==================== asym_flush_fifo_p_flat
**asym_flush_fifo_p_flat: routing congestion**

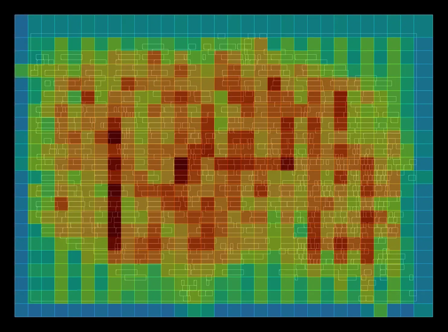

File: config.mk
export PLATFORM = sky130hd
export DESIGN_NAME = asym_flush_fifo_p_flat
export DESIGN_NICKNAME = d
export VERILOG_FILES = /design/src/rtl/asym_flush_fifo_p_if.sv /design/src/rtl/asym_flush_fifo_p.sv /design/src/flat_wrapper.sv
export SDC_FILE = /design/constraint.sdc
export NUM_CORES = 1
export LEC_CHECK = 0
export CORE_ASPECT_RATIO = 0.7
export CORE_MARGIN = 8
export CORE_UTILIZATION = 40
export CTS_BUF_LIST = sky130_fd_sc_hd__clkbuf_16
export DETAILED_ROUTE_END_ITERATION = 16
export SLEW_MARGIN = 20
export SYNTH_ARGS = -nofsm -noshare
export SYNTH_HDL_FRONTEND = slang
export SYNTH_SLANG_ARGS = --single-unit
File: constraint.sdc
create_clock -name clk -period 6.2 [get_ports clk]
set_input_delay 1.24 -clock clk [delete_from_list [all_inputs] [get_ports clk]]
set_output_delay 1.24 -clock clk [all_outputs]
set_load 0.005 [all_outputs]
File: src/rtl/asym_flush_fifo_p_if.sv
`default_nettype none
// ============================================================================
// Module   : asym_flush_fifo_p_if
// Purpose  : Write/read/flush bundle for asym_flush_fifo_p. The optional level
//            signals exist only when ASYM_FIFO_LEVEL_EN is defined.
// Revision : 1.0 - initial release
// ============================================================================
interface asym_flush_fifo_p_if #(
   parameter int WR_W       = 4,
   parameter int RD_W       = 32,
   parameter int DEPTH_BITS = 128
);
   logic                                    wr_valid_i;
   logic [WR_W-1:0]                         wr_data_i;
   logic                                    rd_valid_i;
   logic [RD_W-1:0]                         rd_data_o;
   logic [$clog2(RD_W/WR_W+1)-1:0]          rd_units_o;
   logic                                    data_avail_o;
   logic                                    flush_i;
   logic                                    flush_done_o;
   logic                                    empty_o;
   logic                                    full_o;
`ifdef ASYM_FIFO_LEVEL_EN
   logic [$clog2(DEPTH_BITS/WR_W+1)-1:0]    level_o;
   logic                                    almost_full_o;
`endif

   modport master (
      output wr_valid_i, wr_data_i, rd_valid_i, flush_i,
      input  rd_data_o, rd_units_o, data_avail_o, flush_done_o, empty_o, full_o
`ifdef ASYM_FIFO_LEVEL_EN
      , input level_o, almost_full_o
`endif
   );

   modport slave (
      input  wr_valid_i, wr_data_i, rd_valid_i, flush_i,
      output rd_data_o, rd_units_o, data_avail_o, flush_done_o, empty_o, full_o
`ifdef ASYM_FIFO_LEVEL_EN
      , output level_o, almost_full_o
`endif
   );
endinterface
`default_nettype wire

File: src/rtl/asym_flush_fifo_p.sv
`default_nettype none
// ============================================================================
// Module   : asym_flush_fifo_p
// Purpose  : Narrow-in / wide-out FIFO with a flush that drains a zero-padded
//            partial word. Optional macro ASYM_FIFO_LEVEL_EN adds level outputs.
// Revision : 1.0 - initial release
// ============================================================================
module asym_flush_fifo_p #(
   parameter int WR_W       = 4,
   parameter int RD_W       = 32,
   parameter int DEPTH_BITS = 128
) (
   input  logic                clk,
   input  logic                rst,
   asym_flush_fifo_p_if.slave  bus
);
   localparam int R  = RD_W / WR_W;
   localparam int N  = DEPTH_BITS / WR_W;
   localparam int AW = $clog2(N);
   localparam int PW = AW + 1;
   localparam int UW = $clog2(R + 1);

   localparam logic [PW-1:0] R_P   = PW'(R);
   localparam logic [PW-1:0] N_P   = PW'(N);
   localparam logic [PW-1:0] ONE_P = PW'(1);

   typedef enum logic [1:0] {
      IDLE  = 2'd0,
      FLUSH = 2'd1,
      DONE  = 2'd2
   } state_t;

   state_t          state;
   logic [PW-1:0]   wr_ptr;
   logic [PW-1:0]   rd_ptr;
   logic [PW-1:0]   marker;
   logic            flush_done;
   logic [WR_W-1:0] mem [N];

   logic            wr_fire;
   logic            rd_fire;
   logic            in_flush;
   logic [PW-1:0]   count;
   logic [PW-1:0]   avail;
   logic [PW-1:0]   take_p;
   logic [PW-1:0]   rd_ptr_nxt;
   logic [RD_W-1:0] rd_word;

   assign count    = wr_ptr - rd_ptr;
   assign in_flush = (state == FLUSH);
   assign wr_fire  = bus.wr_valid_i & ~bus.full_o;

   // During a flush only units written up to the request cycle are visible.
   assign avail      = in_flush ? (marker - rd_ptr) : count;
   assign take_p     = (in_flush && (avail < R_P)) ? avail : R_P;
   assign rd_fire    = bus.rd_valid_i & bus.data_avail_o;
   assign rd_ptr_nxt = rd_fire ? (rd_ptr + take_p) : rd_ptr;

   always_comb begin
      rd_word = '0;
      for (int k = 0; k < R; k++) begin
         if (rd_fire && (PW'(k) < take_p))
            rd_word[k*WR_W +: WR_W] = mem[rd_ptr[AW-1:0] + AW'(k)];
      end
   end

   assign bus.rd_data_o    = rd_word;
   assign bus.rd_units_o   = rd_fire ? take_p[UW-1:0] : '0;
   assign bus.data_avail_o = (count >= R_P) | (in_flush & (avail != '0));
   assign bus.full_o       = (count == N_P);
   assign bus.empty_o      = (count == '0);
   assign bus.flush_done_o = flush_done;

`ifdef ASYM_FIFO_LEVEL_EN
   localparam int            CW   = $clog2(N + 1);
   localparam logic [PW-1:0] AF_P = PW'(N - R);

   assign bus.level_o       = CW'(count);
   assign bus.almost_full_o = (count >= AF_P);
`endif

   always_ff @(posedge clk) begin
      if (wr_fire)
         mem[wr_ptr[AW-1:0]] <= bus.wr_data_i;
   end

   always_ff @(posedge clk or negedge rst) begin
      if (!rst) begin
         wr_ptr     <= '0;
         rd_ptr     <= '0;
         marker     <= '0;
         state      <= IDLE;
         flush_done <= 1'b0;
      end else begin
         if (wr_fire)
            wr_ptr <= wr_ptr + ONE_P;
         rd_ptr     <= rd_ptr_nxt;
         flush_done <= 1'b0;
         case (state)
            IDLE: begin
               if (bus.flush_i) begin
                  marker <= wr_ptr + (wr_fire ? ONE_P : '0);
                  state  <= FLUSH;
               end
            end
            FLUSH: begin
               // Also covers an empty flush: rd_ptr already equals marker.
               if (rd_ptr_nxt == marker) begin
                  state      <= DONE;
                  flush_done <= 1'b1;
               end
            end
            DONE:    state <= IDLE;
            default: state <= IDLE;
         endcase
      end
   end
endmodule
`default_nettype wire

File: src/flat_wrapper.sv
// flat-port wrapper written by rule: the top's interface ports become plain ports
module asym_flush_fifo_p_flat 
#(
   parameter int WR_W       = 4,
   parameter int RD_W       = 32,
   parameter int DEPTH_BITS = 128
)
  (clk, rst, bus_wr_valid_i, bus_wr_data_i, bus_rd_valid_i, bus_flush_i, bus_rd_data_o, bus_rd_units_o, bus_data_avail_o, bus_flush_done_o, bus_empty_o, bus_full_o);
  asym_flush_fifo_p_if #(.WR_W(WR_W), .RD_W(RD_W), .DEPTH_BITS(DEPTH_BITS)) bus_i ();
  input  logic clk;
  input  logic rst;
  input wire logic [$bits(bus_i.wr_valid_i)-1:0] bus_wr_valid_i;
  input wire logic [$bits(bus_i.wr_data_i)-1:0] bus_wr_data_i;
  input wire logic [$bits(bus_i.rd_valid_i)-1:0] bus_rd_valid_i;
  input wire logic [$bits(bus_i.flush_i)-1:0] bus_flush_i;
  output wire logic [$bits(bus_i.rd_data_o)-1:0] bus_rd_data_o;
  output wire logic [$bits(bus_i.rd_units_o)-1:0] bus_rd_units_o;
  output wire logic [$bits(bus_i.data_avail_o)-1:0] bus_data_avail_o;
  output wire logic [$bits(bus_i.flush_done_o)-1:0] bus_flush_done_o;
  output wire logic [$bits(bus_i.empty_o)-1:0] bus_empty_o;
  output wire logic [$bits(bus_i.full_o)-1:0] bus_full_o;
  assign bus_i.wr_valid_i = bus_wr_valid_i;
  assign bus_i.wr_data_i = bus_wr_data_i;
  assign bus_i.rd_valid_i = bus_rd_valid_i;
  assign bus_i.flush_i = bus_flush_i;
  assign bus_rd_data_o = bus_i.rd_data_o;
  assign bus_rd_units_o = bus_i.rd_units_o;
  assign bus_data_avail_o = bus_i.data_avail_o;
  assign bus_flush_done_o = bus_i.flush_done_o;
  assign bus_empty_o = bus_i.empty_o;
  assign bus_full_o = bus_i.full_o;
  asym_flush_fifo_p #(.WR_W(WR_W), .RD_W(RD_W), .DEPTH_BITS(DEPTH_BITS)) u_core (.clk(clk), .rst(rst), .bus(bus_i));
endmodule
==================== uart_rx_fifo
--- src/rtl/uart_rx_fifo.sv ---
// uart_rx_fifo: oversampled 8N1 UART receiver feeding a first-word-fall-through RX FIFO.
//
// Ports:
//   clk          system clock, rising edge
//   rst_n        synchronous active-low reset
//   rx           asynchronous serial line, idle high
//   rd_en        pop the head entry (ignored when empty)
//   rd_data      FIFO head, valid while rx_valid=1 (driven 0 when empty)
//   rx_valid     FIFO non-empty
//   fifo_count   occupancy, 0..FIFO_DEPTH
//   frame_err    sticky: stop bit sampled 0
//   overrun_err  sticky: byte arrived while the FIFO was full
//   parity_err   sticky: even-parity mismatch (only with UART_RX_PARITY_EN)
//   err_clr      clears all sticky flags; a same-cycle error event wins
//
// Build option: define UART_RX_PARITY_EN to add an even-parity bit after the data bits.

module uart_rx_fifo #(
  parameter int unsigned CLK_FREQ   = 50_000_000,
  parameter int unsigned BAUD_RATE  = 115_200,
  parameter int unsigned OVERSAMPLE = 16,
  parameter int unsigned DATA_BITS  = 8,
  parameter int unsigned FIFO_DEPTH = 8
) (
  input  logic                          clk,
  input  logic                          rst_n,
  input  logic                          rx,
  input  logic                          rd_en,
  output logic [DATA_BITS-1:0]          rd_data,
  output logic                          rx_valid,
  output logic [$clog2(FIFO_DEPTH):0]   fifo_count,
  output logic                          frame_err,
  output logic                          overrun_err,
`ifdef UART_RX_PARITY_EN
  output logic                          parity_err,
`endif
  input  logic                          err_clr
);

  localparam int unsigned Div   = CLK_FREQ / (BAUD_RATE * OVERSAMPLE);
  localparam int unsigned DivW  = (Div > 1) ? $clog2(Div) : 1;
  localparam int unsigned TickW = $clog2(OVERSAMPLE);
  localparam int unsigned BitW  = $clog2(DATA_BITS + 1);
  localparam int unsigned PtrW  = $clog2(FIFO_DEPTH);
  localparam int unsigned CntW  = PtrW + 1;

  typedef enum logic [2:0] {StIdle, StStart, StData, StParity, StStop, StWaitHi} state_e;

  state_e               state_q, state_d;
  logic                 rx_meta_q, rx_s_q;
  logic [DivW-1:0]      div_cnt_q;
  logic                 tick;
  logic [TickW-1:0]     tick_cnt_q, tick_cnt_d;
  logic [BitW-1:0]      bit_cnt_q, bit_cnt_d;
  logic [DATA_BITS-1:0] shreg_q, shreg_d;
  logic                 push, frame_set;

  logic [DATA_BITS-1:0] mem [FIFO_DEPTH];
  logic [PtrW-1:0]      wr_ptr_q, rd_ptr_q;
  logic [CntW-1:0]      count_q;
  logic                 full, pop, wr_en, overrun_set;
  logic                 frame_err_q, overrun_err_q;

`ifdef UART_RX_PARITY_EN
  logic par_bad_q, par_bad_d, parity_set, parity_err_q;
`endif

  assign tick = (div_cnt_q == DivW'(Div - 1));

  // Receiver FSM. The start bit is sampled at its middle; every later sample is a full bit
  // period on, so data, parity and stop bits are all sampled mid-bit.
  always_comb begin
    state_d    = state_q;
    tick_cnt_d = tick_cnt_q;
    bit_cnt_d  = bit_cnt_q;
    shreg_d    = shreg_q;
    push       = 1'b0;
    frame_set  = 1'b0;
`ifdef UART_RX_PARITY_EN
    par_bad_d  = par_bad_q;
    parity_set = 1'b0;
`endif
    unique case (state_q)
      StIdle: begin
        if (!rx_s_q) begin
          state_d    = StStart;
          tick_cnt_d = '0;
        end
      end
      StStart: begin
        if (tick) begin
          if (tick_cnt_q == TickW'(OVERSAMPLE / 2 - 1)) begin
            tick_cnt_d = '0;
            bit_cnt_d  = '0;
            state_d    = rx_s_q ? StIdle : StData;
`ifdef UART_RX_PARITY_EN
            par_bad_d  = 1'b0;
`endif
          end else begin
            tick_cnt_d = tick_cnt_q + 1'b1;
          end
        end
      end
      StData: begin
        if (tick) begin
          if (tick_cnt_q == TickW'(OVERSAMPLE - 1)) begin
            tick_cnt_d = '0;
            shreg_d    = {rx_s_q, shreg_q[DATA_BITS-1:1]};
            bit_cnt_d  = bit_cnt_q + 1'b1;
            if (bit_cnt_q == BitW'(DATA_BITS - 1)) begin
`ifdef UART_RX_PARITY_EN
              state_d = StParity;
`else
              state_d = StStop;
`endif
            end
          end else begin
            tick_cnt_d = tick_cnt_q + 1'b1;
          end
        end
      end
`ifdef UART_RX_PARITY_EN
      StParity: begin
        if (tick) begin
          if (tick_cnt_q == TickW'(OVERSAMPLE - 1)) begin
            tick_cnt_d = '0;
            // Even parity: data bits xor parity bit must be 0.
            par_bad_d  = (^shreg_q) ^ rx_s_q;
            parity_set = par_bad_d;
            state_d    = StStop;
          end else begin
            tick_cnt_d = tick_cnt_q + 1'b1;
          end
        end
      end
`endif
      StStop: begin
        if (tick) begin
          if (tick_cnt_q == TickW'(OVERSAMPLE - 1)) begin
            tick_cnt_d = '0;
            if (rx_s_q) begin
`ifdef UART_RX_PARITY_EN
              push = !par_bad_q;
`else
              push = 1'b1;
`endif
              state_d = StIdle;
            end else begin
              frame_set = 1'b1;
              state_d   = StWaitHi;
            end
          end else begin
            tick_cnt_d = tick_cnt_q + 1'b1;
          end
        end
      end
      StWaitHi: begin
        // A held-low line (break) parks here so it cannot start a false frame.
        if (rx_s_q) state_d = StIdle;
      end
      default: state_d = StIdle;
    endcase
  end

  assign full        = (count_q == CntW'(FIFO_DEPTH));
  assign pop         = rd_en && (count_q != '0);
  assign wr_en       = push && (!full || pop);
  assign overrun_set = push && full && !pop;

  always_ff @(posedge clk) begin
    if (!rst_n) begin
      state_q       <= StIdle;
      rx_meta_q     <= 1'b1;
      rx_s_q        <= 1'b1;
      div_cnt_q     <= '0;
      tick_cnt_q    <= '0;
      bit_cnt_q     <= '0;
      shreg_q       <= '0;
      wr_ptr_q      <= '0;
      rd_ptr_q      <= '0;
      count_q       <= '0;
      frame_err_q   <= 1'b0;
      overrun_err_q <= 1'b0;
`ifdef UART_RX_PARITY_EN
      par_bad_q     <= 1'b0;
      parity_err_q  <= 1'b0;
`endif
    end else begin
      state_q       <= state_d;
      rx_meta_q     <= rx;
      rx_s_q        <= rx_meta_q;
      div_cnt_q     <= tick ? '0 : div_cnt_q + 1'b1;
      tick_cnt_q    <= tick_cnt_d;
      bit_cnt_q     <= bit_cnt_d;
      shreg_q       <= shreg_d;
      if (wr_en) wr_ptr_q <= wr_ptr_q + 1'b1;
      if (pop)   rd_ptr_q <= rd_ptr_q + 1'b1;
      count_q       <= count_q + CntW'(wr_en) - CntW'(pop);
      frame_err_q   <= frame_set | (frame_err_q & ~err_clr);
      overrun_err_q <= overrun_set | (overrun_err_q & ~err_clr);
`ifdef UART_RX_PARITY_EN
      par_bad_q     <= par_bad_d;
      parity_err_q  <= parity_set | (parity_err_q & ~err_clr);
`endif
    end
  end

  always_ff @(posedge clk) begin
    if (wr_en) mem[wr_ptr_q] <= shreg_q;
  end

  assign rx_valid    = (count_q != '0);
  assign rd_data     = rx_valid ? mem[rd_ptr_q] : '0;
  assign fifo_count  = count_q;
  assign frame_err   = frame_err_q;
  assign overrun_err = overrun_err_q;
`ifdef UART_RX_PARITY_EN
  assign parity_err  = parity_err_q;
`endif

endmodule

--- config.mk ---
export PLATFORM = sky130hd
export DESIGN_NAME = uart_rx_fifo
export DESIGN_NICKNAME = d
export VERILOG_FILES = /design/src/rtl/uart_rx_fifo.sv
export SDC_FILE = /design/constraint.sdc
export NUM_CORES = 1
export LEC_CHECK = 0
export CORE_MARGIN = 2
export CORE_UTILIZATION = 40
export CTS_CLUSTER_DIAMETER = 30
export CTS_CLUSTER_SIZE = 28
export DETAILED_ROUTE_END_ITERATION = 6
export MAX_ROUTING_LAYER = met4
export PLACE_DENSITY = 0.6
export REMOVE_ABC_BUFFERS = 1
export SLEW_MARGIN = 20
export SYNTH_ARGS = -nofsm -noshare
export SYNTH_HDL_FRONTEND = slang
export SYNTH_SLANG_ARGS = --single-unit
--- constraint.sdc ---
create_clock -name clk -period 3.69 [get_ports clk]
set_input_delay 0.369 -clock clk [delete_from_list [all_inputs] [get_ports clk]]
set_output_delay 0.369 -clock clk [all_outputs]
set_load 0.02 [all_outputs]

## Gallery

Signal metal coverage by tile.
(a)
Scale: 3 px per µm. The die is cut into 22 by 22 equal tiles; white is low, dark blue is high, scaled to the fullest tile. Values are wire area over tile area, all layers added.
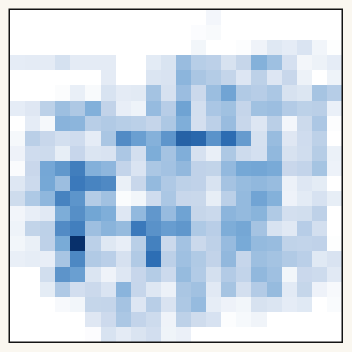
(b)
Scale: 1.5 px per µm. The die is cut into 22 by 16 equal tiles; white is low, dark blue is high, scaled to the fullest tile. Values are wire area over tile area, all layers added.
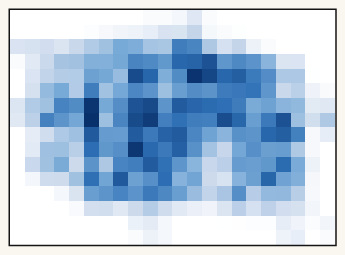
uart_rx_fifo: (a)
asym_flush_fifo_p_flat: (b)
- largest die: (b)

Key to (a):
The densest ninth of the die: center. 8.1% of the tiles are over half the peak. 24% of the tiles are nearly empty. The fullest tile reaches 0.48. The emptiest ninth of the die: north-west.

**uart_rx_fifo: gate-type map**

Scale: 4 px per µm.
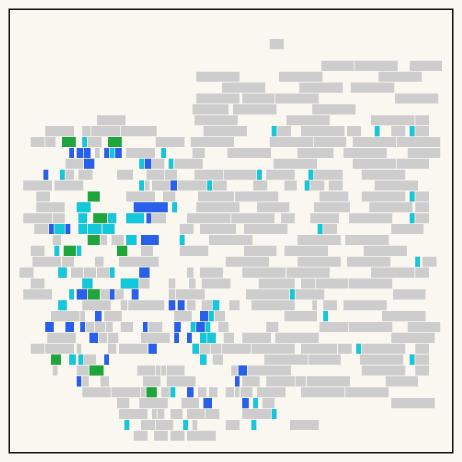
nor cells: drawn in cyan, cells 57. nand cells: drawn in blue, cells 39. non-inverting ao/oa cells: drawn in green, cells 11.
number of cells in the finished layout apart from fillers: 504
most frequently placed logic cell in the final layout: edfxtp_1
logic gate fraction of the total cell area: 32.4%

**uart_rx_fifo: clock distribution**

Scale: 3 px per µm.
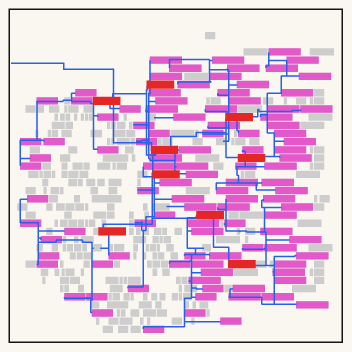
clock-net drivers: drawn in red, count 9. clock wires: drawn in blue, length 1110 µm. flip-flops: drawn in magenta, count 105.
Position of the flops: widely spread. There are 10 routed clock nets.
clock network latency to the later pin of the worst-skew pair: 0.34 ns

==> summary.rpt, uart_rx_fifo <==
===================================================================
Run status ........................................... finished clean
H-tree level count ...................................            3
CP max FO ............................................           16
Detail-routed net length per standard cell ...........      16.4 µm
Postcts setup bufs ...................................            0
Fraction of the yosys area taken by sequential cells .        60.4%
CP max-delay cell ....................................      dfxtp_1
Synthesized instance count ...........................          334
Antenna Nets Post-Route ..............................            0
Compound Share, Synth ................................        5.49%
End point of the critical path .......................   rd_data[7]
Top layer in use .....................................         met4
Total Die Area .......................................    12200 µm²
Worst-case register-to-register setup slack ..........      0.88 ns
Avg Vias per Cell ....................................         5.25
Post-place setup slack ...............................     0.904 ns
Routability congestion estimate ......................        0.745
Post-synthesis cell area .............................     4540 µm²
Startpoint-to-endpoint class of the critical path ....      reg2out
TritonCTS buffer count ...............................            9
Clock tree from TritonCTS ............................        built
Flops out of synthesis ...............................          105
Critical path arrival ................................      2.46 ns
Crit path largest cell delay .........................      0.89 ns
Post-route design area ...............................     5200 µm²
Drt first-iter violations ............................          171
===================================================================
==> uart_rx_fifo: flip-flops by register name, indices dropped and copies added (netlist names), 3 cells and up, named ones only <==
name,flops
mem,64
shreg_q,8
div_cnt_q,5
bit_cnt_q,4
fifo_count,4
tick_cnt_q,4
rd_ptr_q,3
state_q,3
wr_ptr_q,3
==> uart_rx_fifo: cell type report <==
cell class	count	area (µm²)
Fill cell	1007	5730
Multi-Input combinational cell	203	1690
Clock buffer	10	229
Inverter	11	41.3
Timing Repair Buffer	29	265
Tap cell	140	175
Clock inverter	6	62.6
Sequential cell	105	2740
**asym_flush_fifo_p_flat: the metal 4 layer**

Scale: 2 px per µm. Supply wires on this layer in gray.
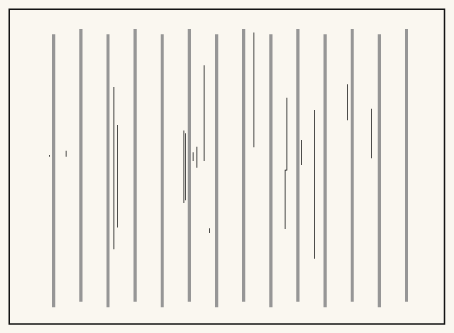
The layer carries 520 µm of wire. The wires run mostly vertical.
total via count after detailed routing: 8063
total length of routed wires: 36100 µm

About 'routing congestion' of asym_flush_fifo_p_flat:
GR met2 Demand/Resource: 31.5%
met3 global-route usage: 8.04%
post-route core utilization: 46.2%
detail-routed net length per standard cell: 30.8 µm
routing layer with the top usage in global route: met2

==> summary.rpt, asym_flush_fifo_p_flat <==
=====================================================================================================
Startpoint-to-endpoint class of the critical path ......................................      reg2out
Launching element of the worst setup path .............................................. u_core.rd_ptr[1]$_DFF_PN0_
Total GRT Usage ........................................................................        21.7%
Post-Route M1 WL .......................................................................     14800 µm
Quantity of gates resized following cts ................................................            0
Horizontal extent of the die ...........................................................       217 µm
Hold Worst Slack .......................................................................     0.529 ns
Post-synthesis share of cell area spent on full adders, half adders and majority gates .        3.66%
Number of rows created at floorplan ....................................................           51
Run status ............................................................................. finished clean
Post-synth EDFFs .......................................................................          128
Worst Reg2Reg Path Length in Cells .....................................................           19
Setup crit start kind ..................................................................     register
Max-area cell share ....................................................................        38.3%
Total Die Area .........................................................................    33900 µm²
Worst reg2reg path endpoint ............................................................ u_core.state[1]$_DFFE_PN0P_
Avg Vias per Cell ......................................................................         6.87
Total number of tap cells ..............................................................          371
=====================================================================================================
asym_flush_fifo_p_flat: sequential cells by signal, indices dropped and copies added (netlist names):
signal,cells
u_core.mem,128
u_core.marker,6
u_core.rd_ptr,6
u_core.wr_ptr,6
u_core.state,2
u_core.bus.flush_done_o,1

==================== jtag_dbg_bridge
**jtag_dbg_bridge: the metal 4 layer**

Scale: 4 px per µm. Supply wires on this layer in gray.
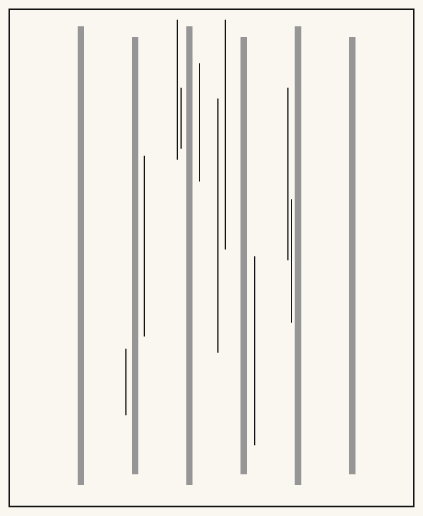

==> src/rtl/jtag_dbg_pkg.sv <==
// Shared opcodes, FSM states and status-word layout for the JTAG debug bridge.
package jtag_dbg_pkg;

  localparam logic [1:0] OP_NOP     = 2'b00;
  localparam logic [1:0] OP_SETADDR = 2'b01;
  localparam logic [1:0] OP_READ    = 2'b10;
  localparam logic [1:0] OP_CLRERR  = 2'b11;

  typedef enum logic [1:0] {
    ST_IDLE  = 2'd0,
    ST_WRITE = 2'd1,
    ST_READ  = 2'd2
  } state_e;

  localparam int STAT_BUSY = 31;
  localparam int STAT_OVR  = 30;
  localparam int STAT_TMO  = 29;
  localparam int STAT_RDV  = 28;

  function automatic logic [31:0] mk_status(input logic busy, input logic ovr,
                                            input logic tmo, input logic rdv,
                                            input logic [23:0] addr);
    logic [31:0] s;
    s            = '0;
    s[STAT_BUSY] = busy;
    s[STAT_OVR]  = ovr;
    s[STAT_TMO]  = tmo;
    s[STAT_RDV]  = rdv;
    s[23:0]      = addr;
    return s;
  endfunction

endpackage

==> src/rtl/dbg_timeout_ctr.sv <==
// Loadable saturating down-counter; expired is high while the count is zero.
// load wins over dec; no backpressure, one update per clock.
module dbg_timeout_ctr #(
  parameter int W = 8
) (
  input  logic         clk,
  input  logic         rst,
  input  logic         load,
  input  logic [W-1:0] load_val,
  input  logic         dec,
  output logic         expired
);

  logic [W-1:0] cnt_q, cnt_d;

  always_comb begin
    cnt_d = cnt_q;
    if (load) begin
      cnt_d = load_val;
    end else if (dec && (cnt_q != '0)) begin
      cnt_d = cnt_q - W'(1);
    end
  end

  always_ff @(posedge clk) begin
    if (rst) begin
      cnt_q <= '0;
    end else begin
      cnt_q <= cnt_d;
    end
  end

  assign expired = (cnt_q == '0);

endmodule

==> src/rtl/jtag_dbg_bridge.sv <==
// JTAG debug-register strobes -> single-outstanding memory-bus master with readback.
// Request appears one cycle after the strobe; strobes while busy are dropped and flag overrun.
module jtag_dbg_bridge
  import jtag_dbg_pkg::*;
#(
  parameter int ADDR_W  = 24,
  parameter int TIMEOUT = 255
) (
  input  logic              clk,
  input  logic              rst,
  input  logic [31:0]       dbgreg_in,
  input  logic              dbgreg_sel,
  input  logic              dbgreg_strobe,
  output logic [31:0]       dbgreg_out,
  output logic [ADDR_W-1:0] mem_addr,
  output logic [31:0]       mem_wdata,
  output logic [3:0]        mem_wen,
  output logic              mem_ren,
  input  logic [31:0]       mem_rdata,
  input  logic              mem_ready,
  output logic              busy
);

  localparam int TW = $clog2(TIMEOUT + 1);

  state_e            state_q, state_d;
  logic [ADDR_W-1:0] addr_q, addr_d;
  logic [31:0]       wdata_q, wdata_d;
  logic [31:0]       rdata_q, rdata_d;
  logic              rd_sel_q, rd_sel_d;
  logic              rd_valid_q, rd_valid_d;
  logic              overrun_q, overrun_d;
  logic              tmo_err_q, tmo_err_d;
  logic              incr_q, incr_d;

  logic [1:0]        op;
  logic              tmo_expired;
  logic [23:0]       addr24;
  logic              unused_in;

  assign op        = dbgreg_in[31:30];
  assign busy      = (state_q != ST_IDLE);
  assign unused_in = ^dbgreg_in;

  dbg_timeout_ctr #(.W(TW)) u_tmo (
    .clk      (clk),
    .rst      (rst),
    .load     (state_q == ST_IDLE),
    .load_val (TW'(TIMEOUT - 1)),
    .dec      (busy),
    .expired  (tmo_expired)
  );

  always_comb begin
    state_d    = state_q;
    addr_d     = addr_q;
    wdata_d    = wdata_q;
    rdata_d    = rdata_q;
    rd_sel_d   = rd_sel_q;
    rd_valid_d = rd_valid_q;
    overrun_d  = overrun_q;
    tmo_err_d  = tmo_err_q;
    incr_d     = incr_q;

    case (state_q)
      ST_IDLE: begin
        if (dbgreg_strobe) begin
          if (dbgreg_sel) begin
            state_d = ST_WRITE;
            wdata_d = dbgreg_in;
          end else begin
            case (op)
              OP_NOP:     rd_sel_d = dbgreg_in[0];
              OP_SETADDR: addr_d   = {dbgreg_in[ADDR_W-1:2], 2'b00};
              OP_READ: begin
                state_d    = ST_READ;
                incr_d     = dbgreg_in[0];
                rd_valid_d = 1'b0;
              end
              default: begin
                overrun_d  = 1'b0;
                tmo_err_d  = 1'b0;
                rd_valid_d = 1'b0;
              end
            endcase
          end
        end
      end

      ST_WRITE, ST_READ: begin
        // CLRERR is applied first so a same-cycle completion or timeout still records its flag.
        if (dbgreg_strobe) begin
          if (!dbgreg_sel && (op == OP_CLRERR)) begin
            overrun_d  = 1'b0;
            tmo_err_d  = 1'b0;
            rd_valid_d = 1'b0;
          end else begin
            overrun_d = 1'b1;
          end
        end
        if (mem_ready) begin
          state_d = ST_IDLE;
          if (state_q == ST_WRITE) begin
            addr_d = addr_q + ADDR_W'(4);
          end else begin
            rdata_d    = mem_rdata;
            rd_valid_d = 1'b1;
            if (incr_q) addr_d = addr_q + ADDR_W'(4);
          end
        end else if (tmo_expired) begin
          state_d   = ST_IDLE;
          tmo_err_d = 1'b1;
        end
      end

      default: state_d = ST_IDLE;
    endcase
  end

  always_ff @(posedge clk) begin
    if (rst) begin
      state_q    <= ST_IDLE;
      addr_q     <= '0;
      wdata_q    <= '0;
      rdata_q    <= '0;
      rd_sel_q   <= 1'b0;
      rd_valid_q <= 1'b0;
      overrun_q  <= 1'b0;
      tmo_err_q  <= 1'b0;
      incr_q     <= 1'b0;
    end else begin
      state_q    <= state_d;
      addr_q     <= addr_d;
      wdata_q    <= wdata_d;
      rdata_q    <= rdata_d;
      rd_sel_q   <= rd_sel_d;
      rd_valid_q <= rd_valid_d;
      overrun_q  <= overrun_d;
      tmo_err_q  <= tmo_err_d;
      incr_q     <= incr_d;
    end
  end

  if (ADDR_W >= 24) begin : g_st_wide
    assign addr24 = addr_q[23:0];
  end else begin : g_st_narrow
    assign addr24 = {{(24 - ADDR_W){1'b0}}, addr_q};
  end

  assign mem_addr   = addr_q;
  assign mem_wdata  = wdata_q;
  assign mem_wen    = (state_q == ST_WRITE) ? 4'hF : 4'h0;
  assign mem_ren    = (state_q == ST_READ);
  assign dbgreg_out = rd_sel_q ? rdata_q
                               : mk_status(busy, overrun_q, tmo_err_q, rd_valid_q, addr24);

endmodule
==> config.mk <==
export PLATFORM = sky130hd
export DESIGN_NAME = jtag_dbg_bridge
export DESIGN_NICKNAME = d
export VERILOG_FILES = /design/src/rtl/jtag_dbg_pkg.sv /design/src/rtl/dbg_timeout_ctr.sv /design/src/rtl/jtag_dbg_bridge.sv
export SDC_FILE = /design/constraint.sdc
export NUM_CORES = 1
export LEC_CHECK = 0
export CAP_MARGIN = 30
export CORE_ASPECT_RATIO = 1.25
export CORE_MARGIN = 4
export CORE_UTILIZATION = 45
export DETAILED_ROUTE_END_ITERATION = 12
export GPL_TIMING_DRIVEN = 1
export PLACE_DENSITY = 0.79
export REMOVE_ABC_BUFFERS = 1
export SLEW_MARGIN = 30
export SYNTH_ARGS = -nofsm -noshare
export SYNTH_HDL_FRONTEND = slang
export SYNTH_SLANG_ARGS = --single-unit
export TNS_END_PERCENT = 5
==> constraint.sdc <==
create_clock -name clk -period 5.86 [get_ports clk]
set_clock_uncertainty 0.2 [all_clocks]
set_input_delay 1.172 -clock clk [delete_from_list [all_inputs] [get_ports clk]]
set_output_delay 1.172 -clock clk [all_outputs]
set_load 0.01 [all_outputs]
==================== cfs_apb_chk_err_log
===== src/rtl/cfs_apb_chk_pkg.sv =====
// Shared types for the APB protocol checker: bus-phase FSM states, error codes, priority encoder.
package cfs_apb_chk_pkg;

    localparam int NUM_ERR = 8;

    typedef enum logic [1:0] {
        ST_IDLE   = 2'd0,
        ST_SETUP  = 2'd1,
        ST_ACCESS = 2'd2
    } apb_state_e;

    typedef enum logic [3:0] {
        ERR_NONE           = 4'd0,
        ERR_SETUP_PENABLE  = 4'd1,
        ERR_ACCESS_PENABLE = 4'd2,
        ERR_PSEL_CHANGE    = 4'd3,
        ERR_CTRL_CHANGE    = 4'd4,
        ERR_WDATA_CHANGE   = 4'd5,
        ERR_PSEL_MULTI     = 4'd6,
        ERR_TIMEOUT        = 4'd7,
        ERR_READ_PSTRB     = 4'd8
    } err_code_e;

    // Bit i of the vector carries error code i+1; the lowest code wins.
    function automatic err_code_e prio_code(input logic [NUM_ERR-1:0] vec);
        prio_code = ERR_NONE;
        for (int i = NUM_ERR - 1; i >= 0; i--) begin
            if (vec[i]) prio_code = err_code_e'(4'(i + 1));
        end
    endfunction

endpackage


===== src/rtl/cfs_apb_chk_err_log.sv =====
// Error log: registered error pulse/code, sticky bits, saturating cycle count, first-error address.
// A new error in the same cycle as clr_errors is logged on top of the clear.
module cfs_apb_chk_err_log
    import cfs_apb_chk_pkg::*;
#(
    parameter int ADDR_WIDTH = 16
) (
    input  logic                  pclk,
    input  logic                  preset,
    input  logic                  clr_errors,
    input  logic [NUM_ERR-1:0]    err_vec,
    input  logic [ADDR_WIDTH-1:0] paddr,
    output logic                  err_valid,
    output logic [3:0]            err_code,
    output logic [NUM_ERR-1:0]    err_sticky,
    output logic [15:0]           err_count,
    output logic [ADDR_WIDTH-1:0] err_addr
);

    logic                  any_err;
    logic                  valid_q;
    err_code_e             code_q,   code_d;
    logic [NUM_ERR-1:0]    sticky_q, sticky_d;
    logic [15:0]           count_q,  count_d;
    logic [ADDR_WIDTH-1:0] addr_q,   addr_d;

    always_comb begin
        any_err  = |err_vec;
        code_d   = prio_code(err_vec);
        sticky_d = (clr_errors ? '0 : sticky_q) | err_vec;
        count_d  = clr_errors ? 16'd0 : count_q;
        if (any_err && (count_d != 16'hFFFF)) begin
            count_d = count_d + 16'd1;
        end
        addr_d = clr_errors ? '0 : addr_q;
        // Only the first error since the log was last empty records an address.
        if (any_err && (clr_errors || (sticky_q == '0))) begin
            addr_d = paddr;
        end
    end

    always_ff @(posedge pclk or posedge preset) begin
        if (preset) begin
            valid_q  <= 1'b0;
            code_q   <= ERR_NONE;
            sticky_q <= '0;
            count_q  <= '0;
            addr_q   <= '0;
        end else begin
            valid_q  <= any_err;
            code_q   <= code_d;
            sticky_q <= sticky_d;
            count_q  <= count_d;
            addr_q   <= addr_d;
        end
    end

    assign err_valid  = valid_q;
    assign err_code   = code_q;
    assign err_sticky = sticky_q;
    assign err_count  = count_q;
    assign err_addr   = addr_q;

endmodule


===== config.mk =====
export PLATFORM = sky130hd
export DESIGN_NAME = cfs_apb_chk_err_log
export DESIGN_NICKNAME = d
export VERILOG_FILES = /design/src/rtl/cfs_apb_chk_pkg.sv /design/src/rtl/cfs_apb_chk_err_log.sv
export SDC_FILE = /design/constraint.sdc
export NUM_CORES = 1
export LEC_CHECK = 0
export CAP_MARGIN = 10
export CORE_MARGIN = 10
export CORE_UTILIZATION = 46
export CTS_BUF_LIST = sky130_fd_sc_hd__clkbuf_2
export DETAILED_ROUTE_END_ITERATION = 16
export GPL_ROUTABILITY_DRIVEN = 0
export PLACE_DENSITY = 0.88
export SYNTH_ARGS = -nofsm -noshare
export SYNTH_HDL_FRONTEND = slang
export SYNTH_SLANG_ARGS = --single-unit
export TNS_END_PERCENT = 20

===== constraint.sdc =====
create_clock -name pclk -period 2.8 [get_ports pclk]
set_input_delay 0.28 -clock pclk [delete_from_list [all_inputs] [get_ports pclk]]
set_output_delay 0.28 -clock pclk [all_outputs]
set_load 0.01 [all_outputs]

==================== digital_pll_lock_detect
[config.mk]
export PLATFORM = sky130hd
export DESIGN_NAME = digital_pll_lock_detect
export DESIGN_NICKNAME = d
export VERILOG_FILES = /design/src/rtl/digital_pll_pkg.sv /design/src/rtl/digital_pll_osc_sync.sv /design/src/rtl/digital_pll_lock_detect.sv
export SDC_FILE = /design/constraint.sdc
export NUM_CORES = 1
export LEC_CHECK = 0
export ABC_CLOCK_PERIOD_IN_PS = 2980
export CAP_MARGIN = 20
export CORE_MARGIN = 2
export CORE_UTILIZATION = 35
export DETAILED_ROUTE_END_ITERATION = 10
export PLACE_DENSITY = 0.52
export SLEW_MARGIN = 40
export SYNTH_ARGS = -nofsm -noshare
export SYNTH_HDL_FRONTEND = slang
export SYNTH_SLANG_ARGS = --single-unit
[constraint.sdc]
create_clock -name clock -period 2.98 [get_ports clock]
set_input_delay 0.894 -clock clock [delete_from_list [all_inputs] [get_ports clock]]
set_output_delay 0.894 -clock clock [all_outputs]
set_load 0.01 [all_outputs]
[src/rtl/digital_pll_pkg.sv]
// rtl/digital_pll_pkg.sv - lock-state encoding and divider width for the PLL lock detector
package digital_pll_pkg;

    localparam int DIV_W = 5;

    typedef enum logic [1:0] {
        ST_UNLOCKED = 2'd0,
        ST_ACQUIRE  = 2'd1,
        ST_LOCKED   = 2'd2,
        ST_SLIP     = 2'd3
    } lock_state_e;

endpackage

[src/rtl/digital_pll_osc_sync.sv]
// rtl/digital_pll_osc_sync.sv - osc synchronizer with rising-edge pulse in the PLL clock domain
module digital_pll_osc_sync #(
    parameter int SYNC_STAGES = 2
) (
    input  logic clock,
    input  logic resetb,
    input  logic osc,
    output logic osc_rise
);

    logic [SYNC_STAGES-1:0] sync_q, sync_d;
    logic                   prev_q, prev_d;
    logic [SYNC_STAGES:0]   warm_q, warm_d;

    // warm_q masks edges until prev_q holds a real osc sample, so a high osc at reset release is not an edge
    always_comb begin
        sync_d   = {sync_q[SYNC_STAGES-2:0], osc};
        prev_d   = sync_q[SYNC_STAGES-1];
        warm_d   = {warm_q[SYNC_STAGES-1:0], 1'b1};
        osc_rise = warm_q[SYNC_STAGES] & sync_q[SYNC_STAGES-1] & ~prev_q;
    end

    always_ff @(posedge clock) begin
        if (!resetb) begin
            sync_q <= '0;
            prev_q <= 1'b0;
            warm_q <= '0;
        end else begin
            sync_q <= sync_d;
            prev_q <= prev_d;
            warm_q <= warm_d;
        end
    end

endmodule

[src/rtl/digital_pll_lock_detect.sv]
// rtl/digital_pll_lock_detect.sv - PLL frequency lock detector measuring PLL cycles per osc period
// Optional lock-loss interrupt (irq / irq_clear) enabled by PLL_LOCK_LOSS_IRQ_EN.
module digital_pll_lock_detect
    import digital_pll_pkg::*;
#(
    parameter int CNT_W        = 8,
    parameter int TOL          = 1,
    parameter int LOCK_COUNT   = 8,
    parameter int UNLOCK_COUNT = 2,
    parameter int SYNC_STAGES  = 2
) (
    input  logic             clock,
    input  logic             resetb,
    input  logic             enable,
    input  logic             osc,
    input  logic [DIV_W-1:0] div,
    output logic             locked,
    output logic [1:0]       lock_state,
    output logic [CNT_W-1:0] period_count,
    output logic             count_valid
`ifdef PLL_LOCK_LOSS_IRQ_EN
    ,
    input  logic             irq_clear,
    output logic             irq
`endif
);

    localparam int GC_W = $clog2(LOCK_COUNT + 1);
    localparam int BC_W = $clog2(UNLOCK_COUNT + 1);
    localparam logic [CNT_W-1:0]      CNT_MAX   = '1;
    localparam logic [GC_W-1:0]       GOOD_LAST = GC_W'(LOCK_COUNT - 1);
    localparam logic [BC_W-1:0]       BAD_LAST  = BC_W'(UNLOCK_COUNT - 1);
    localparam logic signed [CNT_W:0] TOL_S     = (CNT_W + 1)'(TOL);

    logic                osc_rise;
    logic [CNT_W-1:0]    counter_q, counter_d;
    logic [CNT_W-1:0]    period_q, period_d;
    logic                run_q, run_d;
    logic                skip_q, skip_d;
    logic                valid_q, valid_d;
    logic                locked_q, locked_d;
    lock_state_e         state_q, state_d;
    logic [GC_W-1:0]     good_cnt_q, good_cnt_d;
    logic [BC_W-1:0]     bad_cnt_q, bad_cnt_d;
    logic [DIV_W-1:0]    div_q, div_d;
    logic                meas_en;
    logic                good;
    logic signed [CNT_W:0] diff;

    digital_pll_osc_sync #(
        .SYNC_STAGES (SYNC_STAGES)
    ) u_osc_sync (
        .clock    (clock),
        .resetb   (resetb),
        .osc      (osc),
        .osc_rise (osc_rise)
    );

    assign diff = $signed({1'b0, counter_q}) - $signed({{(CNT_W - DIV_W + 1){1'b0}}, div_q});
    assign good = (div_q != '0) && (diff <= TOL_S) && (diff >= -TOL_S);

    // run_q: counter is timing a period; skip_q: after a timeout the next edge only restarts timing
    always_comb begin
        counter_d  = counter_q;
        period_d   = period_q;
        run_d      = run_q;
        skip_d     = skip_q;
        valid_d    = 1'b0;
        state_d    = state_q;
        good_cnt_d = good_cnt_q;
        bad_cnt_d  = bad_cnt_q;
        div_d      = div;
        meas_en    = 1'b0;
        if (!enable) begin
            counter_d  = '0;
            period_d   = '0;
            run_d      = 1'b0;
            skip_d     = 1'b0;
            state_d    = ST_UNLOCKED;
            good_cnt_d = '0;
            bad_cnt_d  = '0;
        end else if (div != div_q) begin
            counter_d  = '0;
            run_d      = 1'b0;
            skip_d     = 1'b0;
            state_d    = ST_UNLOCKED;
            good_cnt_d = '0;
            bad_cnt_d  = '0;
        end else begin
            if (osc_rise) begin
                counter_d = CNT_W'(1);
                run_d     = 1'b1;
                skip_d    = 1'b0;
                meas_en   = run_q & ~skip_q;
            end else if (run_q) begin
                if (counter_q == CNT_MAX) begin
                    counter_d = '0;
                    skip_d    = 1'b1;
                    meas_en   = 1'b1;
                end else begin
                    counter_d = counter_q + CNT_W'(1);
                end
            end
            if (meas_en) begin
                period_d = counter_q;
                valid_d  = 1'b1;
                case (state_q)
                    ST_UNLOCKED: if (good) begin
                        good_cnt_d = GC_W'(1);
                        state_d    = (LOCK_COUNT == 1) ? ST_LOCKED : ST_ACQUIRE;
                    end
                    ST_ACQUIRE: if (good) begin
                        good_cnt_d = good_cnt_q + GC_W'(1);
                        if (good_cnt_q == GOOD_LAST) state_d = ST_LOCKED;
                    end else begin
                        good_cnt_d = '0;
                        state_d    = ST_UNLOCKED;
                    end
                    ST_LOCKED: if (!good) begin
                        bad_cnt_d = BC_W'(1);
                        state_d   = (UNLOCK_COUNT == 1) ? ST_UNLOCKED : ST_SLIP;
                    end
                    ST_SLIP: if (good) begin
                        bad_cnt_d = '0;
                        state_d   = ST_LOCKED;
                    end else begin
                        bad_cnt_d = bad_cnt_q + BC_W'(1);
                        if (bad_cnt_q == BAD_LAST) state_d = ST_UNLOCKED;
                    end
                    default: state_d = ST_UNLOCKED;
                endcase
            end
        end
        locked_d = (state_d == ST_LOCKED) || (state_d == ST_SLIP);
    end

    always_ff @(posedge clock) begin
        if (!resetb) begin
            counter_q  <= '0;
            period_q   <= '0;
            run_q      <= 1'b0;
            skip_q     <= 1'b0;
            valid_q    <= 1'b0;
            locked_q   <= 1'b0;
            state_q    <= ST_UNLOCKED;
            good_cnt_q <= '0;
            bad_cnt_q  <= '0;
            div_q      <= '0;
        end else begin
            counter_q  <= counter_d;
            period_q   <= period_d;
            run_q      <= run_d;
            skip_q     <= skip_d;
            valid_q    <= valid_d;
            locked_q   <= locked_d;
            state_q    <= state_d;
            good_cnt_q <= good_cnt_d;
            bad_cnt_q  <= bad_cnt_d;
            div_q      <= div_d;
        end
    end

    assign locked       = locked_q;
    assign lock_state   = state_q;
    assign period_count = period_q;
    assign count_valid  = valid_q;

`ifdef PLL_LOCK_LOSS_IRQ_EN
    logic irq_q, irq_d;

    // lock loss only counts while enabled; a disable-driven clear is not an event
    always_comb begin
        irq_d = irq_q;
        if (irq_clear) irq_d = 1'b0;
        if (enable && locked_q && (state_d == ST_UNLOCKED)) irq_d = 1'b1;
    end

    always_ff @(posedge clock) begin
        if (!resetb) irq_q <= 1'b0;
        else         irq_q <= irq_d;
    end

    assign irq = irq_q;
`endif

endmodule


==> screenshots <==
Signal metal coverage by tile.
panel A
Scale: 4 px per µm. The die is cut into 16 by 16 equal tiles; white is low, dark blue is high, scaled to the fullest tile. Values are wire area over tile area, all layers added.
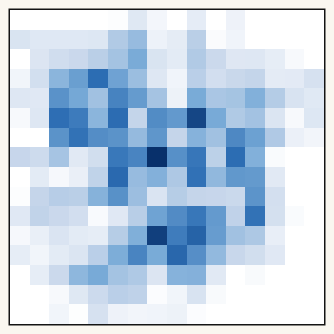
panel B
Scale: 4 px per µm. The die is cut into 18 by 18 equal tiles; white is low, dark blue is high, scaled to the fullest tile. Values are wire area over tile area, all layers added.
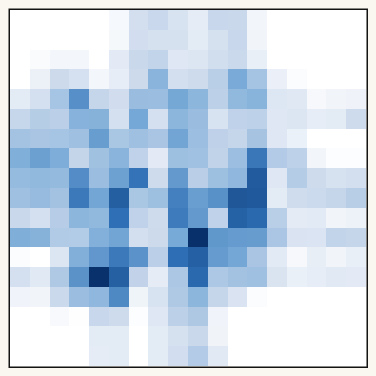
panel C
Scale: 3 px per µm. The die is cut into 20 by 25 equal tiles; white is low, dark blue is high, scaled to the fullest tile. Values are wire area over tile area, all layers added.
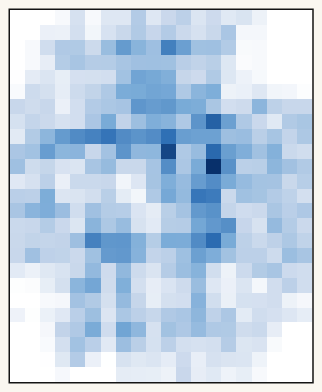
- smallest die: panel A
- largest die: panel C
cfs_apb_chk_err_log is panel B.
jtag_dbg_bridge is panel C.
digital_pll_lock_detect is panel A.

Key to panel C:
11% of the tiles are nearly empty. The fullest tile reaches 0.73. 10% of the tiles are over half the peak.

**cfs_apb_chk_err_log: clock distribution**

Scale: 4 px per µm.
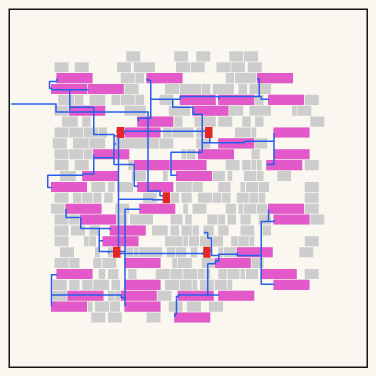
clock wires: drawn in blue, length 517 µm. clock-net drivers: drawn in red, count 5. flip-flops: drawn in magenta, count 45.
There are 6 routed clock nets.
power of the clock network: 0.355 mW
clock skew after layout: 0.0235 ns
portion of total power attributed to the clock network: 27.4%
clock network latency to the later pin of the worst-skew pair: 0.42 ns

**cfs_apb_chk_err_log: zoomed window**

Window x 30 to 60, y 12 to 42 µm. Cells in gray, sequential cells in the stronger gray; small squares are vias.
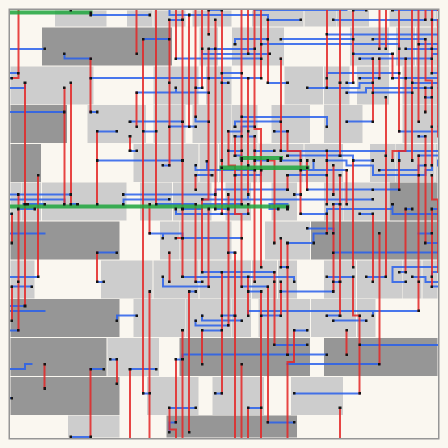
M3: drawn in green. M1: drawn in blue. M2: drawn in red.
Most frequent: clkdlybuf4s50_1 (10), dfrtp_1 (9), nand2_1 (7). Netlist names of flops here include err_count (5), err_code (4). Sequential cells in the window: 9. 65 logic cells have their middle in the window.

==> summary.rpt, cfs_apb_chk_err_log <==
======================================================================================
Run status .............................................................. finished clean
Share of final-layout standard cells stronger than drive strength 1 .....        13.7%
Static power due to leakage .............................................      1.26 nW
GR met2 Demand/Resource .................................................        23.3%
Max-area cell share .....................................................        51.3%
Number of rows created at floorplan .....................................           25
Setup repair after global routing missed its margin .....................           no
Startpoint-to-endpoint class of the critical path .......................       in2reg
Top layer in use ........................................................         met4
Switching component of the power ........................................     0.324 mW
Aggregate global routing overflow .......................................            0
Total via count after detailed routing ..................................         1708
Post-route core utilization .............................................        64.8%
Post-route minimum period ...............................................      2.04 ns
Number of antenna cells inserted ........................................            0
Worst reg2reg path endpoint ............................................. err_count[15]$_DFF_PP0_
Number of clock buffers in the layout ...................................            5
Worst Reg2Reg Path Length in Cells ......................................            6
Area added between synthesis and finish .................................        37.5%
Combinational-cell power consumption ....................................     0.235 mW
Combinational Gates .....................................................          129
Most frequently used flop master after synthesis ........................      dfrtp_1
End point of the critical path .......................................... err_count[15]$_DFF_PP0_
First-pass GRT wire length ..............................................      8720 µm
Clock slew at the register clock pins of the worst setup and hold paths .      0.24 ns
Number of buffers added to fix hold violations after cts ................            0
Average footprint of a synthesized cell .................................     11.6 µm²
======================================================================================
[cfs_apb_chk_err_log: kinds of logic (layout without fill, tap and decap cells)]
logic type,after synthesis,after routing
buf+inv,16,89
compound gates,29,29
mux,20,20
fa+ha+maj,1,1
xor+xnor,11,11
simple gates,68,68
flops,45,45
[cfs_apb_chk_err_log: state kept, by name, summed over array words and instances, names as in the netlist]
signal / flops
err_addr: 16
err_code: 4
err_count: 16
err_sticky: 8
err_valid: 1
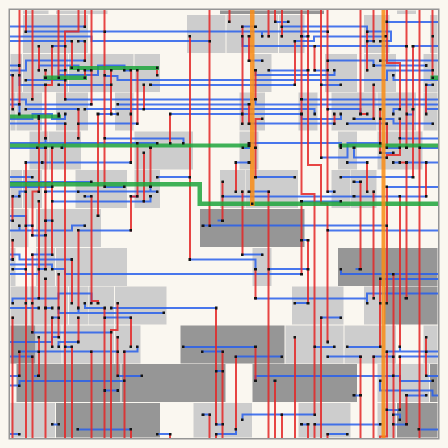
**Above:** jtag_dbg_bridge (zoomed window).
Window x 35 to 65, y 22 to 52 µm. Cells in gray, sequential cells in the stronger gray; small squares are vias.
M4: drawn in orange. M2: drawn in red. M1: drawn in blue. M3: drawn in green.
Netlist names of flops here include rdata_q (3), mem_wdata (2). Most frequent: dfxtp_1 (8), nand2_1 (7), clkdlybuf4s50_1 (7). Sequential cells in the window: 8. 63 logic cells have their middle in the window.

About 'the metal 4 layer' of jtag_dbg_bridge:
9 nets have wire on it. The layer carries 381 µm of wire. The layer holds 2.6% of the routed length. The longest straight run is 63.2 µm. The wires run mostly vertical.
total length of routed wires: 14700 µm
total via count after detailed routing: 4935

==> summary.rpt, jtag_dbg_bridge <==
==================================================================
Post-route design area ..............................     6720 µm²
CP max FO ...........................................           21
Sequential group power ..............................     0.738 mW
Aggregate global routing overflow ...................            0
Mux frac, synth .....................................        6.59%
Switching component of the power ....................     0.405 mW
Max-cap violations ..................................            0
Number of slew-limit violations in the final report .            0
H-tree level count ..................................            3
Combinational Gates .................................          462
Compound Share, Synth ...............................        19.6%
Run status .......................................... finished clean
Required @ worst endpoint ...........................      4.49 ns
Critical path arrival ...............................      2.47 ns
Sequential share of cell area .......................        30.1%
Clock buffer depth ..................................            2
==================================================================
[jtag_dbg_bridge: sequential cells by signal, summed over array words and instances (netlist names)]
| register | flops |
|---|---|
| rd_valid_q | 1 |
| mem_wdata | 32 |
| incr_q | 1 |
| rdata_q | 32 |
| u_tmo.cnt_q | 8 |
| rd_sel_q | 1 |
| overrun_q | 1 |
| state_q | 2 |
| mem_addr | 22 |
| tmo_err_q | 1 |
[jtag_dbg_bridge: worst max-delay path, cell delays in order, from the launching register on]
cell and delay (ns):
dfxtp_1 0.93, buf_4 0.36, mux2_2 0.35, clkdlybuf4s50_1 0.48
**digital_pll_lock_detect: routing congestion**

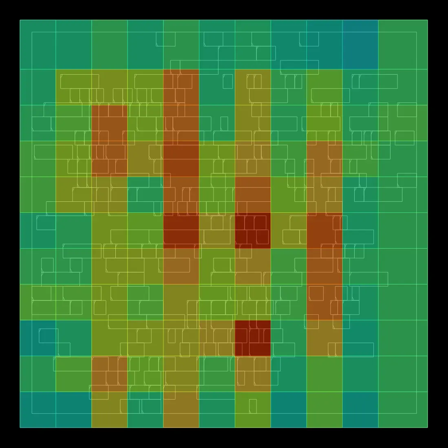
post-route core utilization: 44.0%
GR met2 Demand/Resource: 23.1%
Total GRT Usage: 14.7%
routing layer with the top usage in global route: met2

==> summary.rpt, digital_pll_lock_detect <==
======================================================================
Final layout net count ..................................          271
Top layer in use ........................................         met4
Sinks on the clock net ..................................           39
Fraction of the yosys area taken by sequential cells ....        40.2%
Logic gate fraction of the total cell area ..............        46.3%
Post-route minimum period ...............................      2.75 ns
Sequential share of cell area ...........................        32.7%
Total power density per cell area .......................   450 nW/µm²
Clock buffers and inverters, area share .................        5.07%
Die height ..............................................      78.5 µm
Number of slew-limit violations in the final report .....            0
Run status .............................................. finished clean
Mux frac, synth .........................................        1.55%
Aggregate global routing overflow .......................            0
Max-cap violations ......................................            0
Nets at Floorplan .......................................          244
Launching element of the worst setup path ............... counter_q[0]$_SDFFE_PP0P_
Final setup vio count ...................................            0
Largest power group ..................................... sequential cells
Estimated wirelength of the detail-placed design ........      3020 µm
Type of the most critical hold path .....................      reg2reg
Fillers .................................................          529
Peak supply drop ........................................       268 µV
Fraction of synthesized cell area in xor and xnor cells .        5.41%
Length of routed met3 wiring ............................       172 µm
======================================================================
digital_pll_lock_detect: sequential cells by signal (all words and copies together), names as in the netlist:
| signal | cells |
|---|---|
| period_count | 8 |
| bad_cnt_q | 2 |
| u_osc_sync.sync_q | 2 |
| good_cnt_q | 4 |
| lock_state | 2 |
| skip_q | 1 |
| locked | 1 |
| div_q | 5 |
| u_osc_sync.warm_q | 3 |
| u_osc_sync.prev_q | 1 |
| run_q | 1 |
| count_valid | 1 |
| counter_q | 8 |

==================== register_iff_ctrl_flat
<file path="src/rtl/register_iff_ctrl_pkg.sv">
// Shared codes for the interrupt flip-flop controller: state encoding, IM encoding, IM decode.
// Pure definitions; no timing or flow control of its own.
package register_iff_ctrl_pkg;

    typedef enum logic [1:0] {
        IFF_ST_RUN     = 2'd0,
        IFF_ST_NMI_ACK = 2'd1,
        IFF_ST_INT_ACK = 2'd2
    } iff_state_e;

    localparam logic [1:0] IM_MODE0 = 2'd0;
    localparam logic [1:0] IM_MODE1 = 2'd1;
    localparam logic [1:0] IM_MODE2 = 2'd2;

    // IM 3 has no distinct behaviour and aliases to mode 1.
    function automatic logic [1:0] im_decode(input logic [1:0] op_im);
        return (op_im == 2'd3) ? IM_MODE1 : op_im;
    endfunction

endpackage

</file>
<file path="src/rtl/register_iff_ctrl_if.sv">
// Sequencer/pin bundle for register_iff_ctrl: boundary/op strobes, interrupt pins, ack handshake.
// The master drives strobes and pins; the slave returns the ack levels and IFF/IM state.
interface register_iff_ctrl_if;
    logic       InstrEnd;
    logic       Op_EI;
    logic       Op_DI;
    logic       Op_RETN;
    logic       Op_IMWrite;
    logic [1:0] Op_IM;
    logic       notNMI;
    logic       notINT;
    logic       AckDone;
    logic       NmiAck;
    logic       IntAck;
    logic       IFF1;
    logic       IFF2;
    logic [1:0] IM;

    modport master (
        output InstrEnd, Op_EI, Op_DI, Op_RETN, Op_IMWrite, Op_IM,
        output notNMI, notINT, AckDone,
        input  NmiAck, IntAck, IFF1, IFF2, IM
    );

    modport slave (
        input  InstrEnd, Op_EI, Op_DI, Op_RETN, Op_IMWrite, Op_IM,
        input  notNMI, notINT, AckDone,
        output NmiAck, IntAck, IFF1, IFF2, IM
    );
endinterface

</file>
<file path="src/rtl/register_sync.sv">
// N-stage synchronizer that resets to 1 (an idle active-low pin); latency STAGES cycles.
// No flow control: samples every cycle.
module register_sync #(
    parameter int STAGES = 2
) (
    input  logic clk,
    input  logic rst_n,
    input  logic d,
    output logic q
);
    logic [STAGES-1:0] sync_q;
    logic [STAGES-1:0] sync_d;

    always_comb begin
        sync_d = {sync_q[STAGES-2:0], d};
    end

    always_ff @(posedge clk or negedge rst_n) begin
        if (!rst_n) begin
            sync_q <= '1;
        end else begin
            sync_q <= sync_d;
        end
    end

    assign q = sync_q[STAGES-1];
endmodule

</file>
<file path="src/rtl/register_iff_ctrl.sv">
// IFF1/IFF2/IM owner with NMI edge / INT level acceptance at instruction boundaries; acks are registered.
// Optional REGISTER_IFF_SYNC_EN adds SYNC_STAGES cycles of pin latency; ack is held until AckDone.
module register_iff_ctrl
    import register_iff_ctrl_pkg::*;
#(
    parameter int SYNC_STAGES = 2
) (
    input  logic                 Clk,
    input  logic                 notReset,
    register_iff_ctrl_if.slave   bus
);
    if (SYNC_STAGES < 2) begin : g_bad_sync_stages
        $error("SYNC_STAGES must be at least 2");
    end

    logic nmi_pin;
    logic int_pin;

`ifdef REGISTER_IFF_SYNC_EN
    register_sync #(.STAGES(SYNC_STAGES)) u_sync_nmi (
        .clk(Clk), .rst_n(notReset), .d(bus.notNMI), .q(nmi_pin)
    );
    register_sync #(.STAGES(SYNC_STAGES)) u_sync_int (
        .clk(Clk), .rst_n(notReset), .d(bus.notINT), .q(int_pin)
    );
`else
    assign nmi_pin = bus.notNMI;
    assign int_pin = bus.notINT;
`endif

    iff_state_e state_q, state_d;
    logic       iff1_q, iff1_d;
    logic       iff2_q, iff2_d;
    logic [1:0] im_q, im_d;
    logic       nmi_pend_q, nmi_pend_d;
    logic       nmi_prev_q, nmi_prev_d;
    logic       nmi_ack_q, nmi_ack_d;
    logic       int_ack_q, int_ack_d;
    logic       nmi_edge;
    logic       op_iff1;
    logic       op_iff2;
    logic       ei_taken;

    always_comb begin
        state_d    = state_q;
        iff1_d     = iff1_q;
        iff2_d     = iff2_q;
        im_d       = im_q;
        nmi_prev_d = nmi_pin;
        nmi_edge   = nmi_prev_q & ~nmi_pin;
        nmi_pend_d = nmi_pend_q | nmi_edge;
        op_iff1    = iff1_q;
        op_iff2    = iff2_q;
        ei_taken   = 1'b0;

        case (state_q)
            IFF_ST_RUN: begin
                if (bus.InstrEnd) begin
                    if (bus.Op_DI) begin
                        op_iff1 = 1'b0;
                        op_iff2 = 1'b0;
                    end else if (bus.Op_EI) begin
                        op_iff1  = 1'b1;
                        op_iff2  = 1'b1;
                        ei_taken = 1'b1;
                    end else if (bus.Op_RETN) begin
                        op_iff1 = iff2_q;
                    end
                    if (bus.Op_IMWrite) begin
                        im_d = im_decode(bus.Op_IM);
                    end
                    iff1_d = op_iff1;
                    iff2_d = op_iff2;
                    // EI shadows its own boundary only, so acceptance lands one instruction later.
                    if (!ei_taken) begin
                        if (nmi_pend_q) begin
                            state_d    = IFF_ST_NMI_ACK;
                            iff2_d     = op_iff1;
                            iff1_d     = 1'b0;
                            nmi_pend_d = nmi_edge;
                        end else if (!int_pin && op_iff1) begin
                            state_d = IFF_ST_INT_ACK;
                            iff1_d  = 1'b0;
                            iff2_d  = 1'b0;
                        end
                    end
                end
            end
            IFF_ST_NMI_ACK, IFF_ST_INT_ACK: begin
                if (bus.AckDone) begin
                    state_d = IFF_ST_RUN;
                end
            end
            default: state_d = IFF_ST_RUN;
        endcase

        nmi_ack_d = (state_d == IFF_ST_NMI_ACK);
        int_ack_d = (state_d == IFF_ST_INT_ACK);
    end

    always_ff @(posedge Clk or negedge notReset) begin
        if (!notReset) begin
            state_q    <= IFF_ST_RUN;
            iff1_q     <= 1'b0;
            iff2_q     <= 1'b0;
            im_q       <= IM_MODE0;
            nmi_pend_q <= 1'b0;
            nmi_prev_q <= 1'b1;
            nmi_ack_q  <= 1'b0;
            int_ack_q  <= 1'b0;
        end else begin
            state_q    <= state_d;
            iff1_q     <= iff1_d;
            iff2_q     <= iff2_d;
            im_q       <= im_d;
            nmi_pend_q <= nmi_pend_d;
            nmi_prev_q <= nmi_prev_d;
            nmi_ack_q  <= nmi_ack_d;
            int_ack_q  <= int_ack_d;
        end
    end

    assign bus.NmiAck = nmi_ack_q;
    assign bus.IntAck = int_ack_q;
    assign bus.IFF1   = iff1_q;
    assign bus.IFF2   = iff2_q;
    assign bus.IM     = im_q;
endmodule

</file>
<file path="src/flat_wrapper.sv">
// flat-port wrapper written by rule: the top's interface ports become plain ports
module register_iff_ctrl_flat import register_iff_ctrl_pkg::*;
#(
    parameter int SYNC_STAGES = 2
)
  (Clk, notReset, bus_InstrEnd, bus_Op_EI, bus_Op_DI, bus_Op_RETN, bus_Op_IMWrite, bus_Op_IM, bus_notNMI, bus_notINT, bus_AckDone, bus_NmiAck, bus_IntAck, bus_IFF1, bus_IFF2, bus_IM);
  register_iff_ctrl_if bus_i ();
  input  logic Clk;
  input  logic notReset;
  input wire logic [$bits(bus_i.InstrEnd)-1:0] bus_InstrEnd;
  input wire logic [$bits(bus_i.Op_EI)-1:0] bus_Op_EI;
  input wire logic [$bits(bus_i.Op_DI)-1:0] bus_Op_DI;
  input wire logic [$bits(bus_i.Op_RETN)-1:0] bus_Op_RETN;
  input wire logic [$bits(bus_i.Op_IMWrite)-1:0] bus_Op_IMWrite;
  input wire logic [$bits(bus_i.Op_IM)-1:0] bus_Op_IM;
  input wire logic [$bits(bus_i.notNMI)-1:0] bus_notNMI;
  input wire logic [$bits(bus_i.notINT)-1:0] bus_notINT;
  input wire logic [$bits(bus_i.AckDone)-1:0] bus_AckDone;
  output wire logic [$bits(bus_i.NmiAck)-1:0] bus_NmiAck;
  output wire logic [$bits(bus_i.IntAck)-1:0] bus_IntAck;
  output wire logic [$bits(bus_i.IFF1)-1:0] bus_IFF1;
  output wire logic [$bits(bus_i.IFF2)-1:0] bus_IFF2;
  output wire logic [$bits(bus_i.IM)-1:0] bus_IM;
  assign bus_i.InstrEnd = bus_InstrEnd;
  assign bus_i.Op_EI = bus_Op_EI;
  assign bus_i.Op_DI = bus_Op_DI;
  assign bus_i.Op_RETN = bus_Op_RETN;
  assign bus_i.Op_IMWrite = bus_Op_IMWrite;
  assign bus_i.Op_IM = bus_Op_IM;
  assign bus_i.notNMI = bus_notNMI;
  assign bus_i.notINT = bus_notINT;
  assign bus_i.AckDone = bus_AckDone;
  assign bus_NmiAck = bus_i.NmiAck;
  assign bus_IntAck = bus_i.IntAck;
  assign bus_IFF1 = bus_i.IFF1;
  assign bus_IFF2 = bus_i.IFF2;
  assign bus_IM = bus_i.IM;
  register_iff_ctrl #(.SYNC_STAGES(SYNC_STAGES)) u_core (.Clk(Clk), .notReset(notReset), .bus(bus_i));
endmodule
</file>
<file path="config.mk">
export PLATFORM = sky130hd
export DESIGN_NAME = register_iff_ctrl_flat
export DESIGN_NICKNAME = d
export VERILOG_FILES = /design/src/rtl/register_iff_ctrl_pkg.sv /design/src/rtl/register_iff_ctrl_if.sv /design/src/rtl/register_sync.sv /design/src/rtl/register_iff_ctrl.sv /design/src/flat_wrapper.sv
export SDC_FILE = /design/constraint.sdc
export NUM_CORES = 1
export LEC_CHECK = 0
export CORE_AREA = 2 2 39 41
export CTS_CLUSTER_DIAMETER = 50
export DETAILED_ROUTE_END_ITERATION = 8
export DIE_AREA = 0 0 41 43
export GPL_TIMING_DRIVEN = 0
export PLACE_DENSITY = 0.81
export SKIP_LAST_GASP = 1
export SYNTH_ARGS = -nofsm -noshare
export SYNTH_HDL_FRONTEND = slang
export SYNTH_SLANG_ARGS = --single-unit
</file>
<file path="constraint.sdc">
create_clock -name Clk -period 1.7 [get_ports Clk]
set_input_delay 0.255 -clock Clk [delete_from_list [all_inputs] [get_ports Clk]]
set_output_delay 0.255 -clock Clk [all_outputs]
set_load 0.02 [all_outputs]
</file>
==================== mem_master
==> src/rtl/mem_pkg.sv <==
// Shared types and default constants for the mem_master single-outstanding memory client.
package mem_pkg;

    localparam int DEF_ADDR_WIDTH = 8;
    localparam int DEF_DATA_WIDTH = 16;
    localparam int DEF_MEM_SIZE   = 16;
    localparam int DEF_TIMEOUT    = 4;

    // Command fields are sized for the widest supported configuration; users slice them down.
    localparam int CMD_ADDR_MAX = 32;
    localparam int CMD_DATA_MAX = 64;

    typedef enum logic [1:0] {
        ST_IDLE,
        ST_ISSUE,
        ST_WAIT,
        ST_RESP
    } state_t;

    typedef struct packed {
        logic                    write;
        logic [CMD_ADDR_MAX-1:0] addr;
        logic [CMD_DATA_MAX-1:0] wdata;
    } cmd_t;

    function automatic logic [15:0] sat_inc(input logic [15:0] value);
        return (value == 16'hFFFF) ? value : value + 16'd1;
    endfunction

endpackage

==> src/rtl/mem_wait_timer.sv <==
// Counts consecutive WAIT cycles; expired flags the TIMEOUT-th ticked cycle.
module mem_wait_timer #(
    parameter int TIMEOUT = 4
) (
    input  logic clk,
    input  logic reset,
    input  logic start,
    input  logic tick,
    output logic expired
);

    localparam int CNT_W = (TIMEOUT < 2) ? 1 : $clog2(TIMEOUT);

    logic [CNT_W-1:0] count_reg;

    assign expired = tick && (count_reg == CNT_W'(TIMEOUT - 1));

    always_ff @(posedge clk) begin
        if (reset || start) begin
            count_reg <= '0;
        end else if (tick && !expired) begin
            count_reg <= count_reg + 1'b1;
        end
    end

endmodule

==> src/rtl/mem_master.sv <==
// Single-outstanding memory master: IDLE -> ISSUE -> WAIT -> RESP with write timeout and statistics.
// Optional build macro MEM_MASTER_RANGE_CHECK_EN rejects addresses >= MEM_SIZE without touching memory.
module mem_master
    import mem_pkg::*;
#(
    parameter int ADDR_WIDTH = DEF_ADDR_WIDTH,
    parameter int DATA_WIDTH = DEF_DATA_WIDTH,
    parameter int MEM_SIZE   = DEF_MEM_SIZE,
    parameter int TIMEOUT    = DEF_TIMEOUT
) (
    input  logic                  clk,
    input  logic                  reset,
    input  logic                  cmd_valid,
    output logic                  cmd_ready,
    input  logic                  cmd_write,
    input  logic [ADDR_WIDTH-1:0] cmd_addr,
    input  logic [DATA_WIDTH-1:0] cmd_wdata,
    output logic                  rsp_valid,
    input  logic                  rsp_ready,
    output logic [DATA_WIDTH-1:0] rsp_rdata,
    output logic                  rsp_err,
    output logic                  mem_wr,
    output logic                  mem_rd,
    output logic [ADDR_WIDTH-1:0] mem_addr,
    output logic [DATA_WIDTH-1:0] mem_wdata,
    input  logic [DATA_WIDTH-1:0] mem_rdata,
    input  logic                  mem_response,
    output logic [15:0]           wr_count,
    output logic [15:0]           rd_count,
    output logic [15:0]           err_count
);

    state_t                state_reg, state_next;
    cmd_t                  cmd_reg, cmd_next;
    logic [DATA_WIDTH-1:0] rsp_rdata_reg, rsp_rdata_next;
    logic                  rsp_err_reg, rsp_err_next;
    logic                  timer_start, timer_tick, timer_expired;
    logic                  rsp_done;
    logic [2:0]            count_inc;
    logic [15:0]           count_reg [3];

    mem_wait_timer #(
        .TIMEOUT (TIMEOUT)
    ) u_wait_timer (
        .clk     (clk),
        .reset   (reset),
        .start   (timer_start),
        .tick    (timer_tick),
        .expired (timer_expired)
    );

    always_ff @(posedge clk) begin
        if (reset) begin
            state_reg     <= ST_IDLE;
            cmd_reg       <= '0;
            rsp_rdata_reg <= '0;
            rsp_err_reg   <= 1'b0;
        end else begin
            state_reg     <= state_next;
            cmd_reg       <= cmd_next;
            rsp_rdata_reg <= rsp_rdata_next;
            rsp_err_reg   <= rsp_err_next;
        end
    end

    always_comb begin
        state_next     = state_reg;
        cmd_next       = cmd_reg;
        rsp_rdata_next = rsp_rdata_reg;
        rsp_err_next   = rsp_err_reg;
        timer_start    = 1'b0;
        timer_tick     = 1'b0;
        case (state_reg)
            ST_IDLE: begin
                if (cmd_valid) begin
                    cmd_next.write = cmd_write;
                    cmd_next.addr  = CMD_ADDR_MAX'(cmd_addr);
                    cmd_next.wdata = CMD_DATA_MAX'(cmd_wdata);
                    state_next     = ST_ISSUE;
`ifdef MEM_MASTER_RANGE_CHECK_EN
                    // Out-of-range commands never reach the memory.
                    if (32'(cmd_addr) >= MEM_SIZE) begin
                        state_next     = ST_RESP;
                        rsp_rdata_next = '0;
                        rsp_err_next   = 1'b1;
                    end
`endif
                end
            end
            ST_ISSUE: begin
                timer_start = 1'b1;
                state_next  = ST_WAIT;
            end
            ST_WAIT: begin
                timer_tick = 1'b1;
                if (!cmd_reg.write) begin
                    // Memory read latency is a fixed single cycle.
                    rsp_rdata_next = mem_rdata;
                    rsp_err_next   = 1'b0;
                    state_next     = ST_RESP;
                end else if (mem_response) begin
                    rsp_rdata_next = '0;
                    rsp_err_next   = 1'b0;
                    state_next     = ST_RESP;
                end else if (timer_expired) begin
                    rsp_rdata_next = '0;
                    rsp_err_next   = 1'b1;
                    state_next     = ST_RESP;
                end
            end
            ST_RESP: begin
                if (rsp_ready) begin
                    state_next = ST_IDLE;
                end
            end
            default: state_next = ST_IDLE;
        endcase
    end

    assign cmd_ready = (state_reg == ST_IDLE);
    assign rsp_valid = (state_reg == ST_RESP);
    assign rsp_rdata = rsp_rdata_reg;
    assign rsp_err   = rsp_err_reg;
    assign mem_wr    = (state_reg == ST_ISSUE) && cmd_reg.write;
    assign mem_rd    = (state_reg == ST_ISSUE) && !cmd_reg.write;
    assign mem_addr  = cmd_reg.addr[ADDR_WIDTH-1:0];
    assign mem_wdata = cmd_reg.wdata[DATA_WIDTH-1:0];

    // Statistics advance when the client takes the response.
    assign rsp_done     = (state_reg == ST_RESP) && rsp_ready;
    assign count_inc[0] = rsp_done && !rsp_err_reg && cmd_reg.write;
    assign count_inc[1] = rsp_done && !rsp_err_reg && !cmd_reg.write;
    assign count_inc[2] = rsp_done && rsp_err_reg;

    generate
        for (genvar gi = 0; gi < 3; gi++) begin : g_count
            always_ff @(posedge clk) begin
                if (reset) begin
                    count_reg[gi] <= '0;
                end else if (count_inc[gi]) begin
                    count_reg[gi] <= sat_inc(count_reg[gi]);
                end
            end
        end
    endgenerate

    assign wr_count  = count_reg[0];
    assign rd_count  = count_reg[1];
    assign err_count = count_reg[2];

endmodule

==> config.mk <==
export PLATFORM = sky130hd
export DESIGN_NAME = mem_master
export DESIGN_NICKNAME = d
export VERILOG_FILES = /design/src/rtl/mem_pkg.sv /design/src/rtl/mem_wait_timer.sv /design/src/rtl/mem_master.sv
export SDC_FILE = /design/constraint.sdc
export NUM_CORES = 1
export LEC_CHECK = 0
export CAP_MARGIN = 20
export CORE_MARGIN = 2
export CORE_UTILIZATION = 35
export DETAILED_ROUTE_END_ITERATION = 16
export GPL_ROUTABILITY_DRIVEN = 0
export PLACE_DENSITY_LB_ADDON = 0.15
export SYNTH_ARGS = -nofsm -noshare
export SYNTH_HDL_FRONTEND = slang
export SYNTH_SLANG_ARGS = --single-unit
==> constraint.sdc <==
create_clock -name clk -period 2.7 [get_ports clk]
set_input_delay 0.27 -clock clk [delete_from_list [all_inputs] [get_ports clk]]
set_output_delay 0.27 -clock clk [all_outputs]
set_load 0.005 [all_outputs]
==================== prog_loader_ctrl
--- src/rtl/prog_loader_pkg.sv ---
// Shared types and constants for the PicoBlaze program-memory loader.
package prog_loader_pkg;

    typedef enum logic [2:0] {
        IDLE,
        LEN_H,
        LEN_L,
        B0,
        B1,
        B2,
        WRITE,
        CHK
    } state_t;

    localparam logic [7:0] SYNC_BYTE = 8'h5A;

    localparam logic [1:0] ERR_NONE = 2'd0;
    localparam logic [1:0] ERR_CHK  = 2'd1;
    localparam logic [1:0] ERR_LEN  = 2'd2;
    localparam logic [1:0] ERR_TMO  = 2'd3;

    // A frame must carry at least one word and no more than the RAM holds.
    function automatic logic len_ok(input logic [10:0] len, input int addr_w);
        return (len != 11'd0) && ({21'd0, len} <= (32'd1 << addr_w));
    endfunction

endpackage

--- src/rtl/prog_loader_ctrl.sv ---
// Framed byte-stream loader for the PicoBlaze 1024x18 program RAM; holds the
// processor in reset from SYNC until the frame checksum passes.
//
// state | meaning
// IDLE  | waiting for SYNC, other bytes discarded
// LEN_H | expecting length high byte
// LEN_L | expecting length low byte, range check
// B0    | expecting word bits [17:16]
// B1    | expecting word bits [15:8]
// B2    | expecting word bits [7:0]
// WRITE | one-cycle RAM write strobe, rx_ready low
// CHK   | expecting checksum byte
module prog_loader_ctrl
    import prog_loader_pkg::*;
#(
    parameter int ADDR_W  = 10,
    parameter int TIMEOUT = 50000
) (
    input  logic              clk,
    input  logic              reset,
    input  logic [7:0]        rx_data,
    input  logic              rx_valid,
    output logic              rx_ready,
    output logic              ram_we,
    output logic [ADDR_W-1:0] ram_addr,
    output logic [17:0]       ram_wdata,
    output logic              proc_reset,
    output logic              busy,
    output logic              done,
    output logic [1:0]        err
);

    localparam int               TMO_W    = $clog2(TIMEOUT + 1);
    localparam logic [TMO_W-1:0] TMO_LOAD = TMO_W'(TIMEOUT - 1);

    state_t            state;
    logic [TMO_W-1:0]  tmo_cnt;
    logic [7:0]        chk_sum;
    logic [2:0]        len_hi;
    logic [ADDR_W-1:0] idx;
    logic [ADDR_W-1:0] last_idx;
    logic [1:0]        word_hi;
    logic [7:0]        word_mid;

    logic              accept;
    logic              tmo_hit;
    logic [10:0]       len_v;
    logic [7:0]        chk_fin;

    // Terminal count forces rx_ready low so no byte is lost on the abort cycle.
    assign tmo_hit  = (state != IDLE) && (tmo_cnt == '0);
    assign rx_ready = (state != WRITE) && !tmo_hit;
    assign accept   = rx_valid && rx_ready;
    assign busy     = (state != IDLE);
    assign len_v    = {len_hi, rx_data};
    assign chk_fin  = chk_sum + rx_data;

    always_ff @(posedge clk or posedge reset) begin
        if (reset) begin
            state      <= IDLE;
            tmo_cnt    <= TMO_LOAD;
            chk_sum    <= 8'd0;
            len_hi     <= 3'd0;
            idx        <= '0;
            last_idx   <= '0;
            word_hi    <= 2'd0;
            word_mid   <= 8'd0;
            ram_we     <= 1'b0;
            ram_addr   <= '0;
            ram_wdata  <= 18'd0;
            proc_reset <= 1'b0;
            done       <= 1'b0;
            err        <= ERR_NONE;
        end else begin
            done   <= 1'b0;
            ram_we <= 1'b0;

            if (tmo_hit) begin
                err   <= ERR_TMO;
                state <= IDLE;
            end else begin
                if (accept) begin
                    tmo_cnt <= TMO_LOAD;
                end else if (state != IDLE) begin
                    tmo_cnt <= tmo_cnt - TMO_W'(1);
                end

                if (accept && state != IDLE) begin
                    chk_sum <= chk_fin;
                end

                case (state)
                    IDLE: begin
                        if (accept && rx_data == SYNC_BYTE) begin
                            proc_reset <= 1'b1;
                            err        <= ERR_NONE;
                            chk_sum    <= 8'd0;
                            idx        <= '0;
                            state      <= LEN_H;
                        end
                    end
                    LEN_H: begin
                        if (accept) begin
                            len_hi <= rx_data[2:0];
                            state  <= LEN_L;
                        end
                    end
                    LEN_L: begin
                        if (accept) begin
                            if (!len_ok(len_v, ADDR_W)) begin
                                err   <= ERR_LEN;
                                state <= IDLE;
                            end else begin
                                last_idx <= ADDR_W'(len_v - 11'd1);
                                state    <= B0;
                            end
                        end
                    end
                    B0: begin
                        if (accept) begin
                            word_hi <= rx_data[1:0];
                            state   <= B1;
                        end
                    end
                    B1: begin
                        if (accept) begin
                            word_mid <= rx_data;
                            state    <= B2;
                        end
                    end
                    B2: begin
                        if (accept) begin
                            ram_we    <= 1'b1;
                            ram_addr  <= idx;
                            ram_wdata <= {word_hi, word_mid, rx_data};
                            state     <= WRITE;
                        end
                    end
                    WRITE: begin
                        idx   <= idx + ADDR_W'(1);
                        state <= (idx == last_idx) ? CHK : B0;
                    end
                    CHK: begin
                        if (accept) begin
                            if (chk_fin == 8'h00) begin
                                done       <= 1'b1;
                                proc_reset <= 1'b0;
                            end else begin
                                err <= ERR_CHK;
                            end
                            state <= IDLE;
                        end
                    end
                    default: state <= IDLE;
                endcase
            end
        end
    end

endmodule

--- config.mk ---
export PLATFORM = sky130hd
export DESIGN_NAME = prog_loader_ctrl
export DESIGN_NICKNAME = d
export VERILOG_FILES = /design/src/rtl/prog_loader_pkg.sv /design/src/rtl/prog_loader_ctrl.sv
export SDC_FILE = /design/constraint.sdc
export NUM_CORES = 1
export LEC_CHECK = 0
export ABC_AREA = 1
export CORE_AREA = 2 2 85 108
export DETAILED_ROUTE_END_ITERATION = 16
export DIE_AREA = 0 0 87 110
export MAX_ROUTING_LAYER = met4
export PLACE_DENSITY = 0.84
export SKIP_LAST_GASP = 1
export SLEW_MARGIN = 25
export SYNTH_ARGS = -nofsm -noshare
export SYNTH_HDL_FRONTEND = slang
export SYNTH_SLANG_ARGS = --single-unit
--- constraint.sdc ---
create_clock -name clk -period 5.1 [get_ports clk]
set_input_delay 0.51 -clock clk [delete_from_list [all_inputs] [get_ports clk]]
set_output_delay 0.51 -clock clk [all_outputs]
set_load 0.03 [all_outputs]

==> screenshots <==
Signal metal coverage by tile.
shot_01.png
Scale: 8 px per µm. The die is cut into 8 by 9 equal tiles; white is low, dark blue is high, scaled to the fullest tile. Values are wire area over tile area, all layers added.
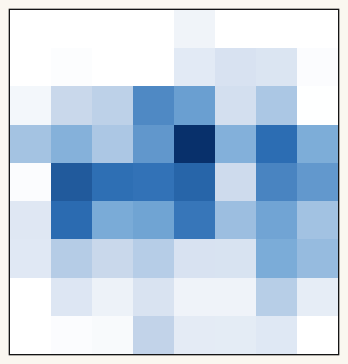
shot_02.png
Scale: 3 px per µm. The die is cut into 17 by 22 equal tiles; white is low, dark blue is high, scaled to the fullest tile. Values are wire area over tile area, all layers added.
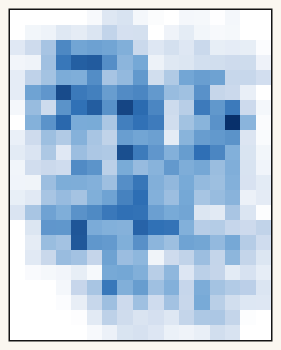
shot_03.png
Scale: 3 px per µm. The die is cut into 24 by 24 equal tiles; white is low, dark blue is high, scaled to the fullest tile. Values are wire area over tile area, all layers added.
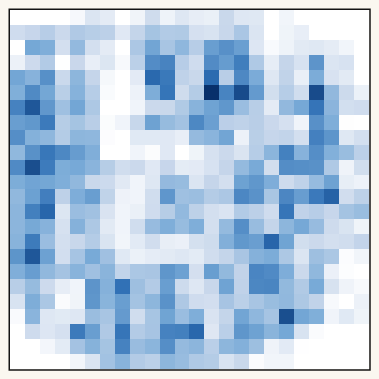
shot_02.png: prog_loader_ctrl
shot_01.png: register_iff_ctrl_flat
shot_03.png: mem_master
Of these, largest die: shot_03.png
Of these, smallest die: shot_01.png

Key to shot_03.png:
9.9% of the tiles are nearly empty. 21% of the tiles are over half the peak. The mean over all tiles is 0.13.

**register_iff_ctrl_flat: gate-type map**

Scale: 12 px per µm.
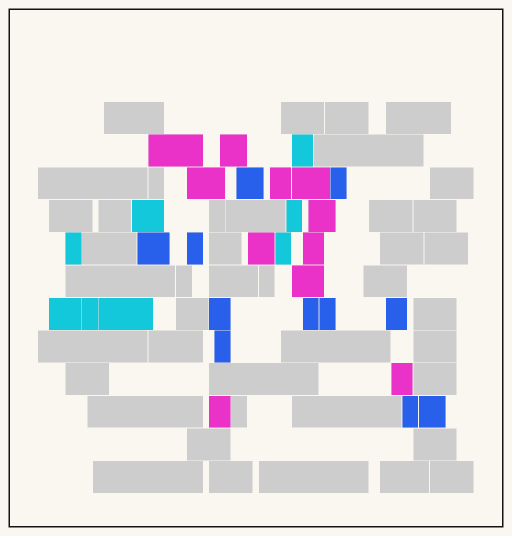
nand cells: drawn in blue, cells 11. nor cells: drawn in cyan, cells 8. aoi and oai cells: drawn in magenta, cells 11.
number of cells in the finished layout apart from fillers: 88
most frequently placed logic cell in the final layout: clkdlybuf4s50_1
logic gate fraction of the total cell area: 33.7%

==> summary.rpt, register_iff_ctrl_flat <==
======================================================================
Register area ...........................................      251 µm²
Multi-input combinational cell area .....................      253 µm²
Cell class ranked first by area ......................... multi-input combinational cells
Number of hold violations in the final report ...........            0
End point of the critical path .......................... u_core.bus.NmiAck$_DFF_PN0_
Async S/R FF share, synth ...............................         100%
Required @ worst endpoint ...............................      1.88 ns
Type of the most critical hold path .....................     in2async
Top Family by Delay on Critical Path .................... buffers and inverters
Total number of sequential cells ........................           10
Post-synth EDFFs ........................................            0
Average footprint of a synthesized cell .................     10.3 µm²
H-tree level count ......................................            1
Seq pwr share ...........................................        34.7%
Total Die Area ..........................................     1760 µm²
Total via count after detailed routing ..................          450
Total length of routed wires ............................      1100 µm
Switch share ............................................        35.8%
Antenna Nets Post-Route .................................            0
Combinational family with the most area after synthesis . simple AND/OR/NAND/NOR gates
Fp util .................................................        37.8%
Run status .............................................. finished clean
======================================================================
-- register_iff_ctrl_flat: routing by layer --
| layer | wire [µm] | GRT usage [%] | vias to the layer above |
|---|---|---|---|
| li1 | - | - | 228 |
| met1 | 474 | 16.3 | 199 |
| met2 | 507 | 22.2 | 21 |
| met3 | 112 | 4.71 | 2 |
| met4 | 6 | 4.00 | 0 |
| met5 | 0 | 0 | - |
-- register_iff_ctrl_flat: per-stage QoR --
stage                     utilization [%]  total power, mW
after floorplan                         -            0.671
after global placement               51.5            0.853
after detailed placement             51.5            0.871
after CTS                            54.2             1.09
after global routing                 54.2             1.14
final                                54.2             1.08
**prog_loader_ctrl: gate-type map**

Scale: 4 px per µm.
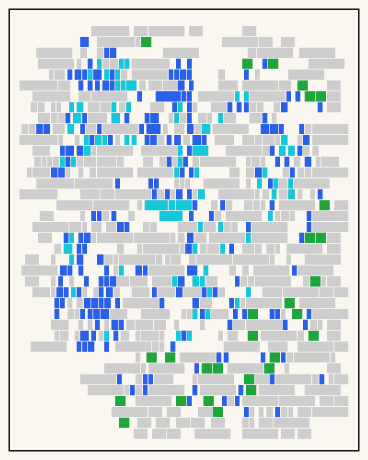
non-inverting ao/oa cells: drawn in green, cells 28. nand cells: drawn in blue, cells 194. nor cells: drawn in cyan, cells 72.
most frequently placed logic cell in the final layout: nand2_1
number of cells in the finished layout apart from fillers: 765
logic gate fraction of the total cell area: 39.3%

==> summary.rpt, prog_loader_ctrl <==
=======================================================================
Fillers ..................................................          695
Postcts setup bufs .......................................            0
Port Buf Inserts .........................................           45
Worst reg2reg path endpoint .............................. last_idx[4]$_DFFE_PP0P_
Clock skew after layout ..................................    0.0126 ns
Total via count after detailed routing ...................         4222
Number of rows created at floorplan ......................           38
Worst Reg2Reg Path Length in Cells .......................            9
Leading cell types by total area after synthesis ......... dfrtp_1 (42%), nand2_1 (11%), inv_1 (6.4%)
Top cell type by instance count after synthesis ..........      nand2_1
Total number of tap cells ................................          100
Yosys warning total ......................................            0
Final setup vio count ....................................            0
Number of buffers added to fix hold violations after cts .            0
Startpoint-to-endpoint class of the critical path ........      reg2out
Detail-routed net length per standard cell ...............      14.0 µm
Cells traversed along the worst timing path .............. inv_1, ha_1, nand3_1, nor3_1, nand3_2, nand2_1, inv_1, clkdlybuf4s50_1
Crit path largest cell delay .............................      0.58 ns
Total GRT Usage ..........................................        25.0%
Max-cap violations .......................................            0
Type of the most critical hold path ......................      reg2reg
Sequential share of cell area ............................        41.3%
Routability congestion estimate ..........................        0.904
Nets at Floorplan ........................................          642
Total Die Area ...........................................     9570 µm²
Run status ............................................... finished clean
Final TNS setup ..........................................         0 ns
CP max FO ................................................           11
Number of slew-limit violations in the final report ......            0
Clock tree from TritonCTS ................................        built
=======================================================================
-- prog_loader_ctrl: logic make-up after synthesis --
group / Yosys count / share of synthesized area [%]
AOI/OAI and AO/OA: 121 / 14.3
xor gates and xnor gates: 17 / 2.98
adders and majority gates: 14 / 3.65
buffers and inverters: 103 / 8.66
DFF: 93 / 46.8
muxes: 1 / 0.225
and+or+nand+nor: 268 / 23.4
-- prog_loader_ctrl: power by group --
| group | internal (mW) | switching [mW] |
|---|---|---|
| registers | 1.02 | 0.162 |
| clock network | 0.189 | 0.257 |
| logic | 0.578 | 0.905 |
**mem_master: the metal 4 layer**

Scale: 4 px per µm. Supply wires on this layer in gray.
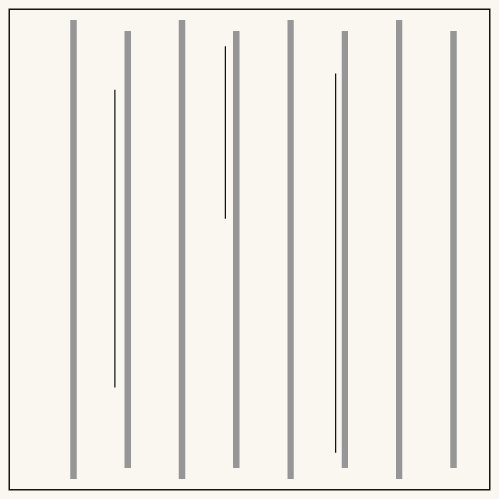
The wires run mostly vertical. The layer carries 212 µm of wire. The layer holds 1.8% of the routed length.
total length of routed wires: 11700 µm
total via count after detailed routing: 4030

**mem_master: routing congestion**

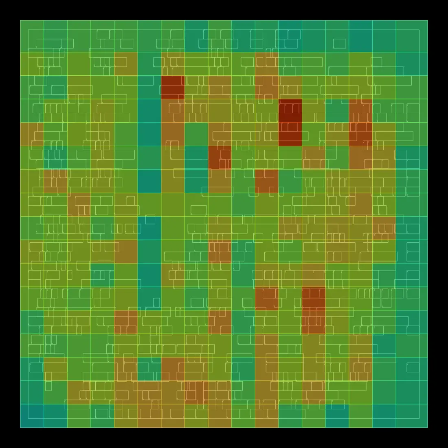
detail-routed net length per standard cell: 14.9 µm
post-route core utilization: 48.6%
GR met2 Demand/Resource: 26.6%
GR Util met1: 20.9%

==> summary.rpt, mem_master <==
=======================================================================
Met3 global-route usage ..................................        5.32%
Max-area cell share ......................................        30.8%
Number of unique standard cell types used by synthesis ...           39
Total GRT Usage ..........................................        16.7%
Async S/R FF share, synth ................................           0%
Total placed instance area ...............................     6100 µm²
Port Buf Inserts .........................................          138
Setup repair after global routing missed its margin ......           no
Estimated wirelength of the detail-placed design .........      7970 µm
Max-cap violations .......................................            0
Static power due to leakage ..............................      2.06 nW
Top cell type by instance count after synthesis ..........      a21oi_1
Run status ............................................... finished clean
CP max-delay cell ........................................     nor4bb_4
Logic pwr share ..........................................        25.1%
Required @ worst endpoint ................................      2.73 ns
Area added between synthesis and finish ..................        36.2%
Hold Worst Slack .........................................     0.427 ns
Antenna violations before repair .........................            0
Fillers ..................................................         1263
Beginning of the worst hold path .........................        reset
Final layout net count ...................................          658
Total number of tap cells ................................          176
Top Family by Delay on Critical Path ..................... simple AND/OR/NAND/NOR gates
Startpoint-to-endpoint class of the critical path ........      reg2reg
Number of buffers added to fix hold violations after cts .            0
Aggregate global routing overflow ........................            0
Peak supply drop .........................................       259 µV
=======================================================================
mem_master: layout by cell type (no fill, tap or decap), drive strengths merged:
master,instances
mux2i,12
nand4,12
a31oi,3
buf,13
clkdlybuf4s50,137
clkinv,4
or3,10
xor2,3
a21oi,65
a311oi,1
nand2,64
edfxtp,48
nor4,12
clkinvlp,1
or3b,4
and2,3
a22oi,2
bufinv,1
nor3b,1
inv,14
and3,2
a31o,1
a211oi,1
o21ai,26
xnor2,7
nand4bb,1
nor3,2
nor2,15
nor2b,2
nand2b,7
clkbuf,10
dfxtp,46
ha,9
nand3b,24
o31ai,12
or4,12
and4b,1
nor4bb,1
nand3,19

==================== sha3_squeeze_ctrl_flat
<file path="config.mk">
export PLATFORM = sky130hd
export DESIGN_NAME = sha3_squeeze_ctrl_flat
export DESIGN_NICKNAME = d
export VERILOG_FILES = /design/src/rtl/sha3_squeeze_ctrl_if.sv /design/src/rtl/sha3_squeeze_ctrl.sv /design/src/flat_wrapper.sv
export SDC_FILE = /design/constraint.sdc
export NUM_CORES = 1
export LEC_CHECK = 0
export ABC_CLOCK_PERIOD_IN_PS = 1700
export CAP_MARGIN = 20
export CORE_UTILIZATION = 57
export CTS_CLUSTER_DIAMETER = 100
export DETAILED_ROUTE_END_ITERATION = 10
export DONT_BUFFER_PORTS = 1
export PLACE_DENSITY = 0.73
export RECOVER_POWER = 25
export SLEW_MARGIN = 10
export SYNTH_ARGS = -nofsm -noshare
export SYNTH_HDL_FRONTEND = slang
export SYNTH_SLANG_ARGS = --single-unit
</file>
<file path="constraint.sdc">
create_clock -name clk -period 1.7 [get_ports clk]
set_input_delay 0.34 -clock clk [delete_from_list [all_inputs] [get_ports clk]]
set_output_delay 0.34 -clock clk [all_outputs]
set_load 0.02 [all_outputs]
</file>
<file path="src/rtl/sha3_squeeze_ctrl_if.sv">
// Output-side handshake bundle between the SHA3 core, the squeeze controller
// and the destination port.
//   master : core/destination side (drives start, size, backpressure, done)
//   slave  : squeeze controller (drives writes, clears, squeeze request, mask)
interface sha3_squeeze_ctrl_if #(
  parameter int unsigned W       = 64,
  parameter int unsigned OSIZE_W = 16
) ();
  logic               output_write;
  logic [OSIZE_W-1:0] output_size;
  logic               dst_full;
  logic               squeeze_done;
  logic               dst_write;
  logic               eo;
  logic               output_write_clr;
  logic               output_busy_clr;
  logic               squeeze_req;
  logic               last_out_word;
  logic [W/8-1:0]     last_bytes;

  modport master (
    output output_write, output_size, dst_full, squeeze_done,
    input  dst_write, eo, output_write_clr, output_busy_clr,
           squeeze_req, last_out_word, last_bytes
  );

  modport slave (
    input  output_write, output_size, dst_full, squeeze_done,
    output dst_write, eo, output_write_clr, output_busy_clr,
           squeeze_req, last_out_word, last_bytes
  );
endinterface

</file>
<file path="src/rtl/sha3_squeeze_ctrl.sv">
// Output-side controller for the SHA3/SHAKE core. Streams ceil(output_size/W)
// words to the destination with backpressure, requesting extra permutations
// at rate-block boundaries, and flags the final word with its byte mask.
// Ports:
//   clk, rst : clock, synchronous active-high reset
//   bus      : sha3_squeeze_ctrl_if.slave (start/size/backpressure/squeeze
//              inputs; write/clear/squeeze-request/last-word/mask outputs)
// Outputs are combinational from state, counters and inputs, held 0 in reset.
module sha3_squeeze_ctrl #(
  parameter int unsigned W          = 64,
  parameter int unsigned RATE_WORDS = 21,
  parameter int unsigned OSIZE_W    = 16
) (
  input  logic                   clk,
  input  logic                   rst,
  sha3_squeeze_ctrl_if.slave     bus
);

  localparam int unsigned LW    = $clog2(W);
  localparam int unsigned REM_W = OSIZE_W - LW + 1;
  localparam int unsigned BLK_W = (RATE_WORDS > 1) ? $clog2(RATE_WORDS) : 1;
  localparam int unsigned WB    = W / 8;
  localparam int unsigned NB_W  = $clog2(WB) + 1;

  typedef enum logic [1:0] {IDLE, XFER, SQZ} state_t;

  state_t            state_q, state_d;
  logic [REM_W-1:0]  rem_q, rem_d;
  logic [BLK_W-1:0]  blk_q, blk_d;
  logic [LW-1:0]     rbits_q, rbits_d;
  logic              sqz_first_q, sqz_first_d;

  logic              wr, wclr, bclr, sqreq, last;
  logic [WB-1:0]     lbytes;

  logic [OSIZE_W:0]  size_sum;
  logic [REM_W-1:0]  total;
  logic [LW:0]       rsum;
  logic [NB_W-1:0]   nbytes;
  logic [WB-1:0]     ones;
  logic [WB-1:0]     tail_mask;

  // Word count rounded up, and MSB-aligned valid-byte mask for the last word
  always_comb begin
    size_sum  = (OSIZE_W+1)'(bus.output_size) + (OSIZE_W+1)'(W - 1);
    total     = REM_W'(size_sum >> LW);
    rsum      = {1'b0, rbits_q} + (LW+1)'(7);
    nbytes    = NB_W'(rsum >> 3);
    ones      = '1;
    tail_mask = (nbytes == '0) ? ones : ~(ones >> nbytes);
  end

  // State and counter registers
  always_ff @(posedge clk) begin
    if (rst) begin
      state_q     <= IDLE;
      rem_q       <= '0;
      blk_q       <= '0;
      rbits_q     <= '0;
      sqz_first_q <= 1'b0;
    end else begin
      state_q     <= state_d;
      rem_q       <= rem_d;
      blk_q       <= blk_d;
      rbits_q     <= rbits_d;
      sqz_first_q <= sqz_first_d;
    end
  end

  // Next-state and output decode
  always_comb begin
    state_d     = state_q;
    rem_d       = rem_q;
    blk_d       = blk_q;
    rbits_d     = rbits_q;
    sqz_first_d = 1'b0;
    wr          = 1'b0;
    wclr        = 1'b0;
    bclr        = 1'b0;
    sqreq       = 1'b0;
    last        = 1'b0;
    lbytes      = '0;

    unique case (state_q)
      IDLE: begin
        if (bus.output_write) begin
          wclr    = 1'b1;
          rem_d   = total;
          blk_d   = '0;
          rbits_d = bus.output_size[LW-1:0];
          if (total == '0) bclr    = 1'b1;
          else             state_d = XFER;
        end
      end
      XFER: begin
        last   = (rem_q == REM_W'(1));
        lbytes = last ? tail_mask : ones;
        if (!bus.dst_full) begin
          wr    = 1'b1;
          rem_d = rem_q - REM_W'(1);
          if (last) begin
            bclr    = 1'b1;
            state_d = IDLE;
          end else if (blk_q == BLK_W'(RATE_WORDS - 1)) begin
            // Rate block exhausted with words still owed: squeeze again
            blk_d       = '0;
            state_d     = SQZ;
            sqz_first_d = 1'b1;
          end else begin
            blk_d = blk_q + BLK_W'(1);
          end
        end
      end
      SQZ: begin
        lbytes = ones;
        sqreq  = sqz_first_q;
        if (bus.squeeze_done) state_d = XFER;
      end
      default: state_d = IDLE;
    endcase

    if (rst) begin
      wr     = 1'b0;
      wclr   = 1'b0;
      bclr   = 1'b0;
      sqreq  = 1'b0;
      last   = 1'b0;
      lbytes = '0;
    end
  end

  assign bus.dst_write        = wr;
  assign bus.eo               = wr;
  assign bus.output_write_clr = wclr;
  assign bus.output_busy_clr  = bclr;
  assign bus.squeeze_req      = sqreq;
  assign bus.last_out_word    = last;
  assign bus.last_bytes       = lbytes;

endmodule

</file>
<file path="src/flat_wrapper.sv">
// flat-port wrapper written by rule: the top's interface ports become plain ports
module sha3_squeeze_ctrl_flat 
#(
  parameter int unsigned W          = 64,
  parameter int unsigned RATE_WORDS = 21,
  parameter int unsigned OSIZE_W    = 16
)
  (clk, rst, bus_output_write, bus_output_size, bus_dst_full, bus_squeeze_done, bus_dst_write, bus_eo, bus_output_write_clr, bus_output_busy_clr, bus_squeeze_req, bus_last_out_word, bus_last_bytes);
  sha3_squeeze_ctrl_if #(.W(W), .OSIZE_W(OSIZE_W)) bus_i ();
  input  logic clk;
  input  logic rst;
  input wire logic [$bits(bus_i.output_write)-1:0] bus_output_write;
  input wire logic [$bits(bus_i.output_size)-1:0] bus_output_size;
  input wire logic [$bits(bus_i.dst_full)-1:0] bus_dst_full;
  input wire logic [$bits(bus_i.squeeze_done)-1:0] bus_squeeze_done;
  output wire logic [$bits(bus_i.dst_write)-1:0] bus_dst_write;
  output wire logic [$bits(bus_i.eo)-1:0] bus_eo;
  output wire logic [$bits(bus_i.output_write_clr)-1:0] bus_output_write_clr;
  output wire logic [$bits(bus_i.output_busy_clr)-1:0] bus_output_busy_clr;
  output wire logic [$bits(bus_i.squeeze_req)-1:0] bus_squeeze_req;
  output wire logic [$bits(bus_i.last_out_word)-1:0] bus_last_out_word;
  output wire logic [$bits(bus_i.last_bytes)-1:0] bus_last_bytes;
  assign bus_i.output_write = bus_output_write;
  assign bus_i.output_size = bus_output_size;
  assign bus_i.dst_full = bus_dst_full;
  assign bus_i.squeeze_done = bus_squeeze_done;
  assign bus_dst_write = bus_i.dst_write;
  assign bus_eo = bus_i.eo;
  assign bus_output_write_clr = bus_i.output_write_clr;
  assign bus_output_busy_clr = bus_i.output_busy_clr;
  assign bus_squeeze_req = bus_i.squeeze_req;
  assign bus_last_out_word = bus_i.last_out_word;
  assign bus_last_bytes = bus_i.last_bytes;
  sha3_squeeze_ctrl #(.W(W), .RATE_WORDS(RATE_WORDS), .OSIZE_W(OSIZE_W)) u_core (.clk(clk), .rst(rst), .bus(bus_i));
endmodule
</file>
==================== pipelined_adder
## src/rtl/pipelined_adder.sv

```systemverilog
// Pipelined ripple-carry adder/subtractor: WIDTH bits split into STAGES slices,
// one slice added per stage, with per-stage valid/ready and bubble collapse.
module pipelined_adder #(
   parameter int WIDTH  = 8,
   parameter int STAGES = 2
) (
   input  logic             clk,
   input  logic             reset,
   input  logic             in_valid,
   output logic             in_ready,
   input  logic [WIDTH-1:0] a,
   input  logic [WIDTH-1:0] b,
   input  logic             cin,
   input  logic             sub,
   output logic             out_valid,
   input  logic             out_ready,
   output logic [WIDTH-1:0] sum,
   output logic             cout,
   output logic             ovf
);

   localparam int CHUNK = WIDTH / STAGES;

   genvar gi;
   generate
      for (gi = 0; gi < STAGES; gi++) begin : stg
         // AW: operand bits still pending on entry; SW: sum bits known on exit
         localparam int AW = WIDTH - gi * CHUNK;
         localparam int SW = (gi + 1) * CHUNK;

         logic          v_in;
         logic          c_in;
         logic          adv;
         logic [AW-1:0] a_in;
         logic [AW-1:0] b_in;
         logic [CHUNK:0] slice;
         logic [SW-1:0] sum_next;
         logic          v_reg;
         logic          c_reg;
         logic [SW-1:0] sum_reg;

         assign slice = {1'b0, a_in[CHUNK-1:0]} + {1'b0, b_in[CHUNK-1:0]}
                      + {{CHUNK{1'b0}}, c_in};

         if (gi == 0) begin : g_head
            assign v_in     = in_valid;
            assign a_in     = a;
            assign b_in     = sub ? ~b : b;
            assign c_in     = sub | cin;
            assign sum_next = slice[CHUNK-1:0];
            assign in_ready = adv;
         end else begin : g_body
            assign v_in     = stg[gi-1].v_reg;
            assign a_in     = stg[gi-1].g_fwd.a_reg;
            assign b_in     = stg[gi-1].g_fwd.b_reg;
            assign c_in     = stg[gi-1].c_reg;
            assign sum_next = {slice[CHUNK-1:0], stg[gi-1].sum_reg};
         end

         always_ff @(posedge clk or posedge reset) begin
            if (reset) begin
               v_reg   <= 1'b0;
               c_reg   <= 1'b0;
               sum_reg <= '0;
            end else if (adv) begin
               v_reg <= v_in;
               if (v_in) begin
                  c_reg   <= slice[CHUNK];
                  sum_reg <= sum_next;
               end
            end
         end

         if (gi == STAGES - 1) begin : g_tail
            logic cmsb_reg;

            assign adv = !v_reg || out_ready;

            // Carry into the MSB recovered from the MSB sum bit, for signed overflow
            always_ff @(posedge clk or posedge reset) begin
               if (reset) begin
                  cmsb_reg <= 1'b0;
               end else if (adv && v_in) begin
                  cmsb_reg <= a_in[CHUNK-1] ^ b_in[CHUNK-1] ^ slice[CHUNK-1];
               end
            end

            assign out_valid = v_reg;
            assign sum       = sum_reg;
            assign cout      = c_reg;
            assign ovf       = cmsb_reg ^ c_reg;
         end else begin : g_fwd
            logic [AW-CHUNK-1:0] a_reg;
            logic [AW-CHUNK-1:0] b_reg;

            assign adv = !v_reg || stg[gi+1].adv;

            always_ff @(posedge clk or posedge reset) begin
               if (reset) begin
                  a_reg <= '0;
                  b_reg <= '0;
               end else if (adv && v_in) begin
                  a_reg <= a_in[AW-1:CHUNK];
                  b_reg <= b_in[AW-1:CHUNK];
               end
            end
         end
      end
   endgenerate

endmodule

```

## config.mk

```make
export PLATFORM = sky130hd
export DESIGN_NAME = pipelined_adder
export DESIGN_NICKNAME = d
export VERILOG_FILES = /design/src/rtl/pipelined_adder.sv
export SDC_FILE = /design/constraint.sdc
export NUM_CORES = 1
export LEC_CHECK = 0
export ABC_AREA = 1
export CORE_MARGIN = 2
export CORE_UTILIZATION = 40
export DETAILED_ROUTE_END_ITERATION = 8
export PLACE_DENSITY_LB_ADDON = 0.15
export SYNTH_ARGS = -nofsm -noshare
export SYNTH_HDL_FRONTEND = slang
export SYNTH_SLANG_ARGS = --single-unit
```

## constraint.sdc

```tcl
create_clock -name clk -period 3.6 [get_ports clk]
set_clock_uncertainty 0.1 [all_clocks]
set_input_delay 1.08 -clock clk [delete_from_list [all_inputs] [get_ports clk]]
set_output_delay 1.08 -clock clk [all_outputs]
set_load 0.005 [all_outputs]
```


==> layout pictures side by side <==
Routing congestion.
Plate I
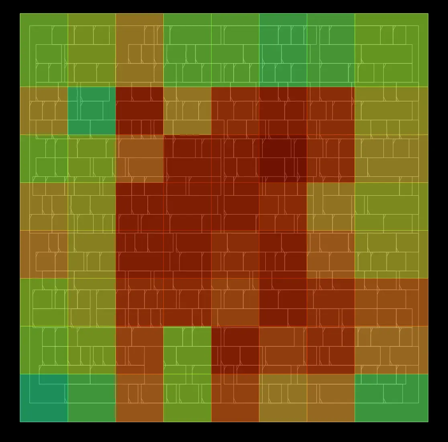
Plate II
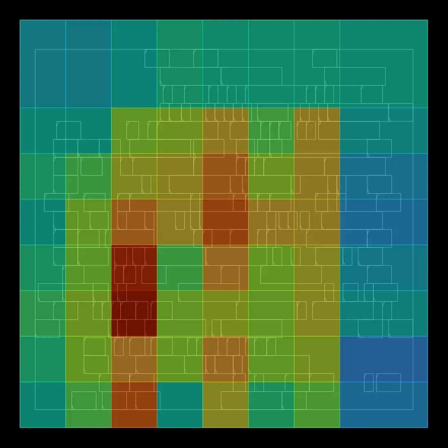
Plate II is pipelined_adder.
Plate I is sha3_squeeze_ctrl_flat.

**sha3_squeeze_ctrl_flat: zoomed window**

Window x 14 to 44, y 3 to 33 µm. Cells in gray, sequential cells in the stronger gray; small squares are vias.
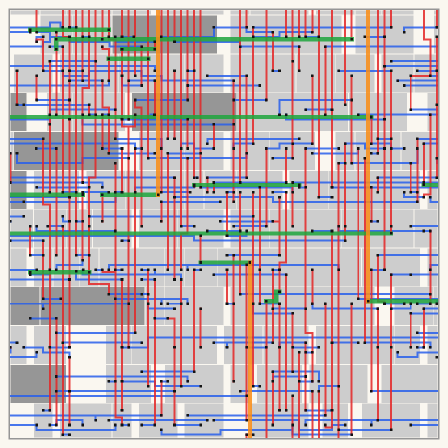
M4: drawn in orange. M1: drawn in blue. M3: drawn in green. M2: drawn in red.
80 logic cells have their middle in the window. Most frequent: buf_4 (12), nand2_1 (7), buf_6 (6). Sequential cells in the window: 5. Netlist names of flops here include u_core.rbits_q (3), u_core.rem_q (2).

**sha3_squeeze_ctrl_flat: gate-type map**

Scale: 10 px per µm.
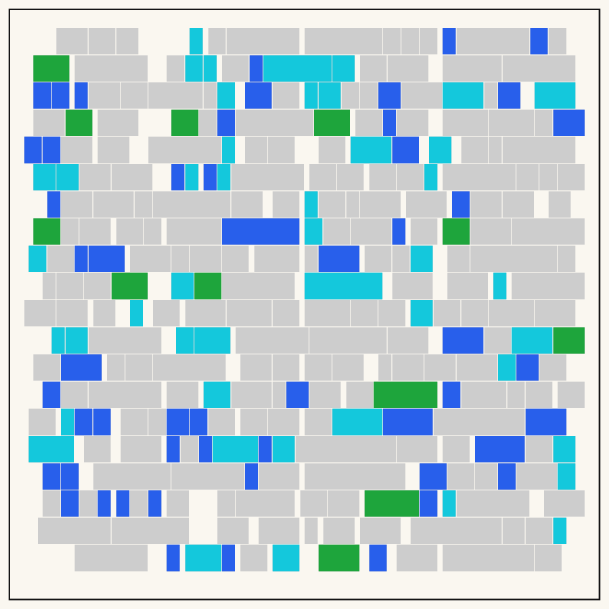
non-inverting ao/oa cells: drawn in green, cells 12, where widely spread. nor cells: drawn in cyan, cells 45, where widely spread. nand cells: drawn in blue, cells 53, where widely spread.
logic gate fraction of the total cell area: 56.3%
most frequently placed logic cell in the final layout: buf_4
number of cells in the finished layout apart from fillers: 342

==> summary.rpt, sha3_squeeze_ctrl_flat <==
======================================================================================
Run status .............................................................. finished with violations
Violations in the final reports ......................................... negative setup slack
Final setup vio count ...................................................           32
Switching component of the power ........................................      1.63 mW
Aggregate global routing overflow .......................................            0
Multi-input combinational cell area .....................................     1540 µm²
Yosys warning total .....................................................            0
GR met2 Demand/Resource .................................................        61.9%
Most frequently used flop master after synthesis ........................      dfxtp_1
Number of clock buffers in the layout ...................................            3
Fillers .................................................................          151
TritonCTS buffer count ..................................................            3
Clock slew at the register clock pins of the worst setup and hold paths .      0.16 ns
Period Utilization, post-route ..........................................         130%
Summed standard-cell area reported by yosys .............................     1840 µm²
Cell class ranked first by area ......................................... multi-input combinational cells
Total via count after detailed routing ..................................         2217
Total number of sequential cells ........................................           25
Mux frac, synth .........................................................           0%
Quantity of gates resized following cts .................................           49
Total number of tap cells ...............................................           44
Drt first-iter violations ...............................................          257
Post-layout worst setup margin ..........................................    -0.502 ns
Top-level port count ....................................................           35
Met3 global-route usage .................................................        4.84%
Largest power group ..................................................... combinational cells
Number of inverters outside the clock class in the layout ...............           12
======================================================================================
sha3_squeeze_ctrl_flat: final timing paths:
path / start / end / depth (start not counted)
worst max-delay path: u_core.rem_q[5]$_SDFFE_PP0P_ / bus_output_busy_clr / 6
worst min register to register: u_core.rbits_q[0]$_SDFFE_PP0P_ / u_core.rbits_q[0]$_SDFFE_PP0P_ / 2
worst max register to register: u_core.rem_q[5]$_SDFFE_PP0P_ / u_core.blk_q[4]$_SDFFE_PP0P_ / 8
worst min-delay path: rst / u_core.rem_q[2]$_SDFFE_PP0P_ / 1
**pipelined_adder: signal metal coverage by tile**

Scale: 6 px per µm. The die is cut into 12 by 12 equal tiles; white is low, dark blue is high, scaled to the fullest tile. Values are wire area over tile area, all layers added.
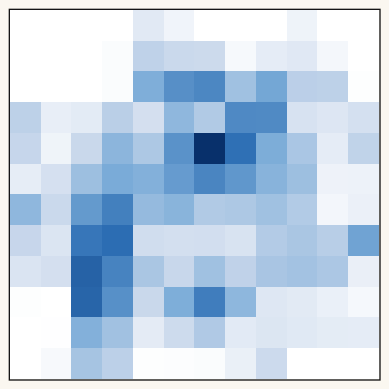
The fullest tile reaches 0.39. The densest ninth of the die: center. 19% of the tiles are nearly empty. The emptiest ninth of the die: north-west.
total length of routed wires: 2330 µm
total via count after detailed routing: 993
Total GRT Usage: 14.6%
detail-routed net length per standard cell: 10.6 µm

**pipelined_adder: zoomed window**

Window x 16 to 46, y 3 to 33 µm. Cells in gray, sequential cells in the stronger gray; small squares are vias.
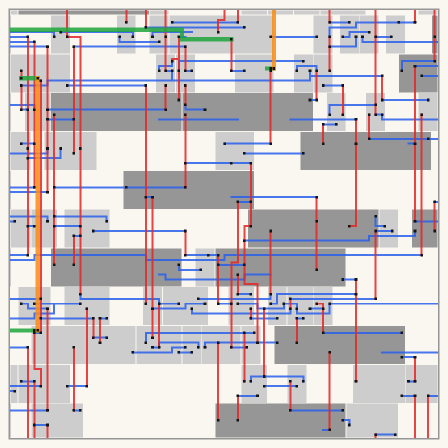
M4: drawn in orange. M2: drawn in red. M1: drawn in blue. M3: drawn in green.
54 logic cells have their middle in the window. Sequential cells in the window: 9. Most frequent: nand2_1 (17), dfrtp_1 (9), clkdlybuf4s50_1 (5). Netlist names of flops here include stg.sum_reg (4), sum (4).

==> summary.rpt, pipelined_adder <==
===================================================================
Run status ........................................... finished clean
Vias in the first global route .......................          935
Post-route minimum period ............................      3.37 ns
Quantity of gates resized following cts ..............            0
Fraction of the yosys area taken by sequential cells .        47.2%
Number of cells after detailed placement .............          217
Power of the clock network ...........................     0.123 mW
Sequential group power ...............................     0.407 mW
Startpoint-to-endpoint class of the critical path ....       in2out
GR met2 Demand/Resource ..............................        23.0%
Cell depth of the worst hold path ....................            2
Startpoint of the worst register-to-register path .... stg[0].c_reg$_DFFE_PP0P_
Setup repair after global routing missed its margin ..           no
Max-cap violations ...................................            0
Met3 global-route usage ..............................        1.89%
Launching element of the worst setup path ............    out_ready
Leading cell types by total area after synthesis ..... dfrtp_1 (47%), nand2_1 (14%), fa_1 (6.0%)
Number of hold violations in the final report ........            0
Root buffer cell .....................................     clkbuf_4
Summed standard-cell area reported by yosys ..........     1330 µm²
Clock buffer depth ...................................            2
First-pass GRT wire length ...........................      4060 µm
Sinks on the clock net ...............................           25
Top post-synthesis cells by count .................... nand2_1 (51), dfrtp_1 (25), inv_1 (10)
Setup crit start kind ................................    input pin
Postcts setup bufs ...................................            0
Largest power group .................................. sequential cells
===================================================================
==> pipelined_adder: area by class of cell <==
type | count | area [µm²]
Sequential cell | 25 | 626
Inverter | 11 | 41.3
Fill cell | 314 | 1390
Tap cell | 44 | 55.1
Clock buffer | 3 | 22.5
Timing Repair Buffer | 34 | 338
Clock inverter | 1 | 7.51
Multi-Input combinational cell | 103 | 623
==> pipelined_adder: critical path, cell delays in order <==
cell             delay [ns]
clkdlybuf4s50_1        0.45
inv_1                  0.05
nand3_2                0.09
clkdlybuf4s50_1        0.51

==================== piso_serializer
**piso_serializer: signal metal coverage by tile**

Scale: 8 px per µm. The die is cut into 10 by 10 equal tiles; white is low, dark blue is high, scaled to the fullest tile. Values are wire area over tile area, all layers added.
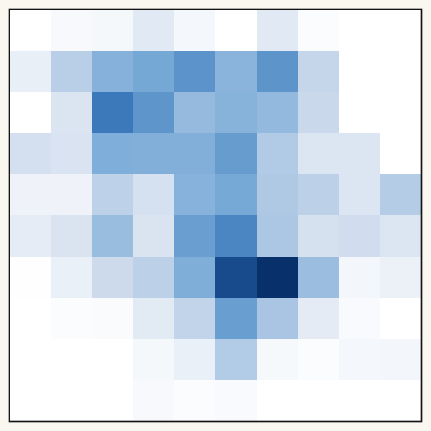
**config.mk**
```make
export PLATFORM = sky130hd
export DESIGN_NAME = piso_serializer
export DESIGN_NICKNAME = d
export VERILOG_FILES = /design/src/rtl/piso_serializer.sv
export SDC_FILE = /design/constraint.sdc
export NUM_CORES = 1
export LEC_CHECK = 0
export ABC_AREA = 0
export CORE_MARGIN = 2
export CORE_UTILIZATION = 35
export DETAILED_ROUTE_END_ITERATION = 6
export PLACE_DENSITY = 0.56
export SLEW_MARGIN = 20
export SYNTH_ARGS = -nofsm -noshare
export SYNTH_HDL_FRONTEND = slang
export SYNTH_SLANG_ARGS = --single-unit
```
**constraint.sdc**
```tcl
create_clock -name clk -period 2.34 [get_ports clk]
set_input_delay 0.585 -clock clk [delete_from_list [all_inputs] [get_ports clk]]
set_output_delay 0.585 -clock clk [all_outputs]
set_load 0.02 [all_outputs]
```
**src/rtl/piso_serializer.sv**
```systemverilog
// piso_serializer: parallel-in serial-out transmitter, LSB first, ready/load handshake.
// Define PISO_PARITY_EN to append an even-parity bit after the data bits.
module piso_serializer #(
  parameter  int WIDTH = 8,
  localparam int CNT_W = $clog2(WIDTH+1)
) (
  input  logic             clk,
  input  logic             rst,
  input  logic [WIDTH-1:0] pIn,
  input  logic             load,
  output logic             ready,
  output logic             sOut,
  output logic             sValid,
  output logic             done
);

`ifdef PISO_PARITY_EN
  localparam int SW = WIDTH + 1;
`else
  localparam int SW = WIDTH;
`endif

  // counter value loaded on accept; reaches 0 on the final frame bit
  localparam logic [CNT_W-1:0] LAST = CNT_W'(SW - 1);

  typedef enum logic {
    IDLE,
    SHIFT
  } state_e;

  state_e           state_q, state_d;
  logic [SW-1:0]    sh_q, sh_d;
  logic [CNT_W-1:0] cnt_q, cnt_d;
  logic             sout_q, sout_d;
  logic             sval_q, sval_d;
  logic             done_q, done_d;

  logic [SW-1:0]    frame;
  logic             last;
  logic             accept;
  logic             drop;
  logic             step;

`ifdef PISO_PARITY_EN
  assign frame = {^pIn, pIn};
`else
  assign frame = pIn;
`endif

  assign last   = (state_q == SHIFT) && (cnt_q == '0);
  assign ready  = !rst && ((state_q == IDLE) || last);
  assign accept = ready && load;
  assign drop   = last && !load;
  assign step   = (state_q == SHIFT) && !last;

  assign sOut   = sout_q;
  assign sValid = sval_q;
  assign done   = done_q;

  // next state, shift register and registered-output values
  always_comb begin
    state_d = state_q;
    sh_d    = sh_q;
    cnt_d   = cnt_q;
    sout_d  = 1'b0;
    sval_d  = 1'b0;
    unique case (1'b1)
      accept: begin
        state_d = SHIFT;
        sh_d    = frame >> 1;
        sout_d  = frame[0];
        sval_d  = 1'b1;
        cnt_d   = LAST;
      end
      drop: begin
        state_d = IDLE;
        sh_d    = '0;
        cnt_d   = '0;
      end
      step: begin
        sh_d   = sh_q >> 1;
        sout_d = sh_q[0];
        sval_d = 1'b1;
        cnt_d  = cnt_q - CNT_W'(1);
      end
      default: ;
    endcase
    done_d = sval_d && (cnt_d == '0);
  end

  // FSM state register
  always_ff @(posedge clk or posedge rst) begin
    if (rst) state_q <= IDLE;
    else     state_q <= state_d;
  end

  // datapath and registered outputs
  always_ff @(posedge clk or posedge rst) begin
    if (rst) begin
      sh_q   <= '0;
      cnt_q  <= '0;
      sout_q <= 1'b0;
      sval_q <= 1'b0;
      done_q <= 1'b0;
    end else begin
      sh_q   <= sh_d;
      cnt_q  <= cnt_d;
      sout_q <= sout_d;
      sval_q <= sval_d;
      done_q <= done_d;
    end
  end

endmodule
```
==> summary.rpt <==
========================================================================
Post-synth top area cell ..................................      dfrtp_1
Run status ................................................ finished clean
CP max-delay cell .........................................      dfrtp_1
Crit path largest cell delay ..............................      0.40 ns
Number of cells in the finished layout apart from fillers .          129
Average footprint of a synthesized cell ...................     10.1 µm²
Length of routed met3 wiring ..............................       112 µm
Flops out of synthesis ....................................           15
Fraction of the yosys area taken by sequential cells ......        47.8%
Avg Vias per Cell .........................................         5.40
Post-route core utilization ...............................        47.7%
Drt first-iter violations .................................           20
Clock tree from TritonCTS .................................        built
Number of buffers added to fix hold violations after cts ..            0
Startpoint-to-endpoint class of the critical path .........      reg2out
Routing layer with the top usage in global route ..........         met2
TritonCTS buffer count ....................................            3
Number of standard cells reported by yosys ................           78
Async S/R FF share, synth .................................         100%
Post-synthesis cell area ..................................      785 µm²
Hold Worst Slack ..........................................     0.527 ns
Number of unique standard cell types used by synthesis ....           29
Estimated wirelength of the detail-placed design ..........      1240 µm
Nets at Floorplan .........................................           91
Met3 global-route usage ...................................        5.26%
Synthesized instance count ................................           78
Number of cells after detailed placement ..................          125
Total number of tap cells .................................           28
Tool warnings .............................................           27
Fillers ...................................................          214
========================================================================
About 'signal metal coverage by tile' of piso_serializer:
The densest ninth of the die: center. 12% of the tiles are over half the peak. 24% of the tiles are nearly empty. The mean over all tiles is 0.11.
total via count after detailed routing: 696
detail-routed net length per standard cell: 14.5 µm
total length of routed wires: 1870 µm
Total GRT Usage: 15.8%

-- worst register-to-register path, stage by stage (launching register included) --
cell	delay, ns
dfrtp_1	0.40
inv_2	0.07
ha_2	0.17
or3b_4	0.38
buf_4	0.19
a31oi_1	0.20
o211ai_1	0.11
-- registers in the layout, indices dropped and copies added, names as in the netlist --
signal and flops:
cnt_q 4, done 1, sOut 1, sValid 1
sh_q 7, state_q 1
-- power breakdown --
group	total (mW)	switching (mW)	internal, mW
clock network	0.143	0.0774	0.0660
logic	0.741	0.365	0.376
registers	0.431	0.0557	0.375
total	1.32	0.498	0.818


==> gallery <==
Gate-type map.
picture 1
Scale: 3 px per µm.
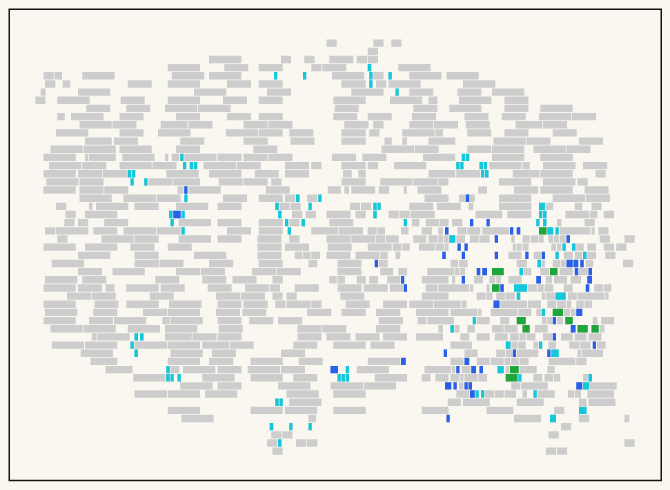
picture 2
Scale: 4 px per µm.
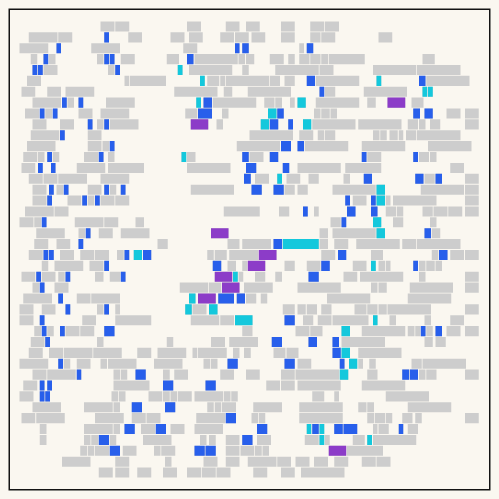
picture 3
Scale: 4 px per µm.
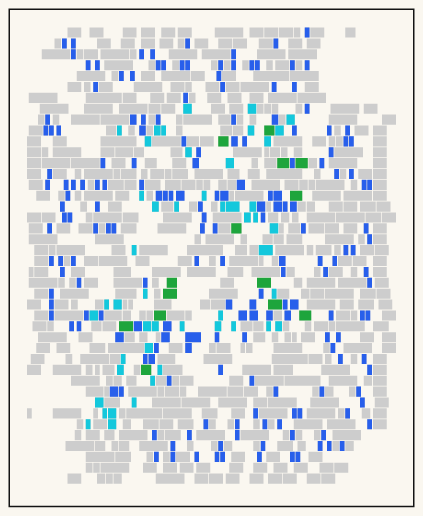
picture 4
Scale: 6 px per µm.
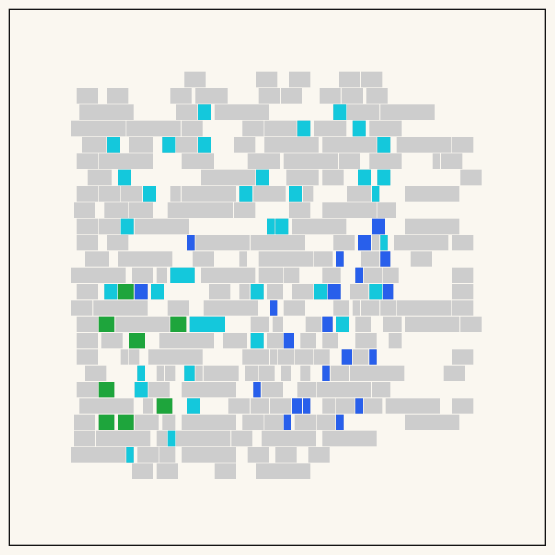
picture 5
Scale: 10 px per µm.
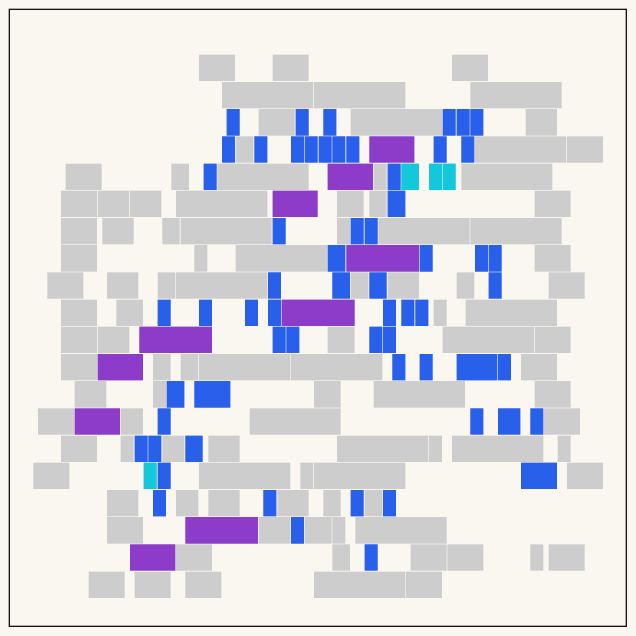
picture 6
Scale: 12 px per µm.
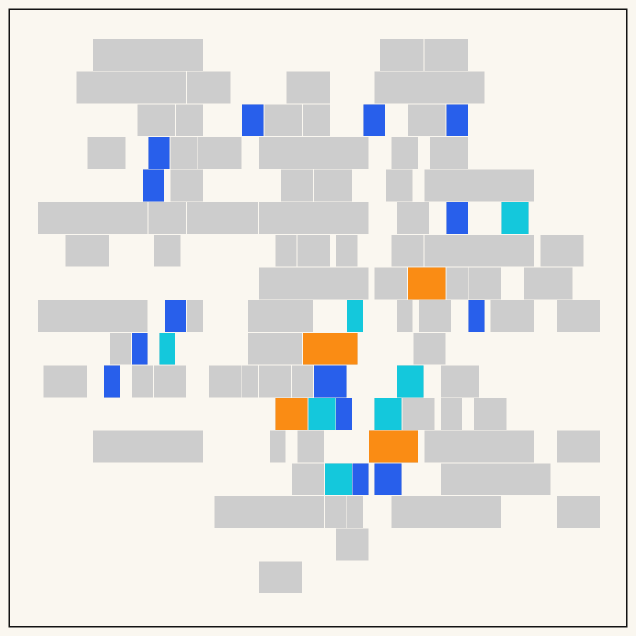
picture 4: cfs_apb_chk_err_log
picture 3: jtag_dbg_bridge
picture 5: pipelined_adder
picture 2: mem_master
picture 1: asym_flush_fifo_p_flat
picture 6: piso_serializer
Of these, smallest die: picture 6
Of these, fewest cells: picture 6

Key to picture 1:
nor cells: drawn in cyan, cells 90. non-inverting ao/oa cells: drawn in green, cells 12. nand cells: drawn in blue, cells 54.


==> gallery <==
Zoomed window.
image #1
Window x 93 to 123, y 32 to 62 µm. Cells in gray, sequential cells in the stronger gray; small squares are vias.
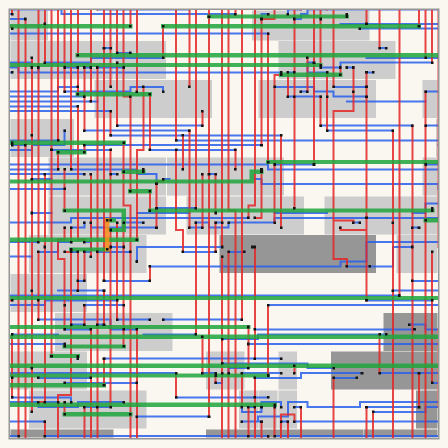
image #2
Window x 40 to 70, y 18 to 48 µm. Cells in gray, sequential cells in the stronger gray; small squares are vias.
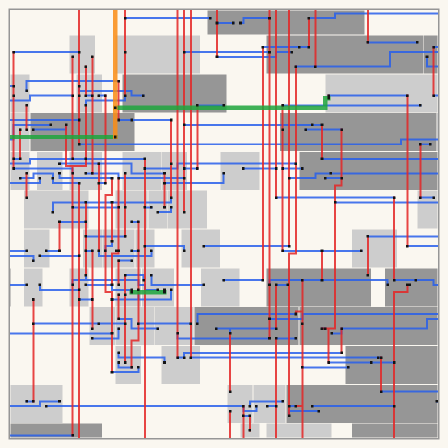
image #3
Window x 11 to 41, y 0 to 30 µm. Cells in gray, sequential cells in the stronger gray; small squares are vias.
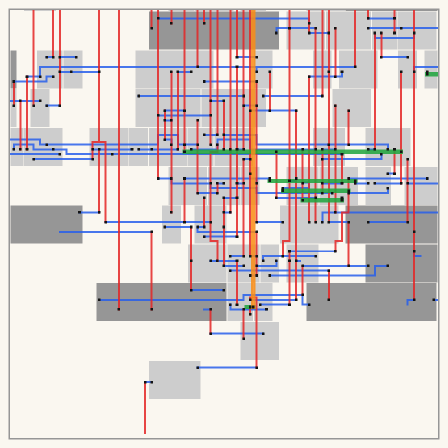
image #4
Window x 28 to 58, y 18 to 48 µm. Cells in gray, sequential cells in the stronger gray; small squares are vias.
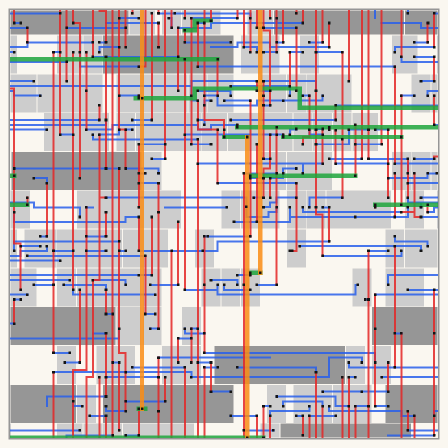
image #5
Window x 24 to 54, y 9 to 39 µm. Cells in gray, sequential cells in the stronger gray; small squares are vias.
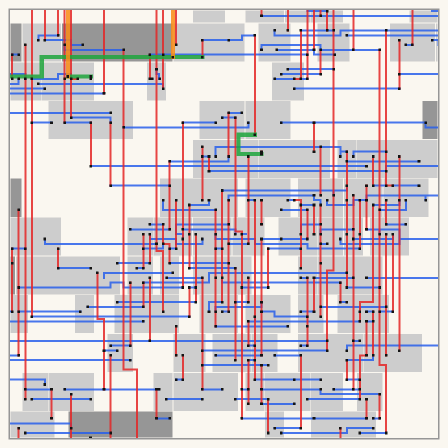
image #6
Window x 45 to 75, y 21 to 51 µm. Cells in gray, sequential cells in the stronger gray; small squares are vias.
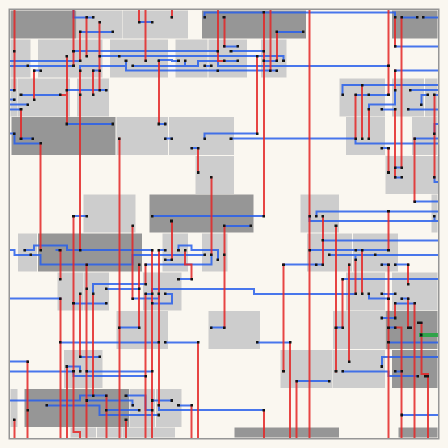
piso_serializer: image #3
asym_flush_fifo_p_flat: image #1
prog_loader_ctrl: image #4
uart_rx_fifo: image #2
mem_master: image #6
digital_pll_lock_detect: image #5

No activity file was given, so power comes from the tool's default toggle rates.
